=== design 1 ===
<file path="src/rtl/bss_pkg.sv">
// Shared BSS framing constants, special-character test, framer state encoding
// and the escape-split record used by the body and checksum paths.
package bss_pkg;

  localparam logic [7:0] STX        = 8'h02;
  localparam logic [7:0] ETX        = 8'h03;
  localparam logic [7:0] ACK        = 8'h06;
  localparam logic [7:0] NAK        = 8'h15;
  localparam logic [7:0] ESC        = 8'h1B;
  localparam logic [7:0] ESC_OFFSET = 8'h80;

  typedef enum logic [2:0] {
    ST_IDLE     = 3'd0,
    ST_STX      = 3'd1,
    ST_BODY     = 3'd2,
    ST_ESC2     = 3'd3,
    ST_CHK      = 3'd4,
    ST_CHK_ESC2 = 3'd5,
    ST_ETX      = 3'd6
  } bss_state_e;

  typedef struct packed {
    logic [7:0] first;
    logic       needs_second;
    logic [7:0] second;
  } esc_split_t;

  function automatic logic is_special(input logic [7:0] b);
    logic special;
    case (b)
      STX, ETX, ACK, NAK, ESC: special = 1'b1;
      default:                 special = 1'b0;
    endcase
    return special;
  endfunction

endpackage

</file>
<file path="src/rtl/bss_byte_escaper.sv">
// Splits one byte into its wire form: either the byte itself, or ESC followed
// by the byte offset by 0x80 when it collides with a control character.
module bss_byte_escaper
  import bss_pkg::*;
(
  input  logic [7:0] raw_i,
  output esc_split_t split_o
);

  // Escape decision and substituted second byte.
  always_comb begin
    split_o.first        = raw_i;
    split_o.needs_second = 1'b0;
    split_o.second       = 8'h00;
    if (is_special(raw_i)) begin
      split_o.first        = ESC;
      split_o.needs_second = 1'b1;
      split_o.second       = raw_i + ESC_OFFSET;
    end else begin
      split_o.first        = raw_i;
    end
  end

endmodule

</file>
<file path="src/rtl/bss_packet_framer.sv">
// Walks the body through the upstream byte mux and emits STX, escaped body,
// escaped XOR checksum and ETX as a registered valid/ready byte stream.
module bss_packet_framer
  import bss_pkg::*;
#(
  parameter int PACKET_LEN = 29,
  parameter int SEL_WIDTH  = 6
) (
  input  logic                 clk,
  input  logic                 rst_n,
  input  logic                 start,
  output logic                 busy,
  output logic                 done,
  output logic [SEL_WIDTH-1:0] data_selector,
  input  logic [7:0]           data,
  output logic [7:0]           tx_data,
  output logic                 tx_valid,
  input  logic                 tx_ready
);

  localparam logic [SEL_WIDTH-1:0] LAST_SEL = SEL_WIDTH'(PACKET_LEN - 1);
  localparam logic [SEL_WIDTH-1:0] SEL_ONE  = SEL_WIDTH'(1);

  bss_state_e           state_q, state_d;
  logic [7:0]           tx_data_q, tx_data_d;
  logic                 tx_valid_q, tx_valid_d;
  logic [SEL_WIDTH-1:0] sel_q, sel_d;
  logic [7:0]           chk_q, chk_d;
  logic                 busy_q, busy_d;
  logic                 done_q, done_d;
  logic [7:0]           pend_q, pend_d;
  logic                 pend_vld_q, pend_vld_d;
  logic                 last_q, last_d;

  esc_split_t           body_split_s;
  esc_split_t           chk_split_s;
  logic                 hs_s;
  logic                 fetch_s;

  bss_byte_escaper u_body_esc (
    .raw_i   (data),
    .split_o (body_split_s)
  );

  bss_byte_escaper u_chk_esc (
    .raw_i   (chk_q),
    .split_o (chk_split_s)
  );

  assign hs_s = tx_valid_q & tx_ready;

  // Next-state and datapath decisions; fetch_s marks a handshake that pulls the next body byte.
  always_comb begin
    state_d    = state_q;
    tx_data_d  = tx_data_q;
    tx_valid_d = tx_valid_q;
    sel_d      = sel_q;
    chk_d      = chk_q;
    busy_d     = busy_q;
    done_d     = 1'b0;
    pend_d     = pend_q;
    pend_vld_d = pend_vld_q;
    last_d     = last_q;
    fetch_s    = 1'b0;

    case (state_q)
      ST_IDLE: begin
        if (start) begin
          state_d    = ST_STX;
          tx_data_d  = STX;
          tx_valid_d = 1'b1;
          busy_d     = 1'b1;
          chk_d      = 8'h00;
          sel_d      = '0;
          pend_vld_d = 1'b0;
          last_d     = 1'b0;
        end else begin
          state_d    = ST_IDLE;
        end
      end
      ST_STX: begin
        if (hs_s) begin
          state_d = ST_BODY;
          fetch_s = 1'b1;
        end else begin
          state_d = ST_STX;
        end
      end
      ST_BODY: begin
        if (!hs_s) begin
          state_d    = ST_BODY;
        end else if (pend_vld_q) begin
          state_d    = ST_ESC2;
          tx_data_d  = pend_q;
          pend_vld_d = 1'b0;
        end else if (last_q) begin
          state_d    = ST_CHK;
          tx_data_d  = chk_split_s.first;
        end else begin
          state_d    = ST_BODY;
          fetch_s    = 1'b1;
        end
      end
      ST_ESC2: begin
        if (!hs_s) begin
          state_d   = ST_ESC2;
        end else if (last_q) begin
          state_d   = ST_CHK;
          tx_data_d = chk_split_s.first;
        end else begin
          state_d   = ST_BODY;
          fetch_s   = 1'b1;
        end
      end
      ST_CHK: begin
        if (!hs_s) begin
          state_d   = ST_CHK;
        end else if (chk_split_s.needs_second) begin
          state_d   = ST_CHK_ESC2;
          tx_data_d = chk_split_s.second;
        end else begin
          state_d   = ST_ETX;
          tx_data_d = ETX;
          sel_d     = '0;
        end
      end
      ST_CHK_ESC2: begin
        if (hs_s) begin
          state_d   = ST_ETX;
          tx_data_d = ETX;
          sel_d     = '0;
        end else begin
          state_d   = ST_CHK_ESC2;
        end
      end
      ST_ETX: begin
        if (hs_s) begin
          state_d    = ST_IDLE;
          tx_valid_d = 1'b0;
          busy_d     = 1'b0;
          done_d     = 1'b1;
        end else begin
          state_d    = ST_ETX;
        end
      end
      default: begin
        state_d    = ST_IDLE;
        tx_valid_d = 1'b0;
        busy_d     = 1'b0;
      end
    endcase

    // The selector parks on the last index so it never points past the body.
    if (fetch_s) begin
      tx_data_d  = body_split_s.first;
      pend_d     = body_split_s.second;
      pend_vld_d = body_split_s.needs_second;
      chk_d      = chk_q ^ data;
      last_d     = (sel_q == LAST_SEL);
      sel_d      = (sel_q == LAST_SEL) ? sel_q : sel_q + SEL_ONE;
    end else begin
      pend_d     = pend_q;
    end
  end

  // State and output registers.
  always_ff @(posedge clk or negedge rst_n) begin
    if (!rst_n) begin
      state_q    <= ST_IDLE;
      tx_data_q  <= 8'h00;
      tx_valid_q <= 1'b0;
      sel_q      <= '0;
      chk_q      <= 8'h00;
      busy_q     <= 1'b0;
      done_q     <= 1'b0;
      pend_q     <= 8'h00;
      pend_vld_q <= 1'b0;
      last_q     <= 1'b0;
    end else begin
      state_q    <= state_d;
      tx_data_q  <= tx_data_d;
      tx_valid_q <= tx_valid_d;
      sel_q      <= sel_d;
      chk_q      <= chk_d;
      busy_q     <= busy_d;
      done_q     <= done_d;
      pend_q     <= pend_d;
      pend_vld_q <= pend_vld_d;
      last_q     <= last_d;
    end
  end

  assign tx_data       = tx_data_q;
  assign tx_valid      = tx_valid_q;
  assign data_selector = sel_q;
  assign busy          = busy_q;
  assign done          = done_q;

endmodule

</file>
<file path="config.mk">
export PLATFORM = sky130hd
export DESIGN_NAME = bss_packet_framer
export DESIGN_NICKNAME = d
export VERILOG_FILES = /design/src/rtl/bss_pkg.sv /design/src/rtl/bss_byte_escaper.sv /design/src/rtl/bss_packet_framer.sv
export SDC_FILE = /design/constraint.sdc
export NUM_CORES = 1
export LEC_CHECK = 0
export CORE_UTILIZATION = 50
export DETAILED_ROUTE_END_ITERATION = 8
export PLACE_DENSITY = 0.81
export REMOVE_ABC_BUFFERS = 1
export SYNTH_ARGS = -nofsm -noshare
export SYNTH_HDL_FRONTEND = slang
export SYNTH_SLANG_ARGS = --single-unit
</file>
<file path="constraint.sdc">
create_clock -name clk -period 1.5 [get_ports clk]
set_input_delay 0.15 -clock clk [delete_from_list [all_inputs] [get_ports clk]]
set_output_delay 0.15 -clock clk [all_outputs]
set_load 0.02 [all_outputs]
</file>
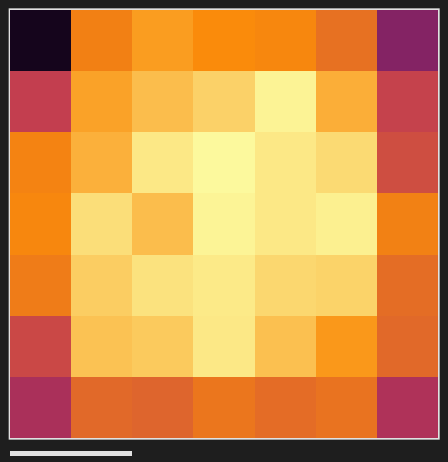
*Local utilization, design 1*
Bar = 20 µm. The die is cut into 7 by 7 equal tiles; black is low, pale yellow is high, 0 to 100% covered.
fullest tile: 99%
mean over tiles: 76%
densest ninth of the die: centre
tiles over 75% full: 53%
Core Box Area: 0.00438 mm²
FP Core Util: 52.6%

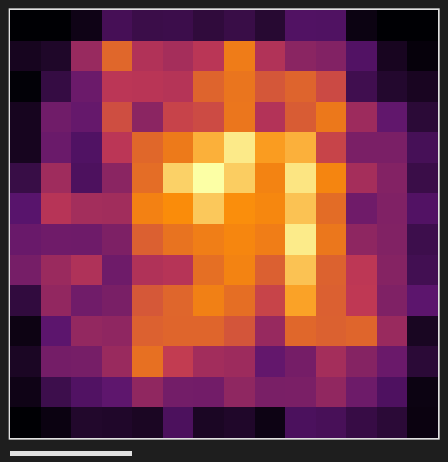
*Wiring heat map, design 1*
Bar = 20 µm. The die is cut into 14 by 14 equal tiles; black is low, pale yellow is high, scaled to the fullest tile. Values are wire area over tile area, all layers added.
nearly empty tiles: 3.6%
mean over tiles: 0.35
tiles over half the peak: 32%
densest ninth of the die: centre
GRT Overall Usage: 31.8%
wirelength, routed: 10.0 mm
via count: 2871
WL/cell: 23.4 µm

==> Slide: Implementation Results <==
Synthesis and Place & Route Summary

Clock network
  • Max H-tree Level: 2
  • CTS tree: done
  • TritonCTS Buffers: 5

Finish
  • Share of layout cells above drive strength 1: 44.0%
  • Nets: 388
  • Fin area: 0.00378 mm²

Global routing
  • Pin count of the biggest net entering global routing: 38
  • Initial antenna violation count: 0
  • Met2 usage: 50.7%

Setup path
  • Critical Path Start: chk_q[5]
  • Arrival @ worst endpoint: 2.10 ns
  • Flop2flop setup slack: -0.37 ns
  • Worst r2r src: chk_q[5]

Pwr
  • Int Power: 3.67 mW
  • P_sw: 2.72 mW

Outcome
  • Outcome: finished, violations left
  • Failing checks: negative setup slack

Timing
  • Final setup violation count: 33
  • Least-Margin Pin Slew: 0.498 ns
  • Final worst slack: -0.374 ns
  • Final tally of hold violations: 0
  • Minimum clock period: 1.87 ns

Yosys
  • Area fraction of the dominant cell type after synthesis: 40.2%
  • Yosys aoi share: 23.7%
## worst max-delay path, cell delays in order (launching register included)
cell and delay, ns:
dfrtp_1 0.45, or3_4 0.46, a211oi_4 0.31, o211ai_1 0.14
a31oi_1 0.23, a2bb2oi_1 0.21
## through the flow
step	setup TNS, ns	power, mW	hold WS (ns)	instances	worst slack (ns)
after floorplan	-10.21	2.95	-0.146	247	-0.637
after global placement	-8.92	4.17	0.219	386	-0.485
after detailed placement	-9.60	4.27	0.224	386	-0.512
after CTS	-2.95	5.34	0.455	399	-0.208
after global routing	-7.04	6.62	0.494	427	-0.420
final	-5.83	6.39	0.428	427	-0.374
## repair_timing
item                                    CTS  global route
hold buffers                              1             0
pin swaps                                 7            18
cloned                                    0             1
buffers inserted                          4            29
endpoints found under the setup margin   41            35
hold endpoints to repair                 37             0
gates resized                            30            74
## final cells by class
type | count | area [µm²]
Multi-Input combinational cell | 203 | 1560
Timing Repair Buffer | 120 | 1080
Sequential cell | 37 | 930
Fill cell | 203 | 607
Clock buffer | 7 | 86.3
Tap cell | 52 | 65.1
Clock inverter | 1 | 30.0
Inverter | 7 | 26.3

=== design 2 ===
[src/rtl/riscv_core_pipelined.sv]
// riscv_core_pipelined: 5-stage (IF/ID/EX/MEM/WB) in-order RV32I integer core.
// Harvard ports: combinational instruction ROM, data RAM with combinational
// read and synchronous write. Hazards are resolved in hardware by forwarding,
// a one-cycle load-use stall and a two-instruction flush on taken control flow.
module riscv_core_pipelined #(
  parameter logic [31:0] RESET_PC = 32'h0000_0000,
  parameter int          ADDR_W   = 10
) (
  input  logic              CLK,
  input  logic              RSTn,
  input  logic [31:0]       idata,
  input  logic [31:0]       ddata_r,
  output logic [ADDR_W-1:0] iaddr,
  output logic [ADDR_W-1:0] daddr,
  output logic [31:0]       ddata_w,
  output logic              d_w,
  output logic              d_r
);

  localparam logic [6:0] OP_LUI   = 7'b0110111;
  localparam logic [6:0] OP_AUIPC = 7'b0010111;
  localparam logic [6:0] OP_JAL   = 7'b1101111;
  localparam logic [6:0] OP_JALR  = 7'b1100111;
  localparam logic [6:0] OP_BR    = 7'b1100011;
  localparam logic [6:0] OP_LD    = 7'b0000011;
  localparam logic [6:0] OP_ST    = 7'b0100011;
  localparam logic [6:0] OP_IMM   = 7'b0010011;
  localparam logic [6:0] OP_REG   = 7'b0110011;
  localparam logic [31:0] NOP     = 32'h0000_0013;

  typedef struct packed {
    logic        vld;
    logic [31:0] pc;
    logic [31:0] instr;
  } ifid_t;

  typedef struct packed {
    logic        vld;
    logic [31:0] pc;
    logic [31:0] instr;
    logic [31:0] rs1_val;
    logic [31:0] rs2_val;
  } idex_t;

  typedef struct packed {
    logic        we;
    logic        ld;
    logic        st;
    logic [4:0]  rd;
    logic [31:0] res;
    logic [31:0] sd;
  } exmem_t;

  typedef struct packed {
    logic        we;
    logic [4:0]  rd;
    logic [31:0] res;
  } memwb_t;

  localparam ifid_t IFID_BUBBLE = '{vld: 1'b0, pc: 32'd0, instr: NOP};
  localparam idex_t IDEX_BUBBLE = '{vld: 1'b0, pc: 32'd0, instr: NOP,
                                    rs1_val: 32'd0, rs2_val: 32'd0};

  // Integer ALU shared by register and immediate forms; alt selects SUB/SRA.
  function automatic logic [31:0] alu(input logic [2:0] f3, input logic alt,
                                      input logic [31:0] a, input logic [31:0] b);
    logic signed [31:0] sa;
    logic signed [31:0] sb;
    logic [31:0]        r;
    sa = a;
    sb = b;
    case (f3)
      3'b000:  r = alt ? (a - b) : (a + b);
      3'b001:  r = a << b[4:0];
      3'b010:  r = {31'd0, sa < sb};
      3'b011:  r = {31'd0, a < b};
      3'b100:  r = a ^ b;
      3'b101:  if (alt) r = sa >>> b[4:0]; else r = a >> b[4:0];
      3'b110:  r = a | b;
      default: r = a & b;
    endcase
    return r;
  endfunction

  logic [31:0] pc_q, pc_d;
  ifid_t       ifid_q, ifid_d;
  idex_t       idex_q, idex_d;
  exmem_t      exmem_q, exmem_d;
  memwb_t      memwb_q, memwb_d;
  logic [31:0] rf_q [32];
  logic [31:0] rf_d [32];

  // ---------------- ID: decode register usage and read the register file
  logic [6:0]  id_op;
  logic [4:0]  id_rs1, id_rs2;
  logic        id_use_rs1, id_use_rs2;
  logic [31:0] id_rs1_val, id_rs2_val;

  assign id_op      = ifid_q.instr[6:0];
  assign id_rs1     = ifid_q.instr[19:15];
  assign id_rs2     = ifid_q.instr[24:20];
  assign id_use_rs1 = !(id_op == OP_LUI || id_op == OP_AUIPC || id_op == OP_JAL);
  assign id_use_rs2 = (id_op == OP_BR || id_op == OP_ST || id_op == OP_REG);

  // Register read; a write-back to the same register this cycle is bypassed.
  always_comb begin
    id_rs1_val = rf_q[id_rs1];
    id_rs2_val = rf_q[id_rs2];
    if (memwb_q.we && memwb_q.rd == id_rs1) id_rs1_val = memwb_q.res;
    if (memwb_q.we && memwb_q.rd == id_rs2) id_rs2_val = memwb_q.res;
    if (id_rs1 == 5'd0) id_rs1_val = 32'd0;
    if (id_rs2 == 5'd0) id_rs2_val = 32'd0;
  end

  // ---------------- EX: operand forwarding, ALU, branch resolution
  logic [31:0]        ex_instr;
  logic [6:0]         ex_op;
  logic [2:0]         ex_f3;
  logic [4:0]         ex_rd, ex_rs1, ex_rs2;
  logic [31:0]        ex_imm, ex_a, ex_b, ex_res, ex_target;
  logic signed [31:0] ex_a_s, ex_b_s;
  logic               ex_we, ex_ld, ex_st, ex_taken;

  assign ex_instr = idex_q.instr;
  assign ex_op    = ex_instr[6:0];
  assign ex_f3    = ex_instr[14:12];
  assign ex_rd    = ex_instr[11:7];
  assign ex_rs1   = ex_instr[19:15];
  assign ex_rs2   = ex_instr[24:20];
  assign ex_a_s   = ex_a;
  assign ex_b_s   = ex_b;

  // Immediate extraction, sign-extended per instruction format.
  always_comb begin
    case (ex_op)
      OP_LUI, OP_AUIPC: ex_imm = {ex_instr[31:12], 12'd0};
      OP_JAL:  ex_imm = {{12{ex_instr[31]}}, ex_instr[19:12], ex_instr[20],
                         ex_instr[30:21], 1'b0};
      OP_BR:   ex_imm = {{20{ex_instr[31]}}, ex_instr[7], ex_instr[30:25],
                         ex_instr[11:8], 1'b0};
      OP_ST:   ex_imm = {{20{ex_instr[31]}}, ex_instr[31:25], ex_instr[11:7]};
      default: ex_imm = {{20{ex_instr[31]}}, ex_instr[31:20]};
    endcase
  end

  // Forwarding: EX/MEM result beats MEM/WB result beats the value read in ID.
  always_comb begin
    ex_a = idex_q.rs1_val;
    ex_b = idex_q.rs2_val;
    if (ex_rs1 == 5'd0)                                ex_a = 32'd0;
    else if (exmem_q.we && exmem_q.rd == ex_rs1)       ex_a = exmem_q.res;
    else if (memwb_q.we && memwb_q.rd == ex_rs1)       ex_a = memwb_q.res;
    if (ex_rs2 == 5'd0)                                ex_b = 32'd0;
    else if (exmem_q.we && exmem_q.rd == ex_rs2)       ex_b = exmem_q.res;
    else if (memwb_q.we && memwb_q.rd == ex_rs2)       ex_b = memwb_q.res;
  end

  // Execute: result, write enable, memory intent and control-flow redirect.
  always_comb begin
    ex_res    = 32'd0;
    ex_we     = 1'b0;
    ex_ld     = 1'b0;
    ex_st     = 1'b0;
    ex_taken  = 1'b0;
    ex_target = idex_q.pc + ex_imm;
    if (idex_q.vld) begin
      case (ex_op)
        OP_LUI:   begin ex_res = ex_imm;               ex_we = 1'b1; end
        OP_AUIPC: begin ex_res = idex_q.pc + ex_imm;   ex_we = 1'b1; end
        OP_JAL:   begin ex_res = idex_q.pc + 32'd4;    ex_we = 1'b1; ex_taken = 1'b1; end
        OP_JALR: begin
          ex_res    = idex_q.pc + 32'd4;
          ex_we     = 1'b1;
          ex_taken  = 1'b1;
          ex_target = (ex_a + ex_imm) & ~32'd1;
        end
        OP_BR: begin
          case (ex_f3)
            3'b000:  ex_taken = (ex_a == ex_b);
            3'b001:  ex_taken = (ex_a != ex_b);
            3'b100:  ex_taken = (ex_a_s < ex_b_s);
            3'b101:  ex_taken = (ex_a_s >= ex_b_s);
            3'b110:  ex_taken = (ex_a < ex_b);
            3'b111:  ex_taken = (ex_a >= ex_b);
            default: ex_taken = 1'b0;
          endcase
        end
        OP_LD: if (ex_f3 == 3'b010) begin
          ex_res = ex_a + ex_imm;
          ex_we  = 1'b1;
          ex_ld  = 1'b1;
        end
        OP_ST: if (ex_f3 == 3'b010) begin
          ex_res = ex_a + ex_imm;
          ex_st  = 1'b1;
        end
        OP_IMM: begin
          ex_res = alu(ex_f3, ex_instr[30] && ex_f3 == 3'b101, ex_a, ex_imm);
          ex_we  = 1'b1;
        end
        OP_REG: begin
          ex_res = alu(ex_f3, ex_instr[30], ex_a, ex_b);
          ex_we  = 1'b1;
        end
        default: ;
      endcase
    end
    if (ex_rd == 5'd0) ex_we = 1'b0;
  end

  // ---------------- Hazard control and pipeline register next-state
  logic load_use;

  assign load_use = ex_ld && ifid_q.vld &&
                    ((id_use_rs1 && id_rs1 == ex_rd) || (id_use_rs2 && id_rs2 == ex_rd));

  // Fetch/decode advance; a taken redirect flushes, a load-use hazard holds IF/ID.
  always_comb begin
    pc_d   = pc_q + 32'd4;
    ifid_d = '{vld: 1'b1, pc: pc_q, instr: idata};
    idex_d = '{vld: ifid_q.vld, pc: ifid_q.pc, instr: ifid_q.instr,
               rs1_val: id_rs1_val, rs2_val: id_rs2_val};
    if (ex_taken) begin
      pc_d   = ex_target;
      ifid_d = IFID_BUBBLE;
      idex_d = IDEX_BUBBLE;
    end else if (load_use) begin
      pc_d   = pc_q;
      ifid_d = ifid_q;
      idex_d = IDEX_BUBBLE;
    end
  end

  // ---------------- MEM: data port driven from EX/MEM, load data captured to MEM/WB
  assign daddr   = exmem_q.res[ADDR_W+1:2];
  assign ddata_w = exmem_q.sd;
  assign d_w     = exmem_q.st;
  assign d_r     = exmem_q.ld;
  assign iaddr   = pc_q[ADDR_W+1:2];

  // EX/MEM and MEM/WB next-state.
  always_comb begin
    exmem_d = '{we: ex_we, ld: ex_ld, st: ex_st, rd: ex_rd, res: ex_res, sd: ex_b};
    memwb_d = '{we: exmem_q.we, rd: exmem_q.rd,
                res: exmem_q.ld ? ddata_r : exmem_q.res};
  end

  // ---------------- WB: register file write (x0 never enabled)
  always_comb begin
    rf_d = rf_q;
    if (memwb_q.we) rf_d[memwb_q.rd] = memwb_q.res;
  end

  // State registers; reset empties the pipeline and clears the register file.
  always_ff @(posedge CLK or negedge RSTn) begin
    if (!RSTn) begin
      pc_q    <= RESET_PC;
      ifid_q  <= IFID_BUBBLE;
      idex_q  <= IDEX_BUBBLE;
      exmem_q <= '0;
      memwb_q <= '0;
      for (int i = 0; i < 32; i++) rf_q[i] <= 32'd0;
    end else begin
      pc_q    <= pc_d;
      ifid_q  <= ifid_d;
      idex_q  <= idex_d;
      exmem_q <= exmem_d;
      memwb_q <= memwb_d;
      rf_q    <= rf_d;
    end
  end

endmodule

[config.mk]
export PLATFORM = sky130hd
export DESIGN_NAME = riscv_core_pipelined
export DESIGN_NICKNAME = d
export VERILOG_FILES = /design/src/rtl/riscv_core_pipelined.sv
export SDC_FILE = /design/constraint.sdc
export NUM_CORES = 2
export LEC_CHECK = 0
export CAP_MARGIN = 10
export CORE_MARGIN = 5
export CORE_UTILIZATION = 60
export CTS_BUF_LIST = sky130_fd_sc_hd__clkbuf_4
export DETAILED_ROUTE_END_ITERATION = 7
export PLACE_DENSITY = 0.76
export SYNTH_ARGS = -nofsm -noshare
export SYNTH_HDL_FRONTEND = slang
export SYNTH_SLANG_ARGS = --single-unit
export TNS_END_PERCENT = 20
[constraint.sdc]
create_clock -name CLK -period 5.9 [get_ports CLK]
set_clock_uncertainty 0.05 [all_clocks]
set_input_delay 1.77 -clock CLK [delete_from_list [all_inputs] [get_ports CLK]]
set_output_delay 1.77 -clock CLK [all_outputs]
set_load 0.005 [all_outputs]
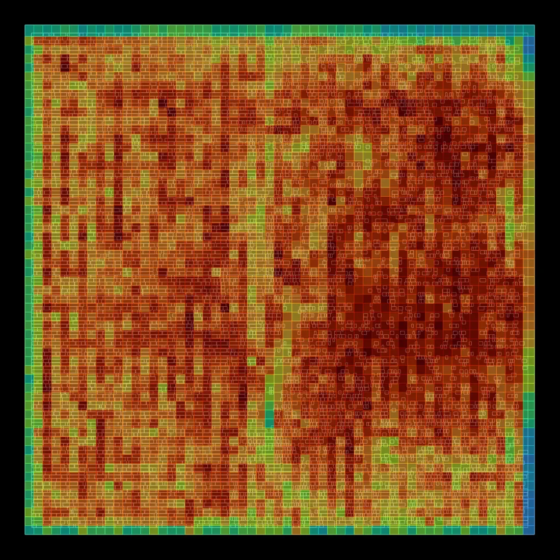
*Congestion heat map, design 2*
most used routing layer in global routing: met2
post-layout util: 66.9%

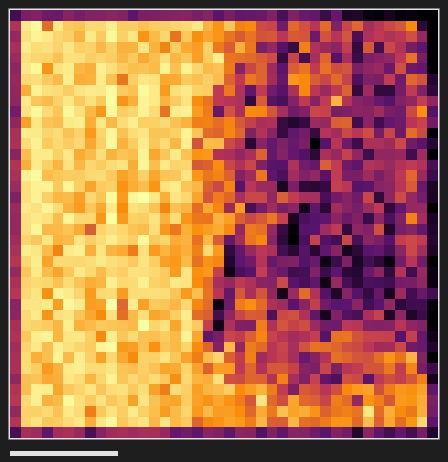
*Local utilization, design 2*
Bar = 100 µm. The die is cut into 40 by 40 equal tiles; black is low, pale yellow is high, 0 to 100% covered.
tiles over 75% full: 44%
nearly empty tiles: 1.2%
fullest tile: 100%
emptiest ninth of the die: east
mean over tiles: 62%
Core Box Area: 0.148 mm²
FP Core Util: 60.3%

==> Slide: Implementation Results <==
Synthesis and Place & Route Summary

Outcome
  • Outcome: complete, no violations

Setup path
  • Flop2flop setup slack: 0.16 ns
  • Startpoint Class: register
  • Arrival @ worst endpoint: 6.72 ns

Clock network
  • CTS hold repair buffers: 0
  • Clock sink count: 1360

Run
  • Max cap viols: 0

Yosys
  • Simple-Gate Fraction of Synth Area: 7.52%
  • Yosys top cell by instances: dfrtp_1
  • Synth cell types: 89
  • Syn. warnings: 0
  • Top FF cell, synth: dfrtp_1
  • Top comb family, area: multiplexers

Pwr
  • Sequential power: 10.1 mW
  • VDD IR max: 0.000261 V
  • P_sw: 6.72 mW
  • Sequential share of power: 46.4%
  • Pwr top: registers

Floorplan
  • Die height: 395 µm
  • Die width: 395 µm

Worst hold path
  • Min-delay worst type: register to register

Timing
  • Final worst slack: 0.164 ns
  • RSZ-0062 raised after global routing: false
  • Fmax: 0.174 GHz

Placement
  • Pre-CTS setup slack: 0.120 ns

Finish
  • Most numerous logic cell after layout: dfrtp_1

Global routing
  • Vias in the first global route: 75600

Routing
  • Vias per std cell: 7.36
metrics by stage:
| step | hold slack (ns) | area [µm²] | std cells | util, % |
|---|---|---|---|---|
| final | 0.271 | 98800 | 10200 | 66.9 |
| after global routing | 0.267 | 98800 | 10200 | 66.9 |
| after CTS | 0.274 | 98700 | 10200 | 66.8 |
| after detailed placement | 0.372 | 94400 | 9576 | 64.0 |
| after global placement | 0.378 | 94400 | 9576 | 64.0 |
| after floorplan | 0.356 | 89000 | 7764 | - |
registers in the layout, summed over array words and instances (netlist names), 7 cells and up:
name / cells
rf_q: 1024
memwb_q: 38
idex_q: 97
ddata_w: 32
exmem_q: 28
ifid_q: 48
id_op: 7
ex_instr: 32
pc_q: 32
daddr: 10
layout make-up:
type                    count  area [µm²]  share of cell area [%]
multi-input cells        5418       51300                    51.9
clock buffers             506        3800                    3.84
diodes                     32        80.1                  0.0810
clock inverters            85         434                   0.439
repair buffers            689        6080                    6.15
flip-flops and latches   1360       34100                    34.5
inverters                 183         687                   0.695
well taps                1930        2410                    2.44
layer usage:
metal,vias up,track usage [%]
met1,37800,57.7
met2,5685,69.6
li1,29900,-
met5,-,0
met4,14,38.5
met3,1714,14.7

=== design 3 ===
### Local utilization, design 3

Bar = 20 µm. The die is cut into 8 by 8 equal tiles; black is low, pale yellow is high, 0 to 100% covered.
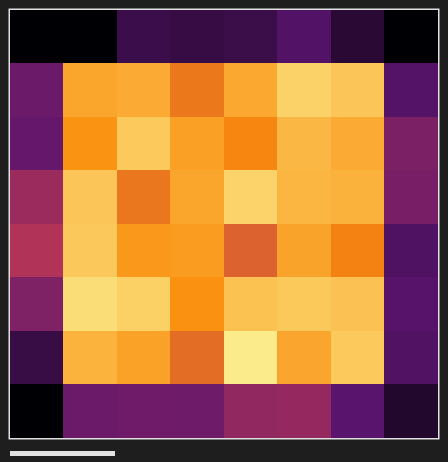
[src/rtl/axis_pkg.sv]
// Shared definitions for the AXI-Stream byte packer: lane sizing and keep/popcount helpers.
package axis_pkg;

  localparam int unsigned MAX_BYTES     = 8;
  localparam int unsigned OUT_BYTES_DEF = 4;
  localparam int unsigned LANE_W        = $clog2(OUT_BYTES_DEF);

  // Contiguous byte-enable mask covering lanes 0..lane.
  function automatic logic [MAX_BYTES-1:0] keep_from_lane(input int unsigned lane);
    keep_from_lane = '0;
    for (int unsigned i = 0; i < MAX_BYTES; i++) begin
      if (i <= lane) keep_from_lane[i] = 1'b1;
    end
  endfunction

  function automatic logic [3:0] popcount(input logic [MAX_BYTES-1:0] v);
    popcount = '0;
    for (int unsigned i = 0; i < MAX_BYTES; i++) begin
      popcount = popcount + 4'(v[i]);
    end
  endfunction

endpackage

[src/rtl/axis_out_slice.sv]
// Output register for the packed stream: loads a completed word, drains on ready, holds otherwise.
module axis_out_slice
  import axis_pkg::*;
#(
  parameter int unsigned DATA_W = 32,
  parameter int unsigned KEEP_W = 4
) (
  input  logic              clk,
  input  logic              rst,
  input  logic              load,
  input  logic [DATA_W-1:0] in_data,
  input  logic [KEEP_W-1:0] in_keep,
  input  logic              in_last,
  input  logic              ready,
  output logic [DATA_W-1:0] data,
  output logic [KEEP_W-1:0] keep,
  output logic              last,
  output logic              valid
);

  // A load in the same cycle as a drain keeps valid high, so there is no bubble.
  always_ff @(posedge clk or posedge rst) begin
    if (rst) begin
      data  <= '0;
      keep  <= '0;
      last  <= 1'b0;
      valid <= 1'b0;
    end else if (load) begin
      data  <= in_data;
      keep  <= in_keep;
      last  <= in_last;
      valid <= 1'b1;
    end else if (valid && ready) begin
      valid <= 1'b0;
    end
  end

endmodule

[src/rtl/axis_byte_packer.sv]
// Packs an 8-bit AXI-Stream into OUT_BYTES-wide little-endian words with tkeep/tlast.
// Optional statistics counters are enabled with `define AXIS_PACKER_STATS_EN.
module axis_byte_packer
  import axis_pkg::*;
#(
  parameter int unsigned IN_WIDTH  = 8,
  parameter int unsigned OUT_BYTES = 4
`ifdef AXIS_PACKER_STATS_EN
  ,
  parameter int unsigned CNT_WIDTH = 16
`endif
) (
  input  logic                          clk,
  input  logic                          rst,
  input  logic [IN_WIDTH-1:0]           s_tdata,
  input  logic                          s_tvalid,
  output logic                          s_tready,
  input  logic                          s_tlast,
  output logic [IN_WIDTH*OUT_BYTES-1:0] m_tdata,
  output logic [OUT_BYTES-1:0]          m_tkeep,
  output logic                          m_tvalid,
  input  logic                          m_tready,
  output logic                          m_tlast
`ifdef AXIS_PACKER_STATS_EN
  ,
  output logic [CNT_WIDTH-1:0]          pkt_count,
  output logic [CNT_WIDTH-1:0]          byte_count
`endif
);

  localparam int unsigned LANE_BITS = $clog2(OUT_BYTES);

  logic [OUT_BYTES-1:0][IN_WIDTH-1:0] acc;
  logic [OUT_BYTES-1:0][IN_WIDTH-1:0] word_c;
  logic [OUT_BYTES-1:0]               keep_c;
  logic [LANE_BITS-1:0]               lane;
  logic                               accept;
  logic                               complete;

  assign s_tready = !m_tvalid || m_tready;
  assign accept   = s_tvalid && s_tready;
  assign complete = accept && (s_tlast || (lane == LANE_BITS'(OUT_BYTES - 1)));
  assign keep_c   = OUT_BYTES'(keep_from_lane(32'(lane)));

  // Merge the incoming byte into the accumulated lanes; lanes above it read as zero.
  always_comb begin
    word_c = '0;
    for (int unsigned k = 0; k < OUT_BYTES; k++) begin
      if (k < 32'(lane))       word_c[k] = acc[k];
      else if (k == 32'(lane)) word_c[k] = s_tdata;
    end
  end

  always_ff @(posedge clk or posedge rst) begin
    if (rst) begin
      acc  <= '0;
      lane <= '0;
    end else if (accept) begin
      if (complete) begin
        lane <= '0;
      end else begin
        acc[lane] <= s_tdata;
        lane      <= lane + LANE_BITS'(1);
      end
    end
  end

  axis_out_slice #(
    .DATA_W (IN_WIDTH * OUT_BYTES),
    .KEEP_W (OUT_BYTES)
  ) u_out (
    .clk     (clk),
    .rst     (rst),
    .load    (complete),
    .in_data (word_c),
    .in_keep (keep_c),
    .in_last (s_tlast),
    .ready   (m_tready),
    .data    (m_tdata),
    .keep    (m_tkeep),
    .last    (m_tlast),
    .valid   (m_tvalid)
  );

`ifdef AXIS_PACKER_STATS_EN
  always_ff @(posedge clk or posedge rst) begin
    if (rst) begin
      pkt_count  <= '0;
      byte_count <= '0;
    end else if (m_tvalid && m_tready) begin
      pkt_count  <= pkt_count + CNT_WIDTH'(m_tlast);
      byte_count <= byte_count + CNT_WIDTH'(popcount(MAX_BYTES'(m_tkeep)));
    end
  end
`endif

endmodule

[config.mk]
export PLATFORM = sky130hd
export DESIGN_NAME = axis_byte_packer
export DESIGN_NICKNAME = d
export VERILOG_FILES = /design/src/rtl/axis_pkg.sv /design/src/rtl/axis_out_slice.sv /design/src/rtl/axis_byte_packer.sv
export SDC_FILE = /design/constraint.sdc
export NUM_CORES = 1
export LEC_CHECK = 0
export CORE_MARGIN = 5
export CORE_UTILIZATION = 58
export CTS_BUF_LIST = sky130_fd_sc_hd__clkbuf_4 sky130_fd_sc_hd__clkbuf_8
export CTS_CLUSTER_SIZE = 28
export DETAILED_ROUTE_END_ITERATION = 12
export GPL_TIMING_DRIVEN = 0
export HOLD_SLACK_MARGIN = 0.12
export PLACE_DENSITY = 0.86
export SLEW_MARGIN = 20
export SYNTH_ARGS = -nofsm -noshare
export SYNTH_HDL_FRONTEND = slang
export SYNTH_SLANG_ARGS = --single-unit
[constraint.sdc]
create_clock -name clk -period 3.13 [get_ports clk]
set_input_delay 0.313 -clock clk [delete_from_list [all_inputs] [get_ports clk]]
set_output_delay 0.313 -clock clk [all_outputs]
set_load 0.05 [all_outputs]
==> Slide: Implementation Results <==
Synthesis and Place & Route Summary

Outcome
  • Outcome: complete, no violations

Global routing
  • Initial antenna violation count: 0

Run
  • Max cap viols: 0

Clock network
  • Post-CTS Repair Setup Buffers: 0
  • Insertion Delay late pin: 0.34 ns
  • Clock sink count: 64
  • CTS tree: done

Setup path
  • Slowest CP cell: dfrtp_1
  • Worst r2r dst: acc[11]
  • CP Buf/Inv Count: 4

Timing
  • Fmax: 0.443 GHz
  • RSZ-0062 raised after global routing: false

Yosys
  • Mean Syn Cell Area: 13.3 µm²
  • Top FF cell, synth: dfrtp_1

Placement
  • PortBufs: 50

Routing
  • WL/cell: 17.6 µm

Finish
  • Filler cell count: 304
## Picture notes: 'Local utilization' of design 3
densest ninth of the die: centre
tiles over 75% full: 47%
fullest tile: 96%
nearly empty tiles: 6.2%
mean over tiles: 56%
FP Core Util: 61.0%
post-layout util: 78.2%

cell type report:
| type | instances | area, µm² | area share (%) |
|---|---|---|---|
| flip-flops and latches | 64 | 1600 | 42.5 |
| multi-input cells | 138 | 1210 | 32.1 |
| repair buffers | 51 | 520 | 13.8 |
| clock buffers | 14 | 186 | 4.95 |
| plain buffers | 13 | 105 | 2.79 |
| well taps | 67 | 83.8 | 2.23 |
| clock inverters | 2 | 35.0 | 0.931 |
| inverters | 6 | 25.0 | 0.665 |
per-stage QoR:
step | area, µm² | hold WS [ns] | util [%] | std cells | setup WS, ns
after floorplan | 2940 | 0.446 | - | 221 | 1.22
after global placement | 3520 | 0.450 | 73.1 | 338 | 0.154
after global routing | 3760 | 0.335 | 78.2 | 355 | 0.678
final | 3760 | 0.304 | 78.2 | 355 | 0.875
after CTS | 3760 | 0.316 | 78.2 | 355 | 0.880
after detailed placement | 3540 | 0.469 | 73.6 | 339 | 0.907
sequential cells by signal, summed over array words and instances, names as in the netlist:
register	count
acc	24
lane	2
u_out.data	32
u_out.keep	4
u_out.last	1
u_out.valid	1

=== design 4 ===
### Signal wires on met2, design 4

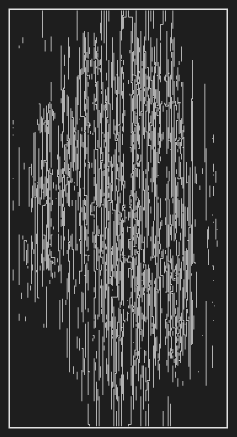
### Congestion heat map, design 4

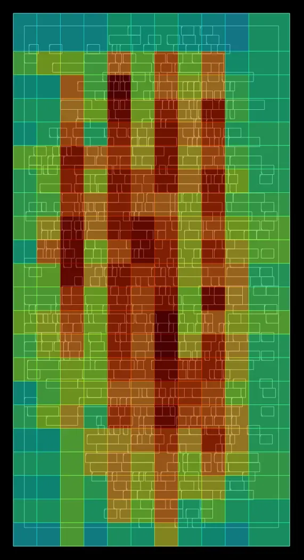
### Wiring heat map, design 4

Bar = 20 µm. The die is cut into 16 by 31 equal tiles; black is low, pale yellow is high, scaled to the fullest tile. Values are wire area over tile area, all layers added.
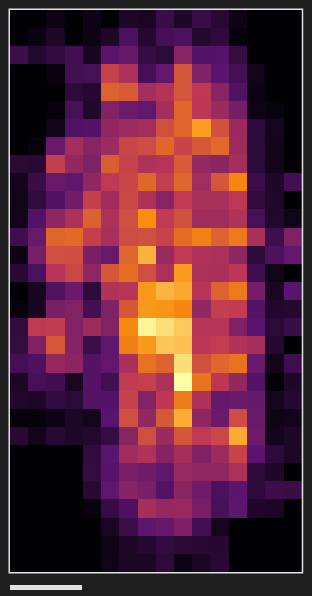
**src/rtl/ds1302_pkg.sv**
```systemverilog
// Shared definitions for the DS1302-compatible serial target: register map,
// command-byte layout, FSM states, reset values and the BCD step helper.
package ds1302_pkg;

  localparam logic [2:0] REG_SEC   = 3'd0;
  localparam logic [2:0] REG_MIN   = 3'd1;
  localparam logic [2:0] REG_HOUR  = 3'd2;
  localparam logic [2:0] REG_DATE  = 3'd3;
  localparam logic [2:0] REG_MONTH = 3'd4;
  localparam logic [2:0] REG_WEEK  = 3'd5;
  localparam logic [2:0] REG_YEAR  = 3'd6;
  localparam logic [2:0] REG_WP    = 3'd7;

  localparam int CMD_RD_BIT   = 0;
  localparam int CMD_ADDR_LSB = 1;
  localparam int CMD_ADDR_MSB = 5;
  localparam int CMD_RAM_BIT  = 6;
  localparam int CMD_ONE_BIT  = 7;

  typedef enum logic [2:0] {IDLE, CMD, WDATA, RDATA, WAIT} state_e;

  localparam logic [7:0] RST_SEC   = 8'h00;
  localparam logic [7:0] RST_MIN   = 8'h00;
  localparam logic [7:0] RST_HOUR  = 8'h00;
  localparam logic [7:0] RST_DATE  = 8'h01;
  localparam logic [7:0] RST_MONTH = 8'h01;
  localparam logic [7:0] RST_WEEK  = 8'h01;
  localparam logic [7:0] RST_YEAR  = 8'h00;

  // Returns {carry, next} for a two-digit BCD counter that wraps after max_v.
  function automatic logic [8:0] bcd_inc(input logic [7:0] v, input logic [7:0] max_v);
    logic [8:0] r;
    if (v == max_v)
      r = {1'b1, 8'h00};
    else if (v[3:0] == 4'd9)
      r = {1'b0, v[7:4] + 4'd1, 4'd0};
    else
      r = {1'b0, v[7:4], v[3:0] + 4'd1};
    return r;
  endfunction

endpackage

```
**src/rtl/ds1302_edge_sync.sv**
```systemverilog
// Brings the asynchronous three-wire inputs into the clk domain and derives
// single-clk rise/fall strobes for chip enable and serial clock.
module ds1302_edge_sync #(
  parameter int SYNC_STAGES = 2
) (
  input  logic clk,
  input  logic reset_n,
  input  logic dce_i,
  input  logic dclk_i,
  input  logic io_i,
  output logic dce_rise_o,
  output logic dce_fall_o,
  output logic dclk_rise_o,
  output logic dclk_fall_o,
  output logic io_o
);

  logic [SYNC_STAGES-1:0] dce_sync_q;
  logic [SYNC_STAGES-1:0] dclk_sync_q;
  logic [SYNC_STAGES-1:0] io_sync_q;
  logic                   dce_prev_q;
  logic                   dclk_prev_q;
  logic                   dce_s;
  logic                   dclk_s;

  always_ff @(posedge clk or negedge reset_n) begin
    if (!reset_n) begin
      dce_sync_q  <= '0;
      dclk_sync_q <= '0;
      io_sync_q   <= '0;
      dce_prev_q  <= 1'b0;
      dclk_prev_q <= 1'b0;
    end else begin
      dce_sync_q[0]  <= dce_i;
      dclk_sync_q[0] <= dclk_i;
      io_sync_q[0]   <= io_i;
      for (int i = 1; i < SYNC_STAGES; i++) begin
        dce_sync_q[i]  <= dce_sync_q[i-1];
        dclk_sync_q[i] <= dclk_sync_q[i-1];
        io_sync_q[i]   <= io_sync_q[i-1];
      end
      dce_prev_q  <= dce_s;
      dclk_prev_q <= dclk_s;
    end
  end

  assign dce_s       = dce_sync_q[SYNC_STAGES-1];
  assign dclk_s      = dclk_sync_q[SYNC_STAGES-1];
  assign io_o        = io_sync_q[SYNC_STAGES-1];
  assign dce_rise_o  = dce_s & ~dce_prev_q;
  assign dce_fall_o  = ~dce_s & dce_prev_q;
  assign dclk_rise_o = dclk_s & ~dclk_prev_q;
  assign dclk_fall_o = ~dclk_s & dclk_prev_q;

endmodule

```
**src/rtl/ds1302_slave.sv**
```systemverilog
// DS1302-compatible responder: decodes command frames, serves single-byte
// clock register reads/writes with write protect, and runs sec/min/hour.
module ds1302_slave
  import ds1302_pkg::*;
#(
  parameter int   SYNC_STAGES = 2,
  parameter logic RST_WP      = 1'b1
) (
  input  logic       clk,
  input  logic       reset_n,
  input  logic       dce,
  input  logic       dclk,
  input  logic       io_in,
  output logic       io_out,
  output logic       io_oe,
  input  logic       tick_1hz,
  output logic [7:0] sec,
  output logic [7:0] min,
  output logic [7:0] hour,
  output logic [7:0] date,
  output logic [7:0] month,
  output logic [7:0] week,
  output logic [7:0] year,
  output logic       wp,
  output logic       frame_done,
  output state_e     state_o
);

  // Handshake: none -- the master owns dce/dclk; every action here is a
  // reaction to a synchronized dce or dclk edge, and frame_done is a 1-clk pulse.

  logic dce_rise, dce_fall, dclk_rise, dclk_fall, io_s;

  ds1302_edge_sync #(.SYNC_STAGES(SYNC_STAGES)) u_sync (
    .clk         (clk),
    .reset_n     (reset_n),
    .dce_i       (dce),
    .dclk_i      (dclk),
    .io_i        (io_in),
    .dce_rise_o  (dce_rise),
    .dce_fall_o  (dce_fall),
    .dclk_rise_o (dclk_rise),
    .dclk_fall_o (dclk_fall),
    .io_o        (io_s)
  );

  state_e     state_q;
  logic [3:0] bit_cnt_q;
  logic [7:0] shift_q;
  logic [2:0] addr_q;
  logic       commit_q;
  logic [7:0] regs_q [0:6];
  logic       wp_q;
  logic       io_out_q;
  logic       io_oe_q;
  logic       frame_done_q;

  logic [7:0] shift_d;
  logic       cmd_valid;
  logic [7:0] read_val;
  logic       commit_now;
  logic       tick_now;
  logic [8:0] sec_inc, min_inc, hour_inc;

  assign shift_d   = {io_s, shift_q[7:1]};
  assign cmd_valid = shift_d[CMD_ONE_BIT] & ~shift_d[CMD_RAM_BIT] &
                     (shift_d[CMD_ADDR_MSB:CMD_ADDR_LSB+3] == 2'b00);

  always_comb begin
    read_val = 8'h00;
    case (shift_d[CMD_ADDR_LSB+2:CMD_ADDR_LSB])
      REG_SEC:   read_val = regs_q[0];
      REG_MIN:   read_val = regs_q[1];
      REG_HOUR:  read_val = regs_q[2];
      REG_DATE:  read_val = regs_q[3];
      REG_MONTH: read_val = regs_q[4];
      REG_WEEK:  read_val = regs_q[5];
      REG_YEAR:  read_val = regs_q[6];
      default:   read_val = {wp_q, 7'b0};
    endcase
  end

  // A register write landing in the same clk as a tick wins; the tick is lost.
  assign commit_now = (state_q == WDATA) && commit_q && !dce_fall;
  assign tick_now   = tick_1hz && !regs_q[0][7] && !commit_now;
  assign sec_inc    = bcd_inc(regs_q[0], 8'h59);
  assign min_inc    = bcd_inc(regs_q[1], 8'h59);
  assign hour_inc   = bcd_inc(regs_q[2], 8'h23);

  always_ff @(posedge clk or negedge reset_n) begin
    if (!reset_n) begin
      state_q      <= IDLE;
      bit_cnt_q    <= 4'd0;
      shift_q      <= 8'h00;
      addr_q       <= 3'd0;
      commit_q     <= 1'b0;
      regs_q[0]    <= RST_SEC;
      regs_q[1]    <= RST_MIN;
      regs_q[2]    <= RST_HOUR;
      regs_q[3]    <= RST_DATE;
      regs_q[4]    <= RST_MONTH;
      regs_q[5]    <= RST_WEEK;
      regs_q[6]    <= RST_YEAR;
      wp_q         <= RST_WP;
      io_out_q     <= 1'b0;
      io_oe_q      <= 1'b0;
      frame_done_q <= 1'b0;
    end else begin
      frame_done_q <= 1'b0;
      if (tick_now) begin
        regs_q[0] <= sec_inc[7:0];
        if (sec_inc[8]) begin
          regs_q[1] <= min_inc[7:0];
          if (min_inc[8])
            regs_q[2] <= hour_inc[7:0];
        end
      end
      if (dce_fall) begin
        state_q  <= IDLE;
        io_oe_q  <= 1'b0;
        io_out_q <= 1'b0;
        commit_q <= 1'b0;
      end else begin
        case (state_q)
          IDLE: begin
            if (dce_rise) begin
              state_q   <= CMD;
              bit_cnt_q <= 4'd0;
            end
          end
          CMD: begin
            if (dclk_rise) begin
              shift_q   <= shift_d;
              bit_cnt_q <= bit_cnt_q + 4'd1;
              if (bit_cnt_q == 4'd7) begin
                addr_q    <= shift_d[CMD_ADDR_LSB+2:CMD_ADDR_LSB];
                bit_cnt_q <= 4'd0;
                if (!cmd_valid)
                  state_q <= WAIT;
                else if (shift_d[CMD_RD_BIT]) begin
                  state_q <= RDATA;
                  shift_q <= read_val;
                end else
                  state_q <= WDATA;
              end
            end
          end
          WDATA: begin
            if (commit_q) begin
              commit_q     <= 1'b0;
              frame_done_q <= 1'b1;
              state_q      <= WAIT;
              if (addr_q == REG_WP)
                wp_q <= shift_q[7];
              else if (!wp_q)
                regs_q[addr_q] <= shift_q;
            end else if (dclk_rise) begin
              shift_q   <= shift_d;
              bit_cnt_q <= bit_cnt_q + 4'd1;
              if (bit_cnt_q == 4'd7)
                commit_q <= 1'b1;
            end
          end
          RDATA: begin
            if (dclk_fall) begin
              if (bit_cnt_q == 4'd8) begin
                io_oe_q      <= 1'b0;
                io_out_q     <= 1'b0;
                frame_done_q <= 1'b1;
                state_q      <= WAIT;
              end else begin
                io_oe_q   <= 1'b1;
                io_out_q  <= shift_q[0];
                shift_q   <= {1'b0, shift_q[7:1]};
                bit_cnt_q <= bit_cnt_q + 4'd1;
              end
            end
          end
          WAIT:    ;
          default: state_q <= IDLE;
        endcase
      end
    end
  end

  assign sec        = regs_q[0];
  assign min        = regs_q[1];
  assign hour       = regs_q[2];
  assign date       = regs_q[3];
  assign month      = regs_q[4];
  assign week       = regs_q[5];
  assign year       = regs_q[6];
  assign wp         = wp_q;
  assign io_out     = io_out_q;
  assign io_oe      = io_oe_q;
  assign frame_done = frame_done_q;
  assign state_o    = state_q;

endmodule
```
**config.mk**
```make
export PLATFORM = sky130hd
export DESIGN_NAME = ds1302_slave
export DESIGN_NICKNAME = d
export VERILOG_FILES = /design/src/rtl/ds1302_pkg.sv /design/src/rtl/ds1302_edge_sync.sv /design/src/rtl/ds1302_slave.sv
export SDC_FILE = /design/constraint.sdc
export NUM_CORES = 1
export LEC_CHECK = 0
export CORE_AREA = 3 3 78 153
export CTS_BUF_LIST = sky130_fd_sc_hd__clkbuf_16
export DETAILED_ROUTE_END_ITERATION = 10
export DIE_AREA = 0 0 81 156
export HOLD_SLACK_MARGIN = 0.08
export PLACE_DENSITY = 0.7
export SLEW_MARGIN = 20
export SYNTH_ARGS = -nofsm -noshare
export SYNTH_HDL_FRONTEND = slang
export SYNTH_SLANG_ARGS = --single-unit
```
**constraint.sdc**
```tcl
create_clock -name clk -period 3 [get_ports clk]
set_input_delay 0.3 -clock clk [delete_from_list [all_inputs] [get_ports clk]]
set_output_delay 0.3 -clock clk [all_outputs]
set_load 0.01 [all_outputs]
```
==> Slide: Implementation Results <==
Synthesis and Place & Route Summary

Outcome
  • Outcome: complete, no violations

Setup path
  • CP required: 3.22 ns

Yosys
  • #FFs+latches synth: 87
  • Biggest area cells: dfrtp_1, mux2_2, ha_1
  • Syn nets: 519
  • Mean Syn Cell Area: 9.90 µm²

Routing
  • 1st-iter DRT viols: 402

Global routing
  • Initial antenna violation count: 0
  • First-pass GRT wire length: 23.6 mm
  • Vias in the first global route: 4404
  • GRT overflow: 0

Timing
  • RSZ-0062 raised after global routing: false
  • Least-Margin Pin Slew: 1.01 ns
  • Fmax: 0.400 GHz
  • WHS: 0.349 ns

Clock network
  • Clock slew seen by the registers of the worst setup and hold paths: 0.06 ns
  • CTS tree: done

Placement
  • Placer Congestion: 0.954

Run
  • Max cap viols: 0
Notes on 'Signal wires on met2' of design 4 above:
share of all routed wire: 53%
main direction: vertical
wire length on this layer: 7860 µm
longest straight run: 60.9 µm
nets with wire on the layer: 513
met2 usage: 43.8%
via count: 4349
wirelength, routed: 14.7 mm

Notes on 'Congestion heat map' of design 4 above:
post-layout util: 55.3%
WL/cell: 20.8 µm
grt met1 use: 27.5%
most used routing layer in global routing: met2

Notes on 'Wiring heat map' of design 4 above:
mean over tiles: 0.19
nearly empty tiles: 18%
densest ninth of the die: centre
GRT Overall Usage: 24.9%

==> routing by layer <==
metal  vias up  routed length, µm  track usage (%)
met5         -                  0                0
met2       193               7860             43.8
met1      2150               5230             27.5
li1       1964                  -                -
met4         0                859             15.0
met3        42                761             3.47
==> what timing repair did <==
item | CTS | global route
gates resized | 0 | 0
endpoints found under the hold margin | 41 | 0
hold buffers | 1 | 0
==> through the flow <==
stage	power, mW	cells
after global placement	3.07	692
after global routing	4.41	709
after CTS	4.17	709
final	4.17	709
after detailed placement	3.10	692
after floorplan	2.48	497
==> report_power, final <==
group          internal (mW)  switching, mW
sequential              1.32          0.401
clock                  0.627          0.434
combinational          0.631          0.756
total                   2.58           1.59
==> layout make-up <==
class                           instances  area [µm²]
Multi-Input combinational cell        364        2550
Inverter                               19        71.3
Fill cell                            1000        4900
Timing Repair Buffer                   83         793
Tap cell                              140         175
Clock buffer                            9         225
Clock inverter                          7        52.6
Sequential cell                        87        2180
==> cells by family after synthesis <==
logic type,Yosys count,synth area share [%]
xor gates and xnor gates,3,0.534
muxes,52,12.2
adders and majority gates,16,4.07
AOI/OAI and AO/OA,126,16.1
DFF,87,44.4
buffers and inverters,46,3.81
and+or+nand+nor,167,18.9

=== design 5 ===
--- src/rtl/temp_mon_pkg.sv ---
// Shared types and widths for the temperature-monitor datapath.
// Used by the averaging divider and its bus interface.
package temp_mon_pkg;

   localparam int TEMP_SUM_W = 16;
   localparam int SENS_NR_W  = 8;
   localparam int RESULT_W   = 16;

   typedef enum logic [1:0] {
      IDLE,
      CALC,
      DONE
   } div_state_t;

endpackage

--- src/rtl/temp_avg_divider_if.sv ---
// Request/result bundle between the sensor accumulator and the averaging divider.
// The slave side is the divider; the master side issues requests and reads results.
interface temp_avg_divider_if
   import temp_mon_pkg::*;
#(
   parameter int DIVIDEND_W = TEMP_SUM_W,
   parameter int DIVISOR_W  = SENS_NR_W
);

   logic                  start_i;
   logic [DIVIDEND_W-1:0] temp_sum_i;
   logic [DIVISOR_W-1:0]  active_sensors_nr_i;
   logic                  busy_o;
   logic                  done_o;
   logic                  div_zero_o;
   logic [RESULT_W-1:0]   temp_Q_o;
   logic [RESULT_W-1:0]   temp_R_o;
   logic [DIVISOR_W-1:0]  active_sensors_nr_o;

   modport master (
      output start_i, temp_sum_i, active_sensors_nr_i,
      input  busy_o, done_o, div_zero_o, temp_Q_o, temp_R_o, active_sensors_nr_o
   );

   modport slave (
      input  start_i, temp_sum_i, active_sensors_nr_i,
      output busy_o, done_o, div_zero_o, temp_Q_o, temp_R_o, active_sensors_nr_o
   );

endinterface

--- src/rtl/div_restore_step.sv ---
// One restoring-division iteration: shift the next dividend bit into the partial
// remainder and subtract the divisor when it fits.
module div_restore_step #(
   parameter int DIVISOR_W = 8
) (
   input  logic [DIVISOR_W:0]   rem,
   input  logic                 dividend_bit,
   input  logic [DIVISOR_W-1:0] divisor,
   output logic [DIVISOR_W:0]   rem_next,
   output logic                 quot_bit
);

   logic [DIVISOR_W+1:0] trial;

   // The trial value is kept one bit wider than the remainder so the compare never wraps.
   always_comb begin
      trial    = {rem, dividend_bit};
      quot_bit = (trial >= {2'b00, divisor});
      rem_next = quot_bit ? (DIVISOR_W+1)'(trial - {2'b00, divisor})
                          : (DIVISOR_W+1)'(trial);
   end

endmodule

--- src/rtl/temp_avg_divider.sv ---
// Sequential restoring divider: average temperature = sum / active sensor count,
// one quotient bit per clock, results held stable for the display/alert stage.
module temp_avg_divider
   import temp_mon_pkg::*;
#(
   parameter int DIVIDEND_W = TEMP_SUM_W,
   parameter int DIVISOR_W  = SENS_NR_W
) (
   input logic               clk_i,
   input logic               rst_n_i,
   temp_avg_divider_if.slave bus
);

   localparam int ITER_W = (DIVIDEND_W > 1) ? $clog2(DIVIDEND_W) : 1;
   localparam logic [ITER_W-1:0] ITER_LAST = ITER_W'(DIVIDEND_W - 1);

   div_state_t            state_q;
   logic [DIVIDEND_W-1:0] dq_q;
   logic [DIVISOR_W-1:0]  divisor_q;
   logic [DIVISOR_W:0]    rem_q;
   logic [ITER_W-1:0]     iter_q;
   logic                  busy_q;
   logic                  done_q;
   logic                  div_zero_q;
   logic [RESULT_W-1:0]   quot_out_q;
   logic [RESULT_W-1:0]   rem_out_q;
   logic [DIVISOR_W-1:0]  nr_out_q;

   logic [DIVISOR_W:0]    rem_nxt;
   logic                  quot_bit;
   logic [DIVIDEND_W-1:0] dq_nxt;

   function automatic logic [RESULT_W-1:0] fit_quot(input logic [DIVIDEND_W-1:0] q);
      return RESULT_W'(q);
   endfunction

   function automatic logic [RESULT_W-1:0] fit_rem(input logic [DIVISOR_W:0] r);
      return RESULT_W'(r);
   endfunction

   div_restore_step #(.DIVISOR_W(DIVISOR_W)) u_step (
      .rem          (rem_q),
      .dividend_bit (dq_q[DIVIDEND_W-1]),
      .divisor      (divisor_q),
      .rem_next     (rem_nxt),
      .quot_bit     (quot_bit)
   );

   // Dividend bits leave at the top while quotient bits enter at the bottom of the same register.
   assign dq_nxt = {dq_q[DIVIDEND_W-2:0], quot_bit};

   always_ff @(posedge clk_i or negedge rst_n_i) begin
      if (!rst_n_i) begin
         state_q    <= IDLE;
         dq_q       <= '0;
         divisor_q  <= '0;
         rem_q      <= '0;
         iter_q     <= '0;
         busy_q     <= 1'b0;
         done_q     <= 1'b0;
         div_zero_q <= 1'b0;
         quot_out_q <= '0;
         rem_out_q  <= '0;
         nr_out_q   <= '0;
      end else begin
         done_q <= 1'b0;
         case (state_q)
            IDLE: begin
               if (bus.start_i) begin
                  dq_q      <= bus.temp_sum_i;
                  divisor_q <= bus.active_sensors_nr_i;
                  rem_q     <= '0;
                  iter_q    <= ITER_LAST;
                  busy_q    <= 1'b1;
                  if (bus.active_sensors_nr_i == '0) begin
                     state_q    <= DONE;
                     done_q     <= 1'b1;
                     div_zero_q <= 1'b1;
                     quot_out_q <= '0;
                     rem_out_q  <= '0;
                     nr_out_q   <= '0;
                  end else begin
                     state_q <= CALC;
                  end
               end
            end
            CALC: begin
               dq_q  <= dq_nxt;
               rem_q <= rem_nxt;
               if (iter_q == '0) begin
                  state_q    <= DONE;
                  done_q     <= 1'b1;
                  div_zero_q <= 1'b0;
                  quot_out_q <= fit_quot(dq_nxt);
                  rem_out_q  <= fit_rem(rem_nxt);
                  nr_out_q   <= divisor_q;
               end else begin
                  iter_q <= iter_q - 1'b1;
               end
            end
            DONE: begin
               state_q <= IDLE;
               busy_q  <= 1'b0;
            end
            default: begin
               state_q <= IDLE;
               busy_q  <= 1'b0;
            end
         endcase
      end
   end

   assign bus.busy_o              = busy_q;
   assign bus.done_o              = done_q;
   assign bus.div_zero_o          = div_zero_q;
   assign bus.temp_Q_o            = quot_out_q;
   assign bus.temp_R_o            = rem_out_q;
   assign bus.active_sensors_nr_o = nr_out_q;

endmodule

--- src/flat_wrapper.sv ---
// flat-port wrapper written by rule: the top's interface ports become plain ports
module temp_avg_divider_flat import temp_mon_pkg::*;
#(
   parameter int DIVIDEND_W = TEMP_SUM_W,
   parameter int DIVISOR_W  = SENS_NR_W
)
  (clk_i, rst_n_i, bus_start_i, bus_temp_sum_i, bus_active_sensors_nr_i, bus_busy_o, bus_done_o, bus_div_zero_o, bus_temp_Q_o, bus_temp_R_o, bus_active_sensors_nr_o);
  temp_avg_divider_if #(.DIVIDEND_W(DIVIDEND_W), .DIVISOR_W(DIVISOR_W)) bus_i ();
  input logic clk_i;
  input logic rst_n_i;
  input wire logic [$bits(bus_i.start_i)-1:0] bus_start_i;
  input wire logic [$bits(bus_i.temp_sum_i)-1:0] bus_temp_sum_i;
  input wire logic [$bits(bus_i.active_sensors_nr_i)-1:0] bus_active_sensors_nr_i;
  output wire logic [$bits(bus_i.busy_o)-1:0] bus_busy_o;
  output wire logic [$bits(bus_i.done_o)-1:0] bus_done_o;
  output wire logic [$bits(bus_i.div_zero_o)-1:0] bus_div_zero_o;
  output wire logic [$bits(bus_i.temp_Q_o)-1:0] bus_temp_Q_o;
  output wire logic [$bits(bus_i.temp_R_o)-1:0] bus_temp_R_o;
  output wire logic [$bits(bus_i.active_sensors_nr_o)-1:0] bus_active_sensors_nr_o;
  assign bus_i.start_i = bus_start_i;
  assign bus_i.temp_sum_i = bus_temp_sum_i;
  assign bus_i.active_sensors_nr_i = bus_active_sensors_nr_i;
  assign bus_busy_o = bus_i.busy_o;
  assign bus_done_o = bus_i.done_o;
  assign bus_div_zero_o = bus_i.div_zero_o;
  assign bus_temp_Q_o = bus_i.temp_Q_o;
  assign bus_temp_R_o = bus_i.temp_R_o;
  assign bus_active_sensors_nr_o = bus_i.active_sensors_nr_o;
  temp_avg_divider #(.DIVIDEND_W(DIVIDEND_W), .DIVISOR_W(DIVISOR_W)) u_core (.clk_i(clk_i), .rst_n_i(rst_n_i), .bus(bus_i));
endmodule
--- config.mk ---
export PLATFORM = sky130hd
export DESIGN_NAME = temp_avg_divider_flat
export DESIGN_NICKNAME = d
export VERILOG_FILES = /design/src/rtl/temp_mon_pkg.sv /design/src/rtl/temp_avg_divider_if.sv /design/src/rtl/div_restore_step.sv /design/src/rtl/temp_avg_divider.sv /design/src/flat_wrapper.sv
export SDC_FILE = /design/constraint.sdc
export NUM_CORES = 1
export LEC_CHECK = 0
export CORE_MARGIN = 10
export CORE_UTILIZATION = 47
export CTS_BUF_LIST = sky130_fd_sc_hd__clkbuf_4 sky130_fd_sc_hd__clkbuf_8
export DETAILED_ROUTE_END_ITERATION = 6
export PLACE_DENSITY = 0.76
export SLEW_MARGIN = 0
export SYNTH_ARGS = -nofsm -noshare
export SYNTH_HDL_FRONTEND = slang
export SYNTH_SLANG_ARGS = --single-unit
export TNS_END_PERCENT = 10
--- constraint.sdc ---
create_clock -name clk_i -period 2.63 [get_ports clk_i]
set_input_delay 0.526 -clock clk_i [delete_from_list [all_inputs] [get_ports clk_i]]
set_output_delay 0.526 -clock clk_i [all_outputs]
set_load 0.005 [all_outputs]
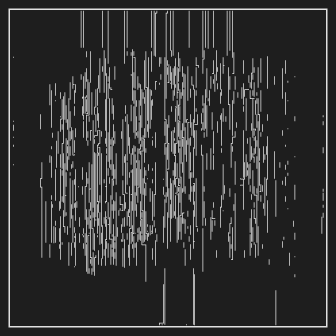
*Signal wires on met2, design 5*
wire length on this layer: 4210 µm
share of all routed wire: 47%
main direction: vertical
longest straight run: 29.9 µm
met2 usage: 26.4%
wirelength, routed: 8.91 mm
via count: 3062

metrics by stage:
step	hold slack [ns]	setup WS, ns	util (%)	power (mW)	cell area (µm²)
finish	0.184	0.164	65.0	6.67	4760
global route	0.209	0.0168	65.0	7.24	4760
CTS	0.208	0.186	65.0	6.70	4760
detailed placement	0.465	-0.0337	61.3	5.53	4500
global placement	0.460	0.0385	61.3	5.40	4500
floorplan	0.230	0.394	-	4.06	3620
what timing repair did:
item | CTS | global route
hold endpoints to repair | 0 | 0
buffers inserted | 3 | 0
endpoints found under the setup margin | 8 | 0
flip-flops by register name (all words and copies together) (netlist names):
register / flops
u_core.divisor_q: 8
u_core.rem_q: 9
u_core.bus.done_o: 1
u_core.bus.temp_R_o: 9
u_core.state_q: 2
u_core.bus.div_zero_o: 1
u_core.bus.temp_Q_o: 16
u_core.iter_q: 4
u_core.dq_q: 16
u_core.bus.active_sensors_nr_o: 8
u_core.bus.busy_o: 1
power groups by stage:
stage	logic, mW	clock network, mW	registers (mW)
detailed placement	3.50	0	2.03
global placement	3.39	0	2.01
floorplan	2.07	0	2.00
global route	4.01	1.15	2.08
CTS	3.59	1.10	2.02
finish	3.58	1.07	2.02
==> Slide: Implementation Results <==
Synthesis and Place & Route Summary

Setup path
  • Flop2flop setup slack: 0.16 ns
  • Largest delay share family, worst path: simple AND/OR/NAND/NOR gates
  • Worst r2r src: u_core.divisor_q[0]
  • Arrival @ worst endpoint: 2.72 ns
  • Critical path peak fanout: 4
  • Worst setup endpoint: u_core.rem_q[5]

Pwr
  • Clock power frac: 16.1%
  • Total power per unit cell area: 1400 mW/mm²

Yosys
  • #FFs+latches synth: 75
  • Yosys cell count: 372
  • Synth cell types: 58

Clock network
  • Max H-tree Level: 3
  • CTS tree: done
  • Insertion Delay late pin: 0.35 ns

Global routing
  • Pin count of the biggest net entering global routing: 76
  • Met3 Use GR: 5.69%

Placement
  • Post-detail-place hpwl: 6.49 mm

Routing
  • DR WL met3: 657 µm

Finish
  • Sequential cell area share: 39.4%
  • Share of layout cells above drive strength 1: 14.8%
  • Synthesis-to-layout area growth: 32.5%
  • Most numerous logic cell after layout: nand2_1

Floorplan
  • Ports: 70
  • # Taps: 99

Timing
  • Slew Limit Headroom: 44.6%

Outcome
  • Outcome: complete, no violations

=== design 6 ===
### Wiring heat map, design 6

Bar = 100 µm. The die is cut into 29 by 29 equal tiles; black is low, pale yellow is high, scaled to the fullest tile. Values are wire area over tile area, all layers added.
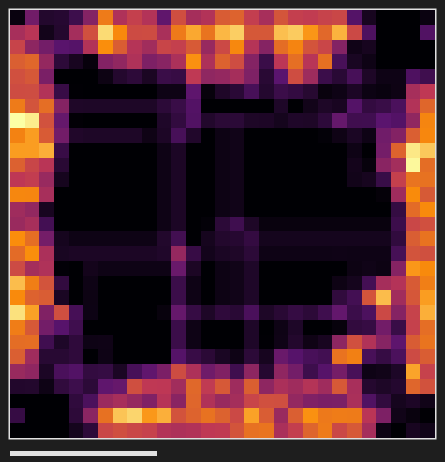
### The metal 1 layer, design 6

Bar = 100 µm.
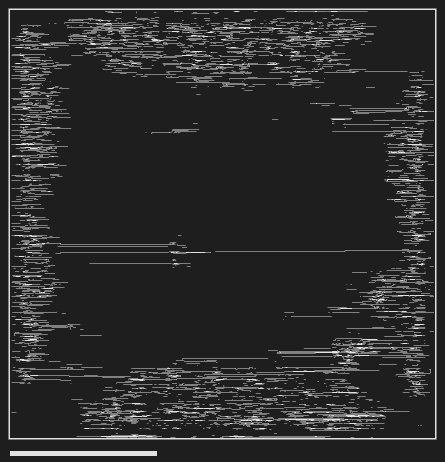
===== src/rtl/probe_ack_responder.sv =====
// Client-side responder for TileLink channel-B probes: downgrades the directory line to the probe cap and answers on channel C.
// Optional perf counters are built when PROBE_RESP_PERF_EN is defined; otherwise both perf ports read 0.
module probe_ack_responder (
  input  logic         clock,
  input  logic         reset,
  input  logic         io_probe_valid,
  output logic         io_probe_ready,
  input  logic [1:0]   io_probe_bits_param,
  input  logic [5:0]   io_probe_bits_source,
  input  logic [9:0]   io_probe_bits_set,
  input  logic [19:0]  io_probe_bits_tag,
  output logic         io_dirReq_valid,
  output logic [9:0]   io_dirReq_set,
  output logic [19:0]  io_dirReq_tag,
  input  logic         io_dirResp_hit,
  input  logic [2:0]   io_dirResp_way,
  input  logic [1:0]   io_dirResp_state,
  input  logic         io_dirResp_dirty,
  output logic         io_dirWrite_valid,
  output logic [9:0]   io_dirWrite_set,
  output logic [2:0]   io_dirWrite_way,
  output logic [1:0]   io_dirWrite_state,
  output logic         io_dirWrite_dirty,
  output logic         io_dataReq_valid,
  output logic [9:0]   io_dataReq_set,
  output logic [2:0]   io_dataReq_way,
  output logic         io_dataReq_beat,
  input  logic [255:0] io_dataResp_data,
  output logic         io_c_valid,
  input  logic         io_c_ready,
  output logic [2:0]   io_c_bits_opcode,
  output logic [2:0]   io_c_bits_param,
  output logic [5:0]   io_c_bits_source,
  output logic [9:0]   io_c_bits_set,
  output logic [19:0]  io_c_bits_tag,
  output logic [255:0] io_c_bits_data,
  output logic         io_c_bits_beat,
  output logic         io_busy,
  output logic [31:0]  io_perf_probes,
  output logic [31:0]  io_perf_dataAcks
);

  localparam logic [2:0] ST_IDLE    = 3'd0;
  localparam logic [2:0] ST_LOOKUP  = 3'd1;
  localparam logic [2:0] ST_RESP    = 3'd2;
  localparam logic [2:0] ST_READ    = 3'd3;
  localparam logic [2:0] ST_CAPTURE = 3'd4;
  localparam logic [2:0] ST_SEND    = 3'd5;
  localparam logic [2:0] ST_UPDATE  = 3'd6;

  localparam logic [1:0] DIR_INVALID = 2'd0;
  localparam logic [1:0] DIR_BRANCH  = 2'd1;

  localparam logic [1:0] CAP_TOT = 2'd0;
  localparam logic [1:0] CAP_TOB = 2'd1;

  localparam logic [2:0] OP_PROBE_ACK      = 3'd4;
  localparam logic [2:0] OP_PROBE_ACK_DATA = 3'd5;

  // Report param for a lookup result; cap 3 falls into the toN default.
  function automatic logic [2:0] report_param(input logic hit, input logic [1:0] state,
                                              input logic [1:0] cap);
    logic [2:0] p;
    if (!hit || state == DIR_INVALID) begin
      p = 3'd5;
    end else if (state == DIR_BRANCH) begin
      p = (cap == CAP_TOT || cap == CAP_TOB) ? 3'd4 : 3'd2;
    end else begin
      case (cap)
        CAP_TOT: p = 3'd3;
        CAP_TOB: p = 3'd0;
        default: p = 3'd1;
      endcase
    end
    return p;
  endfunction

  // Directory state after applying the cap to a valid line.
  function automatic logic [1:0] capped_state(input logic [1:0] state, input logic [1:0] cap);
    logic [1:0] s;
    case (cap)
      CAP_TOT: s = state;
      CAP_TOB: s = DIR_BRANCH;
      default: s = DIR_INVALID;
    endcase
    return s;
  endfunction

  logic [2:0]   state_r;
  logic         probe_ready_r;
  logic         busy_r;
  logic         dir_req_valid_r;
  logic         data_req_valid_r;
  logic         dir_write_valid_r;
  logic         c_valid_r;
  logic [1:0]   cap_r;
  logic [5:0]   source_r;
  logic [9:0]   set_r;
  logic [19:0]  tag_r;
  logic [2:0]   way_r;
  logic [2:0]   opcode_r;
  logic [2:0]   param_r;
  logic [1:0]   new_state_r;
  logic         write_pend_r;
  logic         need_data_r;
  logic         beat_r;
  logic [255:0] data_r;

  logic         probe_fire_s;
  logic         c_fire_s;
  logic         lookup_valid_s;
  logic [1:0]   resp_new_state_s;

  assign probe_fire_s     = io_probe_valid & probe_ready_r;
  assign c_fire_s         = c_valid_r & io_c_ready;
  assign lookup_valid_s   = io_dirResp_hit & (io_dirResp_state != DIR_INVALID);
  assign resp_new_state_s = lookup_valid_s ? capped_state(io_dirResp_state, cap_r) : DIR_INVALID;

  // Transaction FSM; every strobe and C field is a register updated on entry to its state.
  always_ff @(posedge clock or negedge reset) begin
    if (!reset) begin
      state_r           <= ST_IDLE;
      probe_ready_r     <= 1'b1;
      busy_r            <= 1'b0;
      dir_req_valid_r   <= 1'b0;
      data_req_valid_r  <= 1'b0;
      dir_write_valid_r <= 1'b0;
      c_valid_r         <= 1'b0;
      cap_r             <= 2'd0;
      source_r          <= 6'd0;
      set_r             <= 10'd0;
      tag_r             <= 20'd0;
      way_r             <= 3'd0;
      opcode_r          <= 3'd0;
      param_r           <= 3'd0;
      new_state_r       <= 2'd0;
      write_pend_r      <= 1'b0;
      need_data_r       <= 1'b0;
      beat_r            <= 1'b0;
      data_r            <= 256'd0;
    end else begin
      dir_req_valid_r   <= 1'b0;
      data_req_valid_r  <= 1'b0;
      dir_write_valid_r <= 1'b0;
      case (state_r)
        ST_IDLE: begin
          if (probe_fire_s) begin
            cap_r           <= io_probe_bits_param;
            source_r        <= io_probe_bits_source;
            set_r           <= io_probe_bits_set;
            tag_r           <= io_probe_bits_tag;
            beat_r          <= 1'b0;
            data_r          <= 256'd0;
            probe_ready_r   <= 1'b0;
            busy_r          <= 1'b1;
            dir_req_valid_r <= 1'b1;
            state_r         <= ST_LOOKUP;
          end else begin
            state_r <= ST_IDLE;
          end
        end
        ST_LOOKUP: begin
          state_r <= ST_RESP;
        end
        ST_RESP: begin
          way_r        <= io_dirResp_way;
          param_r      <= report_param(io_dirResp_hit, io_dirResp_state, cap_r);
          new_state_r  <= resp_new_state_s;
          write_pend_r <= lookup_valid_s &
                          ((resp_new_state_s != io_dirResp_state) | io_dirResp_dirty);
          need_data_r  <= io_dirResp_hit & io_dirResp_dirty;
          if (io_dirResp_hit & io_dirResp_dirty) begin
            opcode_r         <= OP_PROBE_ACK_DATA;
            data_req_valid_r <= 1'b1;
            state_r          <= ST_READ;
          end else begin
            opcode_r  <= OP_PROBE_ACK;
            c_valid_r <= 1'b1;
            state_r   <= ST_SEND;
          end
        end
        ST_READ: begin
          state_r <= ST_CAPTURE;
        end
        ST_CAPTURE: begin
          data_r    <= io_dataResp_data;
          c_valid_r <= 1'b1;
          state_r   <= ST_SEND;
        end
        ST_SEND: begin
          if (c_fire_s) begin
            c_valid_r <= 1'b0;
            if (need_data_r && !beat_r) begin
              beat_r           <= 1'b1;
              data_req_valid_r <= 1'b1;
              state_r          <= ST_READ;
            end else begin
              dir_write_valid_r <= write_pend_r;
              state_r           <= ST_UPDATE;
            end
          end else begin
            state_r <= ST_SEND;
          end
        end
        ST_UPDATE: begin
          probe_ready_r <= 1'b1;
          busy_r        <= 1'b0;
          state_r       <= ST_IDLE;
        end
        default: begin
          c_valid_r     <= 1'b0;
          probe_ready_r <= 1'b1;
          busy_r        <= 1'b0;
          state_r       <= ST_IDLE;
        end
      endcase
    end
  end

`ifdef PROBE_RESP_PERF_EN
  logic [31:0] perf_probes_r;
  logic [31:0] perf_data_acks_r;

  // Probe and data-ack counters, wrapping modulo 2^32.
  always_ff @(posedge clock or negedge reset) begin
    if (!reset) begin
      perf_probes_r    <= 32'd0;
      perf_data_acks_r <= 32'd0;
    end else begin
      if (probe_fire_s) begin
        perf_probes_r <= perf_probes_r + 32'd1;
      end else begin
        perf_probes_r <= perf_probes_r;
      end
      if (c_fire_s && beat_r) begin
        perf_data_acks_r <= perf_data_acks_r + 32'd1;
      end else begin
        perf_data_acks_r <= perf_data_acks_r;
      end
    end
  end

  assign io_perf_probes   = perf_probes_r;
  assign io_perf_dataAcks = perf_data_acks_r;
`else
  assign io_perf_probes   = 32'd0;
  assign io_perf_dataAcks = 32'd0;
`endif

  assign io_probe_ready    = probe_ready_r;
  assign io_busy           = busy_r;
  assign io_dirReq_valid   = dir_req_valid_r;
  assign io_dirReq_set     = set_r;
  assign io_dirReq_tag     = tag_r;
  assign io_dirWrite_valid = dir_write_valid_r;
  assign io_dirWrite_set   = set_r;
  assign io_dirWrite_way   = way_r;
  assign io_dirWrite_state = new_state_r;
  assign io_dirWrite_dirty = 1'b0;
  assign io_dataReq_valid  = data_req_valid_r;
  assign io_dataReq_set    = set_r;
  assign io_dataReq_way    = way_r;
  assign io_dataReq_beat   = beat_r;
  assign io_c_valid        = c_valid_r;
  assign io_c_bits_opcode  = opcode_r;
  assign io_c_bits_param   = param_r;
  assign io_c_bits_source  = source_r;
  assign io_c_bits_set     = set_r;
  assign io_c_bits_tag     = tag_r;
  assign io_c_bits_data    = data_r;
  assign io_c_bits_beat    = beat_r;

endmodule


===== config.mk =====
export PLATFORM = sky130hd
export DESIGN_NAME = probe_ack_responder
export DESIGN_NICKNAME = d
export VERILOG_FILES = /design/src/rtl/probe_ack_responder.sv
export SDC_FILE = /design/constraint.sdc
export NUM_CORES = 1
export LEC_CHECK = 0
export ABC_CLOCK_PERIOD_IN_PS = 2700
export CAP_MARGIN = 20
export CORE_AREA = 3 3 286 288
export CTS_CLUSTER_DIAMETER = 80
export CTS_CLUSTER_SIZE = 10
export DETAILED_ROUTE_END_ITERATION = 10
export DIE_AREA = 0 0 289 291
export SLEW_MARGIN = 40
export SYNTH_ARGS = -nofsm -noshare
export SYNTH_HDL_FRONTEND = slang
export SYNTH_SLANG_ARGS = --single-unit

===== constraint.sdc =====
create_clock -name clock -period 2.7 [get_ports clock]
set_input_delay 0.675 -clock clock [delete_from_list [all_inputs] [get_ports clock]]
set_output_delay 0.675 -clock clock [all_outputs]
set_load 0.02 [all_outputs]

==> Slide: Implementation Results <==
Synthesis and Place & Route Summary

Outcome
  • Outcome: complete, no violations

Clock network
  • Clock slew seen by the registers of the worst setup and hold paths: 0.05 ns

Yosys
  • Mapped Cells: 869

Routing
  • Met1 wire length: 16.8 mm

Finish
  • CLK BUF: 45
  • Logic area: 0.00331 mm²
  • #MultiIn Comb: 427

Pwr
  • Sequential power: 8.17 mW
  • VDD IR max: 0.000983 V

Setup path
  • Critical path peak fanout: 7
  • Arrival @ worst endpoint: 1.76 ns
  • Critical path depth in cells: 1

Global routing
  • Initial antenna violation count: 2

Placement
  • Placer Congestion: 0.763

Floorplan
  • # Taps: 1050
About 'Wiring heat map' of design 6:
nearly empty tiles: 26%
emptiest ninth of the die: centre
mean over tiles: 0.085
fullest tile: 0.36
WL/cell: 17.3 µm
wirelength, routed: 43.8 mm
GRT Overall Usage: 9.82%

About 'The metal 1 layer' of design 6:
main direction: horizontal
wire length on this layer: 16800 µm
via count: 9376
grt met1 use: 11.2%

[synthesized netlist by cell type (all sizes together)]
| library cell | n | area share [%] |
|---|---|---|
| dfrtp | 314 | 63 |
| a22o | 258 | 18 |
| buf | 183 | 11 |
| mux2 | 38 | 3.5 |
| nand2 | 21 | 0.64 |
| nor2 | 6 | 0.18 |
| inv | 5 | 0.15 |
| o21ai | 5 | 0.20 |
| a21oi | 4 | 0.16 |
| clkbuf | 4 | 0.12 |
| nand2b | 4 | 0.20 |
| o22ai | 4 | 0.20 |
| o31ai | 3 | 0.18 |
| nand3 | 2 | 0.081 |
| a211o | 1 | 0.071 |
| a21o | 1 | 0.061 |
| a22oi | 1 | 0.061 |
| a31oi | 1 | 0.051 |
| a41oi | 1 | 0.071 |
| and2 | 1 | 0.051 |
| and3b | 1 | 0.071 |
| conb | 1 | 0.030 |
| dfstp | 1 | 0.21 |
| nand3b | 1 | 0.061 |
| nand4b | 1 | 0.071 |
| nor2b | 1 | 0.051 |
| nor3 | 1 | 0.040 |
| nor3b | 1 | 0.061 |
| nor4 | 1 | 0.17 |
| o21a | 1 | 0.061 |
| o221ai | 1 | 0.071 |
| or3b | 1 | 0.071 |

=== design 7 ===
<file path="src/rtl/gelu_lut_pkg.sv">
// Shared constants, lane-id sizing helper and the stage-1 tag entry for the GELU LUT arbiter.
package gelu_lut_pkg;

    localparam int DEF_ADDR_WIDTH = 4;
    localparam int DEF_DATA_WIDTH = 20;

    // Stage-1 tags carry a fixed-width id so one struct serves any lane count up to 256.
    localparam int MAX_ID_WIDTH = 8;

    function automatic int id_width(input int num_lanes);
        if (num_lanes <= 2) begin
            return 1;
        end else begin
            return $clog2(num_lanes);
        end
    endfunction

    typedef struct packed {
        logic                    valid;
        logic [MAX_ID_WIDTH-1:0] id;
    } s1_entry_t;

endpackage

</file>
<file path="src/rtl/gelu_lut_arbiter_rr_pick.sv">
// Rotating first-one finder: returns the first set bit of elig at or after start, wrapping.
module gelu_rr_pick #(
    parameter int N   = 4,
    parameter int IDW = 2
) (
    input  logic [N-1:0]   elig,
    input  logic [IDW-1:0] start,
    output logic           found,
    output logic [IDW-1:0] idx
);

    // Scan N positions from start; the first hit wins and later hits are ignored.
    always_comb begin
        int             pos;
        logic [IDW-1:0] lane;
        logic           take;
        found = 1'b0;
        idx   = {IDW{1'b0}};
        pos   = 0;
        lane  = {IDW{1'b0}};
        take  = 1'b0;
        for (int k = 0; k < N; k++) begin
            pos   = (int'(start) + k >= N) ? int'(start) + k - N : int'(start) + k;
            lane  = IDW'(pos);
            take  = elig[lane] & ~found;
            idx   = take ? lane : idx;
            found = found | take;
        end
    end

endmodule

</file>
<file path="src/rtl/gelu_lut_arbiter.sv">
// Round-robin sharing of the GELU LUT RAM's two read ports among NUM_REQ lanes,
// with in-flight tracking and a held per-lane response slot.
module gelu_lut_arbiter
    import gelu_lut_pkg::*;
#(
    parameter int NUM_REQ    = 4,
    parameter int ADDR_WIDTH = DEF_ADDR_WIDTH,
    parameter int DATA_WIDTH = DEF_DATA_WIDTH
) (
    input  logic                          clk,
    input  logic                          rst,
    input  logic [NUM_REQ-1:0]            req_valid,
    input  logic [NUM_REQ*ADDR_WIDTH-1:0] req_addr,
    output logic [NUM_REQ-1:0]            req_ready,
    output logic [NUM_REQ-1:0]            resp_valid,
    output logic [NUM_REQ*DATA_WIDTH-1:0] resp_data,
    input  logic [NUM_REQ-1:0]            resp_ready,
    output logic [ADDR_WIDTH-1:0]         ram_addr_a,
    output logic [ADDR_WIDTH-1:0]         ram_addr_b,
    input  logic [DATA_WIDTH-1:0]         ram_q_a,
    input  logic [DATA_WIDTH-1:0]         ram_q_b,
    output logic                          ram_we_a,
    output logic                          ram_we_b,
    output logic                          busy
);

    localparam int IDW = id_width(NUM_REQ);

    function automatic logic [IDW-1:0] wrap_inc(input logic [IDW-1:0] v);
        return (v == IDW'(NUM_REQ - 1)) ? {IDW{1'b0}} : v + IDW'(1);
    endfunction

    logic [NUM_REQ-1:0]    inflight_s;
    logic [NUM_REQ-1:0]    elig_s;
    logic [NUM_REQ-1:0]    elig_b_s;
    logic [NUM_REQ-1:0]    onehot_a_s;
    logic [NUM_REQ-1:0]    onehot_b_s;
    logic [NUM_REQ-1:0]    grant_s;
    logic                  found_a_s;
    logic                  found_b_s;
    logic                  grant_a_s;
    logic                  grant_b_s;
    logic [IDW-1:0]        pick_a_s;
    logic [IDW-1:0]        pick_b_s;
    logic [IDW-1:0]        start_b_s;
    logic [IDW-1:0]        rr_ptr_r;
    logic [ADDR_WIDTH-1:0] addr_arr_s [NUM_REQ];
    s1_entry_t             s1_a_r;
    s1_entry_t             s1_b_r;

    // A lane whose held result is being consumed this cycle may issue again immediately.
    assign elig_s = req_valid & ~inflight_s & (~resp_valid | resp_ready);

    gelu_rr_pick #(.N(NUM_REQ), .IDW(IDW)) u_pick_a (
        .elig  (elig_s),
        .start (rr_ptr_r),
        .found (found_a_s),
        .idx   (pick_a_s)
    );

    assign onehot_a_s = NUM_REQ'(1) << pick_a_s;
    assign elig_b_s   = elig_s & ~onehot_a_s;
    assign start_b_s  = wrap_inc(pick_a_s);

    gelu_rr_pick #(.N(NUM_REQ), .IDW(IDW)) u_pick_b (
        .elig  (elig_b_s),
        .start (start_b_s),
        .found (found_b_s),
        .idx   (pick_b_s)
    );

    assign onehot_b_s = NUM_REQ'(1) << pick_b_s;
    assign grant_a_s  = found_a_s & ~rst;
    assign grant_b_s  = found_b_s & found_a_s & ~rst;
    assign grant_s    = ({NUM_REQ{grant_a_s}} & onehot_a_s) | ({NUM_REQ{grant_b_s}} & onehot_b_s);
    assign req_ready  = grant_s;

    for (genvar g = 0; g < NUM_REQ; g++) begin : g_addr
        assign addr_arr_s[g] = req_addr[g*ADDR_WIDTH +: ADDR_WIDTH];
    end

    assign ram_addr_a = grant_a_s ? addr_arr_s[pick_a_s] : {ADDR_WIDTH{1'b0}};
    assign ram_addr_b = grant_b_s ? addr_arr_s[pick_b_s] : {ADDR_WIDTH{1'b0}};
    assign ram_we_a   = 1'b0;
    assign ram_we_b   = 1'b0;
    assign busy       = (|inflight_s) | (|resp_valid);

    // Stage-1 port tags track the RAM's one-cycle read; the pointer moves past the last grant.
    always_ff @(posedge clk) begin
        if (rst) begin
            rr_ptr_r <= {IDW{1'b0}};
            s1_a_r   <= '{valid: 1'b0, id: {MAX_ID_WIDTH{1'b0}}};
            s1_b_r   <= '{valid: 1'b0, id: {MAX_ID_WIDTH{1'b0}}};
        end else begin
            s1_a_r.valid <= grant_a_s;
            s1_a_r.id    <= MAX_ID_WIDTH'(pick_a_s);
            s1_b_r.valid <= grant_b_s;
            s1_b_r.id    <= MAX_ID_WIDTH'(pick_b_s);
            if (grant_b_s) begin
                rr_ptr_r <= wrap_inc(pick_b_s);
            end else if (grant_a_s) begin
                rr_ptr_r <= wrap_inc(pick_a_s);
            end else begin
                rr_ptr_r <= rr_ptr_r;
            end
        end
    end

    for (genvar g = 0; g < NUM_REQ; g++) begin : g_lane
        logic                  wr_a_s;
        logic                  wr_b_s;
        logic                  vld_r;
        logic                  infl_r;
        logic [DATA_WIDTH-1:0] data_r;

        assign wr_a_s = s1_a_r.valid && (s1_a_r.id == MAX_ID_WIDTH'(g));
        assign wr_b_s = s1_b_r.valid && (s1_b_r.id == MAX_ID_WIDTH'(g));

        // Response slot: a returning read always lands, otherwise the held value waits for ready.
        always_ff @(posedge clk) begin
            if (rst) begin
                vld_r  <= 1'b0;
                infl_r <= 1'b0;
                data_r <= {DATA_WIDTH{1'b0}};
            end else begin
                if (wr_a_s) begin
                    vld_r  <= 1'b1;
                    data_r <= ram_q_a;
                end else if (wr_b_s) begin
                    vld_r  <= 1'b1;
                    data_r <= ram_q_b;
                end else if (resp_ready[g]) begin
                    vld_r  <= 1'b0;
                end else begin
                    vld_r  <= vld_r;
                end
                if (grant_s[g]) begin
                    infl_r <= 1'b1;
                end else if (wr_a_s || wr_b_s) begin
                    infl_r <= 1'b0;
                end else begin
                    infl_r <= infl_r;
                end
            end
        end

        assign resp_valid[g]                         = vld_r;
        assign inflight_s[g]                         = infl_r;
        assign resp_data[g*DATA_WIDTH +: DATA_WIDTH] = data_r;
    end

endmodule

</file>
<file path="config.mk">
export PLATFORM = sky130hd
export DESIGN_NAME = gelu_lut_arbiter
export DESIGN_NICKNAME = d
export VERILOG_FILES = /design/src/rtl/gelu_lut_pkg.sv /design/src/rtl/gelu_lut_arbiter_rr_pick.sv /design/src/rtl/gelu_lut_arbiter.sv
export SDC_FILE = /design/constraint.sdc
export NUM_CORES = 1
export LEC_CHECK = 0
export ABC_AREA = 1
export CAP_MARGIN = 20
export CORE_ASPECT_RATIO = 0.75
export CORE_MARGIN = 2
export CORE_UTILIZATION = 35
export CTS_CLUSTER_SIZE = 20
export DETAILED_ROUTE_END_ITERATION = 6
export HOLD_SLACK_MARGIN = 0.02
export PLACE_DENSITY = 0.62
export SLEW_MARGIN = 5
export SYNTH_ARGS = -nofsm -noshare
export SYNTH_HDL_FRONTEND = slang
export SYNTH_SLANG_ARGS = --single-unit
</file>
<file path="constraint.sdc">
create_clock -name clk -period 10 [get_ports clk]
set_input_delay 3 -clock clk [delete_from_list [all_inputs] [get_ports clk]]
set_output_delay 3 -clock clk [all_outputs]
set_load 0.02 [all_outputs]
</file>
==> Slide: Implementation Results <==
Synthesis and Place & Route Summary

Yosys
  • Top FF cell, synth: dfxtp_1
  • Biggest area cells: dfxtp_1, o21ai_0, nand2_1
  • Adder share: 1.90%
  • Synth cell types: 36

Timing
  • Final setup violation count: 0
  • Cycle use final: 96.1%
  • Least-Margin Pin Slew: 0.889 ns

Routing
  • Wirelength, routed: 18.1 mm
  • Router iterations before antenna repair: 5

Floorplan
  • Die width: 146 µm

Setup path
  • Flop2flop setup slack: 6.16 ns
  • Largest delay share family, worst path: simple AND/OR/NAND/NOR gates
  • Slowest CP cell: clkdlybuf4s50_1

Worst hold path
  • Min-delay worst type: register to register

Clock network
  • Clock sink count: 96

Outcome
  • Outcome: complete, no violations
## layer usage
layer | global-route usage, % | wire length [µm] | vias to the layer above
li1 | - | - | 2899
met1 | 34.0 | 9130 | 2616
met2 | 31.2 | 7160 | 210
met3 | 6.63 | 1640 | 13
met4 | 4.41 | 197 | 0
met5 | 0 | 0 | -
## what timing repair did
item,in CTS,in global routing
setup endpoints to repair,2,8
resized,1,15
pin swaps,0,1
hold buffers,0,0
## cells by family (layout without fill, tap and decap cells)
| group | count (synthesis) | in the layout |
|---|---|---|
| xor+xnor | 2 | 2 |
| buf+inv | 125 | 276 |
| compound gates | 204 | 204 |
| flops | 96 | 96 |
| simple gates | 339 | 339 |
| other cells | 1 | 2 |
| fa+ha+maj | 8 | 8 |
## worst max-delay path by stage
stage	slack (ns)	end
floorplan	1.11	req_ready[0]
global placement	0.07	req_ready[0]
detailed placement	-0.05	req_ready[0]
CTS	0.04	req_ready[0]
global route	0.03	req_ready[0]
finish	0.39	req_ready[0]
## layout make-up
type,instances,share of cell area (%)
repair buffers,182,23.9
well taps,200,3.33
clock buffers,9,3.00
inverters,78,3.94
multi-input cells,555,38.6
clock inverters,7,1.65
flip-flops and latches,96,25.6
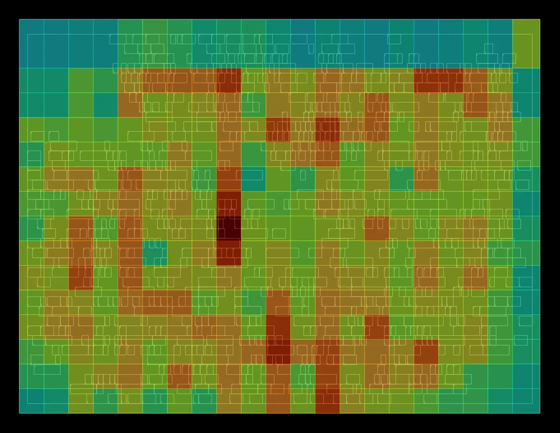
*Congestion heat map, design 7*
GRT Overall Usage: 22.5%
grt met1 use: 34.0%
met2 usage: 31.2%
post-layout util: 51.4%

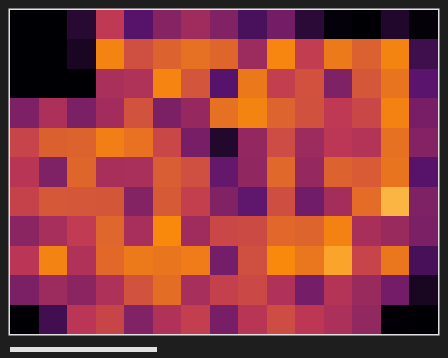
*Local utilization, design 7*
Bar = 50 µm. The die is cut into 15 by 11 equal tiles; black is low, pale yellow is high, 0 to 100% covered.
tiles over 75% full: 1.2%
mean over tiles: 45%
emptiest ninth of the die: north-west
fullest tile: 84%
nearly empty tiles: 7.9%
Core Box Area: 0.0146 mm²
FP Core Util: 36.1%


=== design 8 ===
### Signal wires on met2, design 8

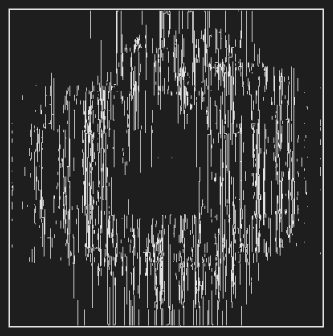
### The metal 1 layer, design 8

Bar = 50 µm.
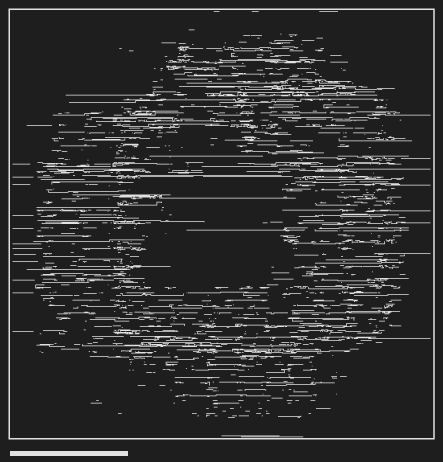
### Congestion heat map, design 8

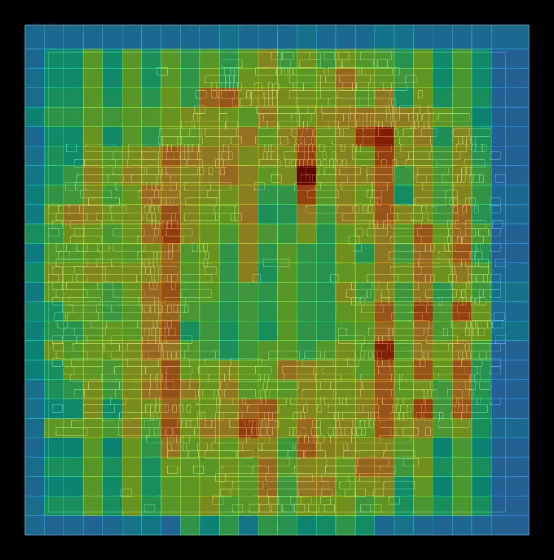
[config.mk]
export PLATFORM = sky130hd
export DESIGN_NAME = wb_arbiter
export DESIGN_NICKNAME = d
export VERILOG_FILES = /design/src/rtl/wb_pkg.sv /design/src/rtl/wb_src_fifo.sv /design/src/rtl/wb_arbiter.sv
export SDC_FILE = /design/constraint.sdc
export NUM_CORES = 1
export LEC_CHECK = 0
export ABC_AREA = 1
export CORE_AREA = 8 8 171 173
export CTS_CLUSTER_DIAMETER = 50
export CTS_CLUSTER_SIZE = 16
export DETAILED_ROUTE_END_ITERATION = 10
export DIE_AREA = 0 0 179 181
export REMOVE_ABC_BUFFERS = 1
export SYNTH_ARGS = -nofsm -noshare
export SYNTH_HDL_FRONTEND = slang
export SYNTH_HIERARCHICAL = 1
export SYNTH_SLANG_ARGS = --single-unit
[constraint.sdc]
create_clock -name clk -period 2.85 [get_ports clk]
set_input_delay 0.57 -clock clk [delete_from_list [all_inputs] [get_ports clk]]
set_output_delay 0.57 -clock clk [all_outputs]
set_load 0.05 [all_outputs]
[src/rtl/wb_pkg.sv]
// Shared types and constants for the write-back arbiter and its per-source FIFOs.
package wb_pkg;

    localparam int XLEN       = 32;
    localparam int REG_ADDR_W = 5;

    localparam int WB_SRC_ALU = 0;
    localparam int WB_SRC_MEM = 1;

    typedef struct packed {
        logic [XLEN-1:0]       data;
        logic [REG_ADDR_W-1:0] rd;
    } wb_entry_t;

    // Channel index reached by stepping `offset` places from `base`, wrapping at n.
    function automatic int rr_index(input int base, input int offset, input int n);
        return (base + offset) % n;
    endfunction

endpackage

[src/rtl/wb_src_fifo.sv]
// Small per-source result FIFO. Pushes and pops are assumed legal; the arbiter
// gates push with !full and only pops a non-empty FIFO.
module wb_src_fifo #(
    parameter int  DEPTH   = 2,
    parameter type entry_t = wb_pkg::wb_entry_t
) (
    input  logic   clk,
    input  logic   rst_n,
    input  logic   push,
    input  entry_t push_data,
    input  logic   pop,
    output entry_t pop_data,
    output logic   full,
    output logic   empty
);
    import wb_pkg::*;

    // A depth of one still needs a 1-bit pointer; it simply never moves.
    localparam int PTR_W = (DEPTH > 1) ? $clog2(DEPTH) : 1;
    localparam int CNT_W = $clog2(DEPTH) + 1;
    localparam logic [PTR_W-1:0] LAST_PTR = PTR_W'(DEPTH - 1);
    localparam logic [CNT_W-1:0] FULL_CNT = CNT_W'(DEPTH);

    entry_t           r_mem [DEPTH];
    logic [PTR_W-1:0] r_wr_ptr;
    logic [PTR_W-1:0] r_rd_ptr;
    logic [CNT_W-1:0] r_count;

    assign full     = (r_count == FULL_CNT);
    assign empty    = (r_count == '0);
    assign pop_data = r_mem[r_rd_ptr];

    always_ff @(posedge clk) begin
        if (!rst_n) begin
            r_wr_ptr <= '0;
            r_rd_ptr <= '0;
            r_count  <= '0;
        end else begin
            if (push) begin
                r_wr_ptr <= (r_wr_ptr == LAST_PTR) ? '0 : r_wr_ptr + 1'b1;
            end
            if (pop) begin
                r_rd_ptr <= (r_rd_ptr == LAST_PTR) ? '0 : r_rd_ptr + 1'b1;
            end
            case ({push, pop})
                2'b10:   r_count <= r_count + 1'b1;
                2'b01:   r_count <= r_count - 1'b1;
                default: r_count <= r_count;
            endcase
        end
    end

    // Storage needs no reset; the count alone defines which slots are live.
    always_ff @(posedge clk) begin
        if (push) begin
            r_mem[r_wr_ptr] <= push_data;
        end
    end

    always_ff @(posedge clk) begin
        if (rst_n && pop) begin
            assert (!empty);
        end
    end

endmodule

[src/rtl/wb_arbiter.sv]
// Write-back stage: one FIFO per producer channel, drained round-robin into a
// single registered register-file write port.
module wb_arbiter #(
    parameter int XLEN    = wb_pkg::XLEN,
    parameter int NUM_SRC = 2,
    parameter int DEPTH   = 2
) (
    input  logic                                  clk,
    input  logic                                  rst_n,
    input  logic [NUM_SRC*XLEN-1:0]               src_res,
    input  logic [NUM_SRC*wb_pkg::REG_ADDR_W-1:0] src_rd,
    input  logic [NUM_SRC-1:0]                    src_v,
    output logic [NUM_SRC-1:0]                    src_ok,
    output logic [XLEN-1:0]                       result,
    output logic [wb_pkg::REG_ADDR_W-1:0]         rd,
    output logic                                  result_v
);
    import wb_pkg::*;

    localparam int PTR_W = (NUM_SRC > 1) ? $clog2(NUM_SRC) : 1;

    typedef struct packed {
        logic [XLEN-1:0]       data;
        logic [REG_ADDR_W-1:0] rd;
    } entry_t;

    entry_t                w_push_data [NUM_SRC];
    entry_t                w_pop_data  [NUM_SRC];
    logic [NUM_SRC-1:0]    w_push;
    logic [NUM_SRC-1:0]    w_pop;
    logic [NUM_SRC-1:0]    w_full;
    logic [NUM_SRC-1:0]    w_empty;
    logic [NUM_SRC-1:0]    w_ok;
    logic [PTR_W-1:0]      w_gnt;
    logic                  w_found;

    logic [PTR_W-1:0]      r_ptr;
    logic [XLEN-1:0]       r_result;
    logic [REG_ADDR_W-1:0] r_rd;
    logic                  r_result_v;

    genvar gi;
    generate
        for (gi = 0; gi < NUM_SRC; gi++) begin : g_src
            assign w_push_data[gi] = '{data: src_res[gi*XLEN +: XLEN],
                                       rd:   src_rd[gi*REG_ADDR_W +: REG_ADDR_W]};
            // Ready reflects FIFO state only; it is never combined with a pending pop.
            assign w_ok[gi]   = rst_n && !w_full[gi];
            // Writes to x0 complete the handshake but are never stored.
            assign w_push[gi] = src_v[gi] && w_ok[gi] && (w_push_data[gi].rd != '0);
            assign w_pop[gi]  = w_found && (w_gnt == PTR_W'(gi));

            wb_src_fifo #(
                .DEPTH   (DEPTH),
                .entry_t (entry_t)
            ) u_fifo (
                .clk       (clk),
                .rst_n     (rst_n),
                .push      (w_push[gi]),
                .push_data (w_push_data[gi]),
                .pop       (w_pop[gi]),
                .pop_data  (w_pop_data[gi]),
                .full      (w_full[gi]),
                .empty     (w_empty[gi])
            );
        end
    endgenerate

    // First non-empty channel scanning from r_ptr upward with wrap.
    always_comb begin
        logic [PTR_W-1:0] idx;
        idx     = '0;
        w_found = 1'b0;
        w_gnt   = '0;
        for (int k = 0; k < NUM_SRC; k++) begin
            idx = PTR_W'(rr_index(int'(r_ptr), k, NUM_SRC));
            if (!w_found && !w_empty[idx]) begin
                w_found = 1'b1;
                w_gnt   = idx;
            end
        end
    end

    always_ff @(posedge clk) begin
        if (!rst_n) begin
            r_ptr      <= '0;
            r_result   <= '0;
            r_rd       <= '0;
            r_result_v <= 1'b0;
        end else begin
            r_result_v <= w_found;
            if (w_found) begin
                r_result <= w_pop_data[w_gnt].data;
                r_rd     <= w_pop_data[w_gnt].rd;
                r_ptr    <= PTR_W'(rr_index(int'(w_gnt), 1, NUM_SRC));
            end
        end
    end

    always_ff @(posedge clk) begin
        if (rst_n && r_result_v) begin
            assert (r_rd != '0);
        end
    end

    assign src_ok   = w_ok;
    assign result   = r_result;
    assign rd       = r_rd;
    assign result_v = r_result_v;

endmodule

==> Slide: Implementation Results <==
Synthesis and Place & Route Summary

Pwr
  • Sequential share of power: 34.4%
  • Switching Fraction: 40.2%

Timing
  • Minimum clock period: 2.34 ns
  • Least-Margin Pin Slew: 0.979 ns

Setup path
  • Worst path max stage delay: 0.60 ns
  • Worst-path cell chain: clkdlybuf4s50_1 -> nor3_1 -> nand2_1 -> nand3_1 -> inv_1 -> inv_1 -> nor2_4 -> buf_4
  • Critical Path Start: src_rd[3]

Finish
  • Layout Cells excl Fill: 1197
  • Sequential cell area share: 51.1%

Global routing
  • GRT overflow: 0

Outcome
  • Outcome: complete, no violations

Placement
  • Placed cells: 1165
  • DP Area: 0.0100 mm²

Floorplan
  • Chip Area: 0.0324 mm²
  • Core Box Area: 0.0265 mm²

Yosys
  • Yosys chip area: 0.00860 mm²
Notes on 'Signal wires on met2' of design 8 above:
nets with wire on the layer: 707
share of all routed wire: 50%
main direction: vertical
wire length on this layer: 9870 µm
met2 usage: 21.6%
via count: 5310

Notes on 'The metal 1 layer' of design 8 above:
main direction: horizontal
longest straight run: 60.7 µm
share of all routed wire: 42%
nets with wire on the layer: 864
grt met1 use: 14.7%
wirelength, routed: 19.6 mm

Notes on 'Congestion heat map' of design 8 above:
most used routing layer in global routing: met2
WL/cell: 16.3 µm
met3 Use GR: 3.02%
GRT Overall Usage: 12.4%
post-layout util: 40.1%

final timing paths:
kind / to / slack [ns] / cells after the start
min reg2reg: g_src[0].u_fifo/r_rd_ptr / 0.50 / 2
max reg2reg: g_src[0].u_fifo/r_mem[0][0] / 0.65 / 7
max: g_src[0].u_fifo/r_mem[0][0] / 0.51 / 8
min: r_ptr / 0.49 / 3
cell usage after synthesis:
library cell    n  share of area [%]
buf_4           2               0.17
mux2_2         14                1.8
buf_2          16               0.93
buf_1           1              0.044
edfxtp_1      148                 52
dfxtp_1        49                 11
inv_2           2              0.087
nand2_2         1              0.073
inv_1          92                4.0
nand3_1        40                2.3
a21oi_1         3               0.17
buf_12          6                1.4
o21ai_0         3               0.17
mux2_4         60                 10
ha_1            2               0.29
buf_6          11                1.4
nand2_1        94                4.1
nor2_1        141                6.2
nor3_1          2               0.12
nand4_1        39                2.8
nand3_2         1               0.12
clkbuf_1        4               0.17
sequential cells by signal, indices dropped and copies added (netlist names), named ones only:
register / count
g_src.u_fifo/r_mem: 148
result: 32
rd: 5
g_src.u_fifo/r_count: 4
g_src.u_fifo/r_rd_ptr: 2
g_src.u_fifo/r_wr_ptr: 2
r_ptr: 1
result_v: 1

=== design 9 ===
### Congestion heat map, design 9

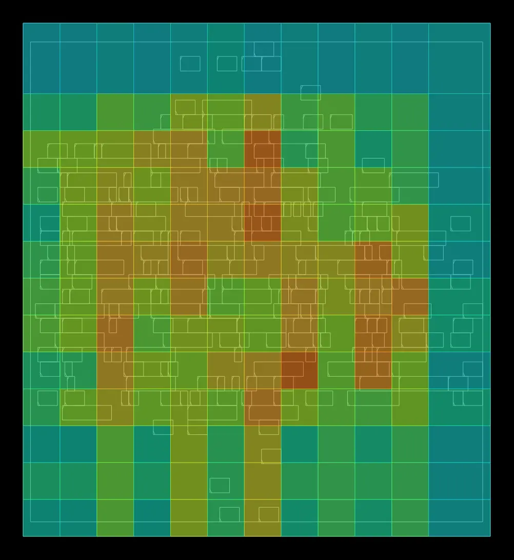
==> config.mk <==
export PLATFORM = sky130hd
export DESIGN_NAME = serial_mag_cmp
export DESIGN_NICKNAME = d
export VERILOG_FILES = /design/src/rtl/serial_mag_cmp_pkg.sv /design/src/rtl/serial_mag_cmp_slice4.sv /design/src/rtl/serial_mag_cmp.sv
export SDC_FILE = /design/constraint.sdc
export NUM_CORES = 1
export LEC_CHECK = 0
export ABC_CLOCK_PERIOD_IN_PS = 3300
export CORE_ASPECT_RATIO = 1.1
export CORE_UTILIZATION = 25
export CTS_BUF_LIST = sky130_fd_sc_hd__clkbuf_4 sky130_fd_sc_hd__clkbuf_8
export CTS_CLUSTER_DIAMETER = 60
export CTS_CLUSTER_SIZE = 16
export DETAILED_ROUTE_END_ITERATION = 10
export GPL_TIMING_DRIVEN = 0
export SLEW_MARGIN = 25
export SYNTH_ARGS = -nofsm -noshare
export SYNTH_HDL_FRONTEND = slang
export SYNTH_SLANG_ARGS = --single-unit
==> constraint.sdc <==
create_clock -name clk -period 3.3 [get_ports clk]
set_input_delay 0.33 -clock clk [delete_from_list [all_inputs] [get_ports clk]]
set_output_delay 0.33 -clock clk [all_outputs]
set_load 0.005 [all_outputs]
==> src/rtl/serial_mag_cmp_pkg.sv <==
// Shared definitions for the serial magnitude comparator.
// Holds the one-hot cascade codes, the FSM state type and the cascade normaliser.
package serial_mag_cmp_pkg;

  localparam logic [2:0] CMP_GT = 3'b100;
  localparam logic [2:0] CMP_EQ = 3'b010;
  localparam logic [2:0] CMP_LT = 3'b001;

  typedef enum logic {
    IDLE = 1'b0,
    RUN  = 1'b1
  } state_t;

  // Any cascade value that is not exactly one-hot is treated as "equal so far".
  function automatic logic [2:0] norm_cascade(input logic [2:0] c);
    logic [2:0] res;
    unique case (c)
      CMP_GT, CMP_EQ, CMP_LT: res = c;
      default:                res = CMP_EQ;
    endcase
    return res;
  endfunction

endpackage

==> src/rtl/serial_mag_cmp_slice4.sv <==
// One 4-bit cascaded magnitude comparator slice.
// An unequal nibble overrides the cascade; equal nibbles pass it through.
module mag_slice4
  import serial_mag_cmp_pkg::*;
(
  input  logic [3:0] x,
  input  logic [3:0] y,
  input  logic [2:0] casc_in,
  output logic [2:0] casc_out
);

  always_comb begin
    casc_out = casc_in;
    if (x > y)      casc_out = CMP_GT;
    else if (x < y) casc_out = CMP_LT;
  end

endmodule

==> src/rtl/serial_mag_cmp.sv <==
// Sequential unsigned magnitude comparator that reuses one 4-bit slice
// over WIDTH/4 cycles, LSB nibble first, feeding its own cascade back.
//
// state | meaning
// IDLE  | waiting for start; y holds the last result
// RUN   | one nibble per cycle, LSB first; last nibble publishes y and done
module serial_mag_cmp
  import serial_mag_cmp_pkg::*;
#(
  parameter int WIDTH = 16
) (
  input  logic             clk,
  input  logic             rst_n,
  input  logic             start,
  input  logic [WIDTH-1:0] a,
  input  logic [WIDTH-1:0] b,
  input  logic [2:0]       cin,
  output logic             busy,
  output logic             done,
  output logic [2:0]       y
);

  localparam int NSL   = WIDTH / 4;
  localparam int IDX_W = (NSL > 1) ? $clog2(NSL) : 1;

  if (((WIDTH % 4) != 0) || (WIDTH < 4)) begin : g_bad_width
    $error("serial_mag_cmp: WIDTH must be a multiple of 4 and at least 4");
  end

  state_t           state;
  state_t           state_nxt;
  logic [IDX_W-1:0] idx;
  logic [WIDTH-1:0] a_sh;
  logic [WIDTH-1:0] b_sh;
  logic [2:0]       casc;
  logic [2:0]       casc_nxt;
  logic             accept;
  logic             last;

  mag_slice4 u_slice (
    .x        (a_sh[3:0]),
    .y        (b_sh[3:0]),
    .casc_in  (casc),
    .casc_out (casc_nxt)
  );

  always_ff @(posedge clk or negedge rst_n) begin
    if (!rst_n) state <= IDLE;
    else        state <= state_nxt;
  end

  always_comb begin
    state_nxt = state;
    unique case (state)
      IDLE:    if (start) state_nxt = RUN;
      RUN:     if (last)  state_nxt = IDLE;
      default: state_nxt = IDLE;
    endcase
  end

  always_comb begin
    busy   = (state == RUN);
    accept = (state == IDLE) && start;
    last   = (state == RUN) && (idx == IDX_W'(NSL - 1));
  end

  // Operands shift right so the active nibble is always at bits [3:0].
  always_ff @(posedge clk or negedge rst_n) begin
    if (!rst_n) begin
      idx  <= '0;
      a_sh <= '0;
      b_sh <= '0;
      casc <= CMP_EQ;
      y    <= 3'b000;
      done <= 1'b0;
    end else begin
      done <= 1'b0;
      if (accept) begin
        a_sh <= a;
        b_sh <= b;
        idx  <= '0;
        casc <= norm_cascade(cin);
      end else if (state == RUN) begin
        a_sh <= a_sh >> 4;
        b_sh <= b_sh >> 4;
        casc <= casc_nxt;
        idx  <= idx + 1'b1;
        if (last) begin
          y    <= casc_nxt;
          done <= 1'b1;
          idx  <= '0;
        end
      end
    end
  end

endmodule
==> Slide: Implementation Results <==
Synthesis and Place & Route Summary

Clock network
  • TritonCTS Buffers: 5
  • Post-CTS Resized: 0
  • Max clock buf depth: 2
  • Insertion Delay late pin: 0.29 ns

Pwr
  • Switching Fraction: 36.2%
  • Clock power frac: 17.0%

Setup path
  • CP Buf/Inv Count: 1

Outcome
  • Outcome: complete, no violations

Finish
  • Non-clk buf share: 19.7%
  • Most numerous logic cell after layout: dfrtp_1
  • Clk tree area frac: 2.97%

Global routing
  • GRT Overall Usage: 12.0%
  • First-pass GRT wire length: 7.48 mm

Routing
  • WL/cell: 12.9 µm

Timing
  • Least-Margin Pin Slew: 0.417 ns

Yosys
  • Yosys top cell by instances: dfrtp_1
  • Syn nets: 231
  • Most frequent cells after synthesis: dfrtp_1, mux2i_1, nand2_1, o21ai_1, o21ai_0

Floorplan
  • Die width: 87.5 µm
About 'Congestion heat map' of design 9:
met3 Use GR: 2.83%
grt met1 use: 16.0%

kinds of logic (layout without fill, tap and decap cells):
kind of cell,Yosys count,after routing,share of synthesized area (%)
xor+xnor,1,1,0.436
fa+ha+maj,5,5,3.12
flops,42,42,52.4
mux,32,32,16.0
buf+inv,18,68,5.61
compound gates,42,42,11.5
simple gates,48,48,11.0
worst paths after layout:
kind / depth (start not counted) / to / startpoint / slack (ns)
min in group asynchronous: 2 / y[2] / rst_n / 0.49
max: 1 / busy / busy / 1.75
max in group asynchronous: 3 / casc[1] / rst_n / 2.28
min: 3 / a_sh[11] / start / 0.44
min reg2reg: 2 / b_sh[4] / b_sh[8] / 0.49
max reg2reg: 4 / y[1] / a_sh[3] / 1.90
stage by stage:
stage | worst slack, ns | instances | hold slack [ns] | util (%)
floorplan | 2.06 | 188 | 0.0344 | -
global placement | 0.762 | 334 | 0.463 | 33.6
detailed placement | 1.92 | 335 | 0.275 | 33.8
CTS | 1.72 | 343 | 0.431 | 34.9
global route | 1.68 | 343 | 0.438 | 34.9
finish | 1.75 | 343 | 0.441 | 34.9
state kept, by name, summed over array words and instances (netlist names):
signal	cells
a_sh	16
b_sh	16
casc	3
y	3
idx	2
busy	1
done	1

=== design 10 ===
### The metal 1 layer, design 10

Bar = 50 µm.
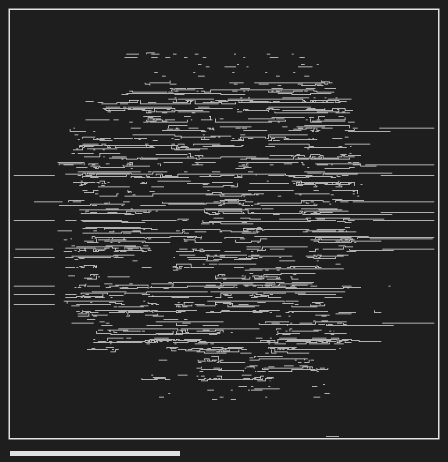
### Signal wires on met2, design 10

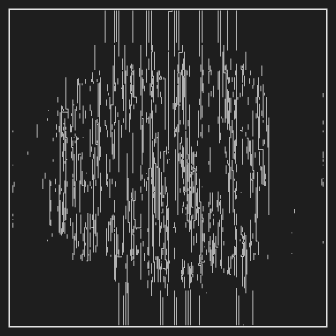
===== src/rtl/ascii_pkg.sv =====
// ---------------------------------------------------------------------------
// ascii_pkg
// Character constants and the transmitter state encoding shared by
// word_to_ascii_tx and nibble_to_ascii (and later the debug dump block).
// ---------------------------------------------------------------------------
package ascii_pkg;

    localparam logic [7:0] ASCII_ZERO    = 8'd48;
    localparam logic [7:0] ASCII_ONE     = 8'd49;
    localparam logic [7:0] ASCII_A       = 8'd65;
    localparam logic [7:0] ASCII_SPACE   = 8'd32;
    localparam logic [7:0] ASCII_CAR_RET = 8'd13;
    localparam logic [7:0] ASCII_NEWLINE = 8'd10;

    typedef enum logic [2:0] {
        IDLE,
        DIGIT,
        SEP,
        CR,
        LF
    } tx_state_t;

endpackage


===== src/rtl/word_to_ascii_tx_if.sv =====
// ---------------------------------------------------------------------------
// word_to_ascii_tx_if
// Control/data bundle between the result-register side (master) and the
// word_to_ascii_tx serialiser (slave), including the uart_tx write path.
//   en_16_x_baud  pacing enable          (master -> slave)
//   send          start request          (master -> slave)
//   hex_mode      0 = binary, 1 = hex    (master -> slave)
//   data_in[N]    word to transmit       (master -> slave)
//   buffer_full   UART FIFO full         (master -> slave)
//   ascii_out[8]  current character      (slave -> master)
//   write_buffer  UART write strobe      (slave -> master)
//   busy          message in progress    (slave -> master)
//   done          end-of-message pulse   (slave -> master)
// ---------------------------------------------------------------------------
interface word_to_ascii_tx_if #(
    parameter int N = 48
) ();

    logic         en_16_x_baud;
    logic         send;
    logic         hex_mode;
    logic [N-1:0] data_in;
    logic         buffer_full;
    logic [7:0]   ascii_out;
    logic         write_buffer;
    logic         busy;
    logic         done;

    modport master (
        output en_16_x_baud, send, hex_mode, data_in, buffer_full,
        input  ascii_out, write_buffer, busy, done
    );

    modport slave (
        input  en_16_x_baud, send, hex_mode, data_in, buffer_full,
        output ascii_out, write_buffer, busy, done
    );

endinterface


===== src/rtl/nibble_to_ascii.sv =====
// ---------------------------------------------------------------------------
// nibble_to_ascii
// Combinational hex digit mapper: 0-9 -> '0'-'9', 10-15 -> 'A'-'F'.
//   nibble[4]  input value
//   ascii[8]   character code
// ---------------------------------------------------------------------------
module nibble_to_ascii
    import ascii_pkg::*;
(
    input  logic [3:0] nibble,
    output logic [7:0] ascii
);

    always_comb begin
        if (nibble < 4'd10) begin
            ascii = ASCII_ZERO + {4'd0, nibble};
        end else begin
            ascii = ASCII_A + {4'd0, nibble} - 8'd10;
        end
    end

endmodule


===== src/rtl/word_to_ascii_tx.sv =====
// ---------------------------------------------------------------------------
// word_to_ascii_tx
// Serialises an N-bit word into ASCII binary or hex digits (MSB first) for
// uart_tx, with optional space-separated digit groups and a CR LF trailer.
// Output is paced by en_16_x_baud and held off while buffer_full is high.
//   clk    system clock
//   reset  synchronous, active-high reset
//   bus    word_to_ascii_tx_if slave (send/data in, character/strobe out)
// ---------------------------------------------------------------------------
module word_to_ascii_tx
    import ascii_pkg::*;
#(
    parameter int N     = 48,
    parameter int GROUP = 0,
    parameter int CRLF  = 1
) (
    input  logic                  clk,
    input  logic                  reset,
    word_to_ascii_tx_if.slave     bus
);

    localparam int HEX_DIGITS = (N + 3) / 4;
    // The shift register is wide enough to hold the zero-padded hex view.
    localparam int SW = 4 * HEX_DIGITS;
    localparam int DW = $clog2(N + 1);
    localparam int GW = (GROUP > 0) ? $clog2(GROUP + 1) : 1;

    localparam logic [DW-1:0] BIN_CNT    = DW'(N);
    localparam logic [DW-1:0] HEX_CNT    = DW'(HEX_DIGITS);
    localparam logic [GW-1:0] GROUP_LAST = GW'((GROUP == 0) ? 0 : GROUP - 1);

    tx_state_t       state;
    logic [SW-1:0]   shreg;
    logic            hex_q;
    logic [DW-1:0]   digit_cnt;
    logic [GW-1:0]   group_cnt;
    logic            busy_q;
    logic            done_q;

    logic            emit;
    logic            digit_last;
    logic            group_last;
    logic [7:0]      hex_char;
    logic [7:0]      digit_char;
    logic [7:0]      ascii_q;

    nibble_to_ascii u_nibble (
        .nibble (shreg[SW-1 -: 4]),
        .ascii  (hex_char)
    );

    assign emit       = (state != IDLE) && bus.en_16_x_baud && !bus.buffer_full;
    assign digit_last = (digit_cnt == DW'(1));
    assign group_last = (GROUP != 0) && (group_cnt == GROUP_LAST);
    assign digit_char = hex_q ? hex_char : (shreg[SW-1] ? ASCII_ONE : ASCII_ZERO);

    always_comb begin
        // NOTE: default first so every path assigns and no latch is inferred.
        ascii_q = 8'h00;
        case (state)
            DIGIT:   ascii_q = digit_char;
            SEP:     ascii_q = ASCII_SPACE;
            CR:      ascii_q = ASCII_CAR_RET;
            LF:      ascii_q = ASCII_NEWLINE;
            default: ascii_q = 8'h00;
        endcase
    end

    // NOTE: non-blocking assignments for all state so every register sees
    // the pre-edge values of the others, independent of statement order.
    always_ff @(posedge clk) begin
        if (reset) begin
            state     <= IDLE;
            shreg     <= '0;
            hex_q     <= 1'b0;
            digit_cnt <= '0;
            group_cnt <= '0;
            busy_q    <= 1'b0;
            done_q    <= 1'b0;
        end else begin
            done_q <= 1'b0;
            case (state)
                IDLE: begin
                    if (bus.send) begin
                        // Binary is left-aligned so its MSB sits at the top;
                        // hex keeps the word right-aligned with zero pad above.
                        shreg     <= bus.hex_mode ? SW'(bus.data_in)
                                                  : SW'(bus.data_in) << (SW - N);
                        hex_q     <= bus.hex_mode;
                        digit_cnt <= bus.hex_mode ? HEX_CNT : BIN_CNT;
                        group_cnt <= '0;
                        busy_q    <= 1'b1;
                        state     <= DIGIT;
                    end
                end
                DIGIT: begin
                    if (emit) begin
                        shreg     <= hex_q ? (shreg << 4) : (shreg << 1);
                        digit_cnt <= digit_cnt - 1'b1;
                        // Last-digit test comes first so no trailing separator.
                        if (digit_last) begin
                            group_cnt <= '0;
                            if (CRLF != 0) begin
                                state <= CR;
                            end else begin
                                state  <= IDLE;
                                busy_q <= 1'b0;
                                done_q <= 1'b1;
                            end
                        end else if (group_last) begin
                            group_cnt <= '0;
                            state     <= SEP;
                        end else begin
                            group_cnt <= group_cnt + 1'b1;
                        end
                    end
                end
                SEP: begin
                    if (emit) state <= DIGIT;
                end
                CR: begin
                    if (emit) state <= LF;
                end
                LF: begin
                    if (emit) begin
                        state  <= IDLE;
                        busy_q <= 1'b0;
                        done_q <= 1'b1;
                    end
                end
                default: state <= IDLE;
            endcase
        end
    end

    assign bus.ascii_out    = ascii_q;
    assign bus.write_buffer = emit;
    assign bus.busy         = busy_q;
    assign bus.done         = done_q;

endmodule


===== src/flat_wrapper.sv =====
// flat-port wrapper written by rule: the top's interface ports become plain ports
module word_to_ascii_tx_flat import ascii_pkg::*;
#(
    parameter int N     = 48,
    parameter int GROUP = 0,
    parameter int CRLF  = 1
)
  (clk, reset, bus_en_16_x_baud, bus_send, bus_hex_mode, bus_data_in, bus_buffer_full, bus_ascii_out, bus_write_buffer, bus_busy, bus_done);
  word_to_ascii_tx_if #(.N(N)) bus_i ();
  input  logic clk;
  input  logic reset;
  input wire logic [$bits(bus_i.en_16_x_baud)-1:0] bus_en_16_x_baud;
  input wire logic [$bits(bus_i.send)-1:0] bus_send;
  input wire logic [$bits(bus_i.hex_mode)-1:0] bus_hex_mode;
  input wire logic [$bits(bus_i.data_in)-1:0] bus_data_in;
  input wire logic [$bits(bus_i.buffer_full)-1:0] bus_buffer_full;
  output wire logic [$bits(bus_i.ascii_out)-1:0] bus_ascii_out;
  output wire logic [$bits(bus_i.write_buffer)-1:0] bus_write_buffer;
  output wire logic [$bits(bus_i.busy)-1:0] bus_busy;
  output wire logic [$bits(bus_i.done)-1:0] bus_done;
  assign bus_i.en_16_x_baud = bus_en_16_x_baud;
  assign bus_i.send = bus_send;
  assign bus_i.hex_mode = bus_hex_mode;
  assign bus_i.data_in = bus_data_in;
  assign bus_i.buffer_full = bus_buffer_full;
  assign bus_ascii_out = bus_i.ascii_out;
  assign bus_write_buffer = bus_i.write_buffer;
  assign bus_busy = bus_i.busy;
  assign bus_done = bus_i.done;
  word_to_ascii_tx #(.N(N), .GROUP(GROUP), .CRLF(CRLF)) u_core (.clk(clk), .reset(reset), .bus(bus_i));
endmodule

===== config.mk =====
export PLATFORM = sky130hd
export DESIGN_NAME = word_to_ascii_tx_flat
export DESIGN_NICKNAME = d
export VERILOG_FILES = /design/src/rtl/ascii_pkg.sv /design/src/rtl/word_to_ascii_tx_if.sv /design/src/rtl/nibble_to_ascii.sv /design/src/rtl/word_to_ascii_tx.sv /design/src/flat_wrapper.sv
export SDC_FILE = /design/constraint.sdc
export NUM_CORES = 1
export LEC_CHECK = 0
export CORE_MARGIN = 10
export CORE_UTILIZATION = 30
export CTS_CLUSTER_SIZE = 8
export DETAILED_ROUTE_END_ITERATION = 8
export GPL_TIMING_DRIVEN = 0
export PLACE_DENSITY_LB_ADDON = 0.12
export SYNTH_ARGS = -nofsm -noshare
export SYNTH_HDL_FRONTEND = slang
export SYNTH_SLANG_ARGS = --single-unit

===== constraint.sdc =====
create_clock -name clk -period 3.5 [get_ports clk]
set_input_delay 0.525 -clock clk [delete_from_list [all_inputs] [get_ports clk]]
set_output_delay 0.525 -clock clk [all_outputs]
set_load 0.01 [all_outputs]

==> Slide: Implementation Results <==
Synthesis and Place & Route Summary

Outcome
  • Outcome: complete, no violations

Routing
  • WL met2: 4.60 mm

Timing
  • Minimum clock period: 2.81 ns
  • Slew Limit Fails: 0
  • Setup_tns: 0 ns

Yosys
  • Synth area leader: dfxtp_1
  • #FFs+latches synth: 60
  • Top FF cell, synth: dfxtp_1
  • Cell area after synthesis: 0.00337 mm²
  • Yosys cell count: 438

Finish
  • Logic area: 0.00196 mm²
  • Flop count: 60
  • CLK BUF: 12
  • Nets: 568
  • Synthesis-to-layout area growth: 33.6%

Clock network
  • Insertion Delay late pin: 0.32 ns
  • TritonCTS Buffers: 9

Pwr
  • Clock power frac: 44.2%

Setup path
  • Slowest CP cell: clkdlybuf4s50_1

Placement
  • Post-detail-place hpwl: 7.56 mm
  • PortBufs: 62
About 'The metal 1 layer' of design 10:
share of all routed wire: 50%
wire length on this layer: 5130 µm
wirelength, routed: 10.3 mm
grt met1 use: 17.0%
via count: 3290

About 'Signal wires on met2' of design 10:
longest straight run: 50.7 µm
main direction: vertical
wire length on this layer: 4600 µm
met2 usage: 19.9%

## per-stage QoR
| step | total power [mW] | instances | hold slack, ns | worst slack, ns | cell area, µm² |
|---|---|---|---|---|---|
| CTS | 2.27 | 656 | 0.469 | 0.648 | 4510 |
| finish | 2.24 | 656 | 0.470 | 0.692 | 4510 |
| global route | 2.35 | 656 | 0.497 | 0.513 | 4510 |
| detailed placement | 1.27 | 640 | 0.462 | 0.949 | 4170 |
| global placement | 1.26 | 640 | 0.457 | 0.978 | 4170 |
| floorplan | 1.10 | 438 | 0.440 | 1.63 | 3370 |
## registers in the layout, indices dropped and copies added (netlist names)
| register | count |
|---|---|
| u_core.digit_cnt | 6 |
| u_core.shreg | 48 |
| u_core.hex_q | 1 |
| u_core.state | 3 |
| u_core.bus.done | 1 |
| u_core.bus.busy | 1 |
## logic make-up (layout without fill, tap and decap cells)
kind of cell	Yosys count	count (layout)	synth area share, %
multiplexers	44	44	13.1
AND-OR/OR-AND	131	131	23.9
adder cells (fa/ha/maj)	3	3	1.11
flip-flops	60	60	35.6
buffers and inverters	48	126	6.16
AND/OR/NAND/NOR	151	151	20.1
other	1	1	0.111


==> gallery <==
Local utilization.
panel A
Bar = 50 µm. The die is cut into 13 by 13 equal tiles; black is low, pale yellow is high, 0 to 100% covered.
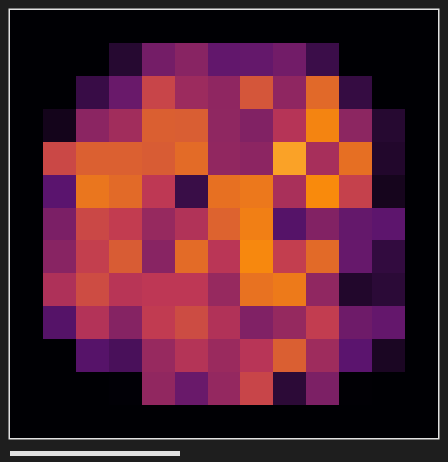
panel B
Bar = 100 µm. The die is cut into 29 by 29 equal tiles; black is low, pale yellow is high, 0 to 100% covered.
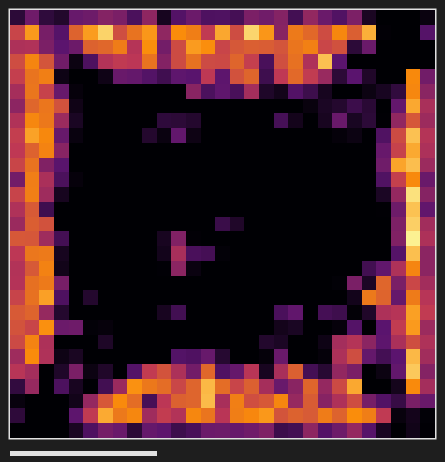
panel C
Bar = 20 µm. The die is cut into 9 by 10 equal tiles; black is low, pale yellow is high, 0 to 100% covered.
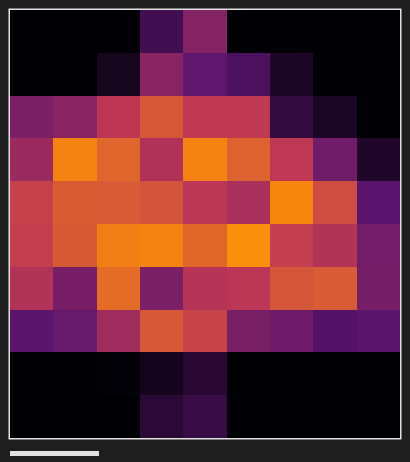
panel D
Bar = 50 µm. The die is cut into 18 by 18 equal tiles; black is low, pale yellow is high, 0 to 100% covered.
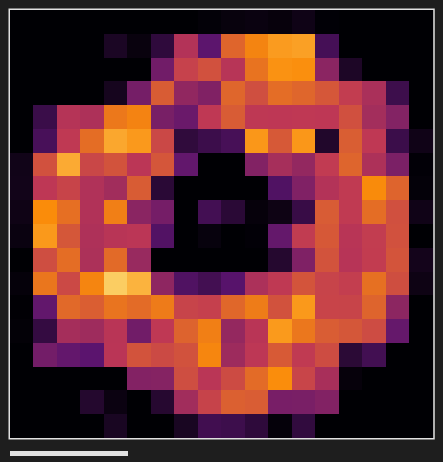
panel E
Bar = 20 µm. The die is cut into 11 by 11 equal tiles; black is low, pale yellow is high, 0 to 100% covered.
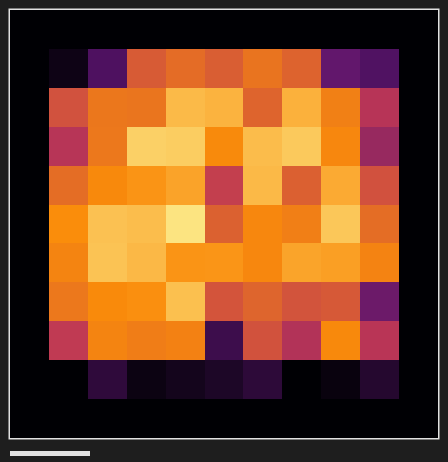
panel F
Bar = 20 µm. The die is cut into 8 by 16 equal tiles; black is low, pale yellow is high, 0 to 100% covered.
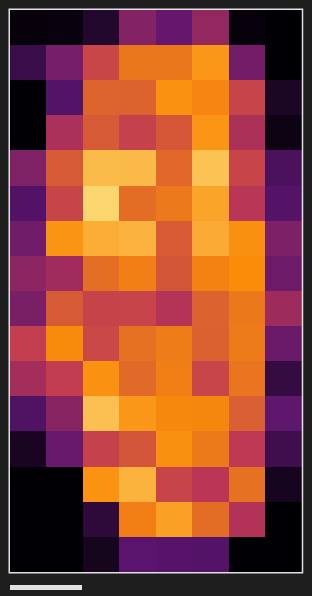
For design 9, see panel C.
For design 10, see panel A.
For design 6, see panel B.
For design 5, see panel E.
For design 4, see panel F.
For design 8, see panel D.
The one with the lowest utilization is panel B.
The one with the largest die is panel B.

Key to panel C:
fullest tile: 76%
emptiest ninth of the die: north-east
nearly empty tiles: 29%


==> notes/layouts.md <==
Pictures saved along the way, in no particular order.

Congestion heat map.
picture 1
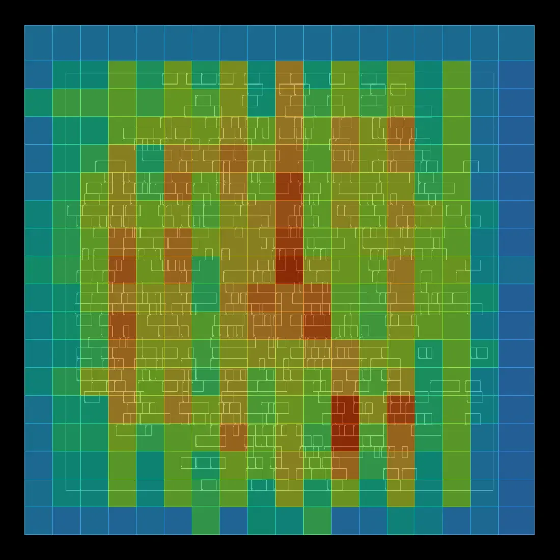
picture 2
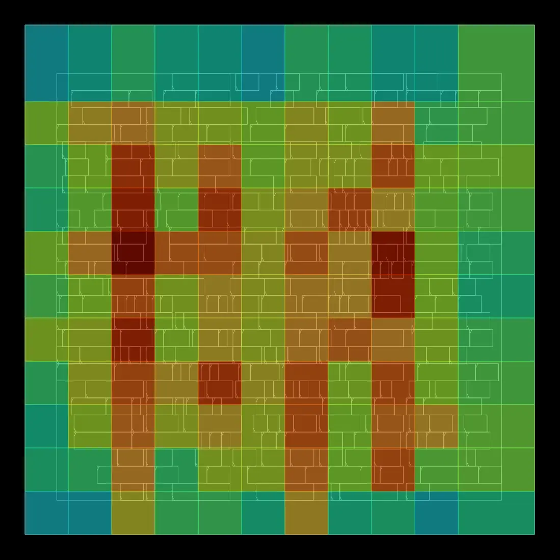
picture 3
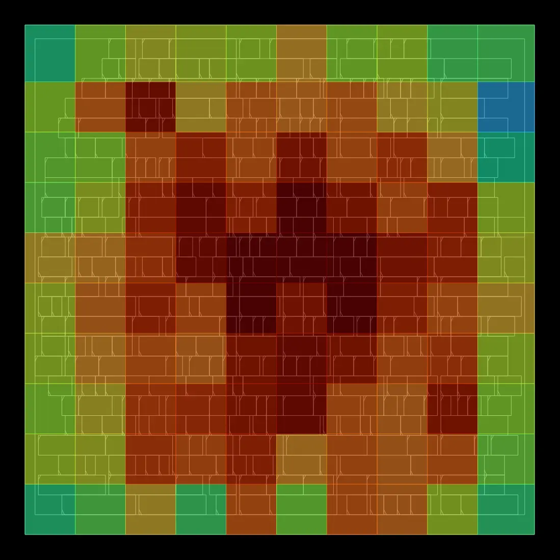
picture 4
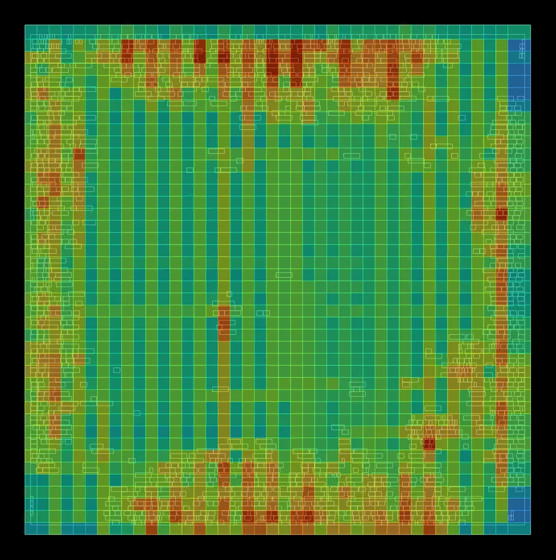
picture 5
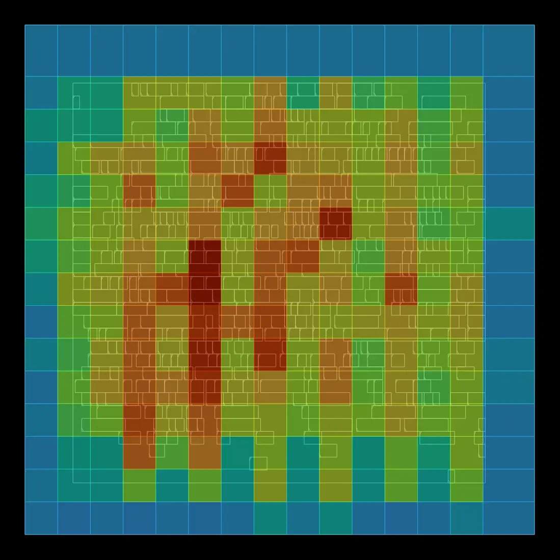
Design 1 is picture 3.
Design 6 is picture 4.
Design 5 is picture 5.
Design 3 is picture 2.
Design 10 is picture 1.

Power and IR drop assume default switching activity.
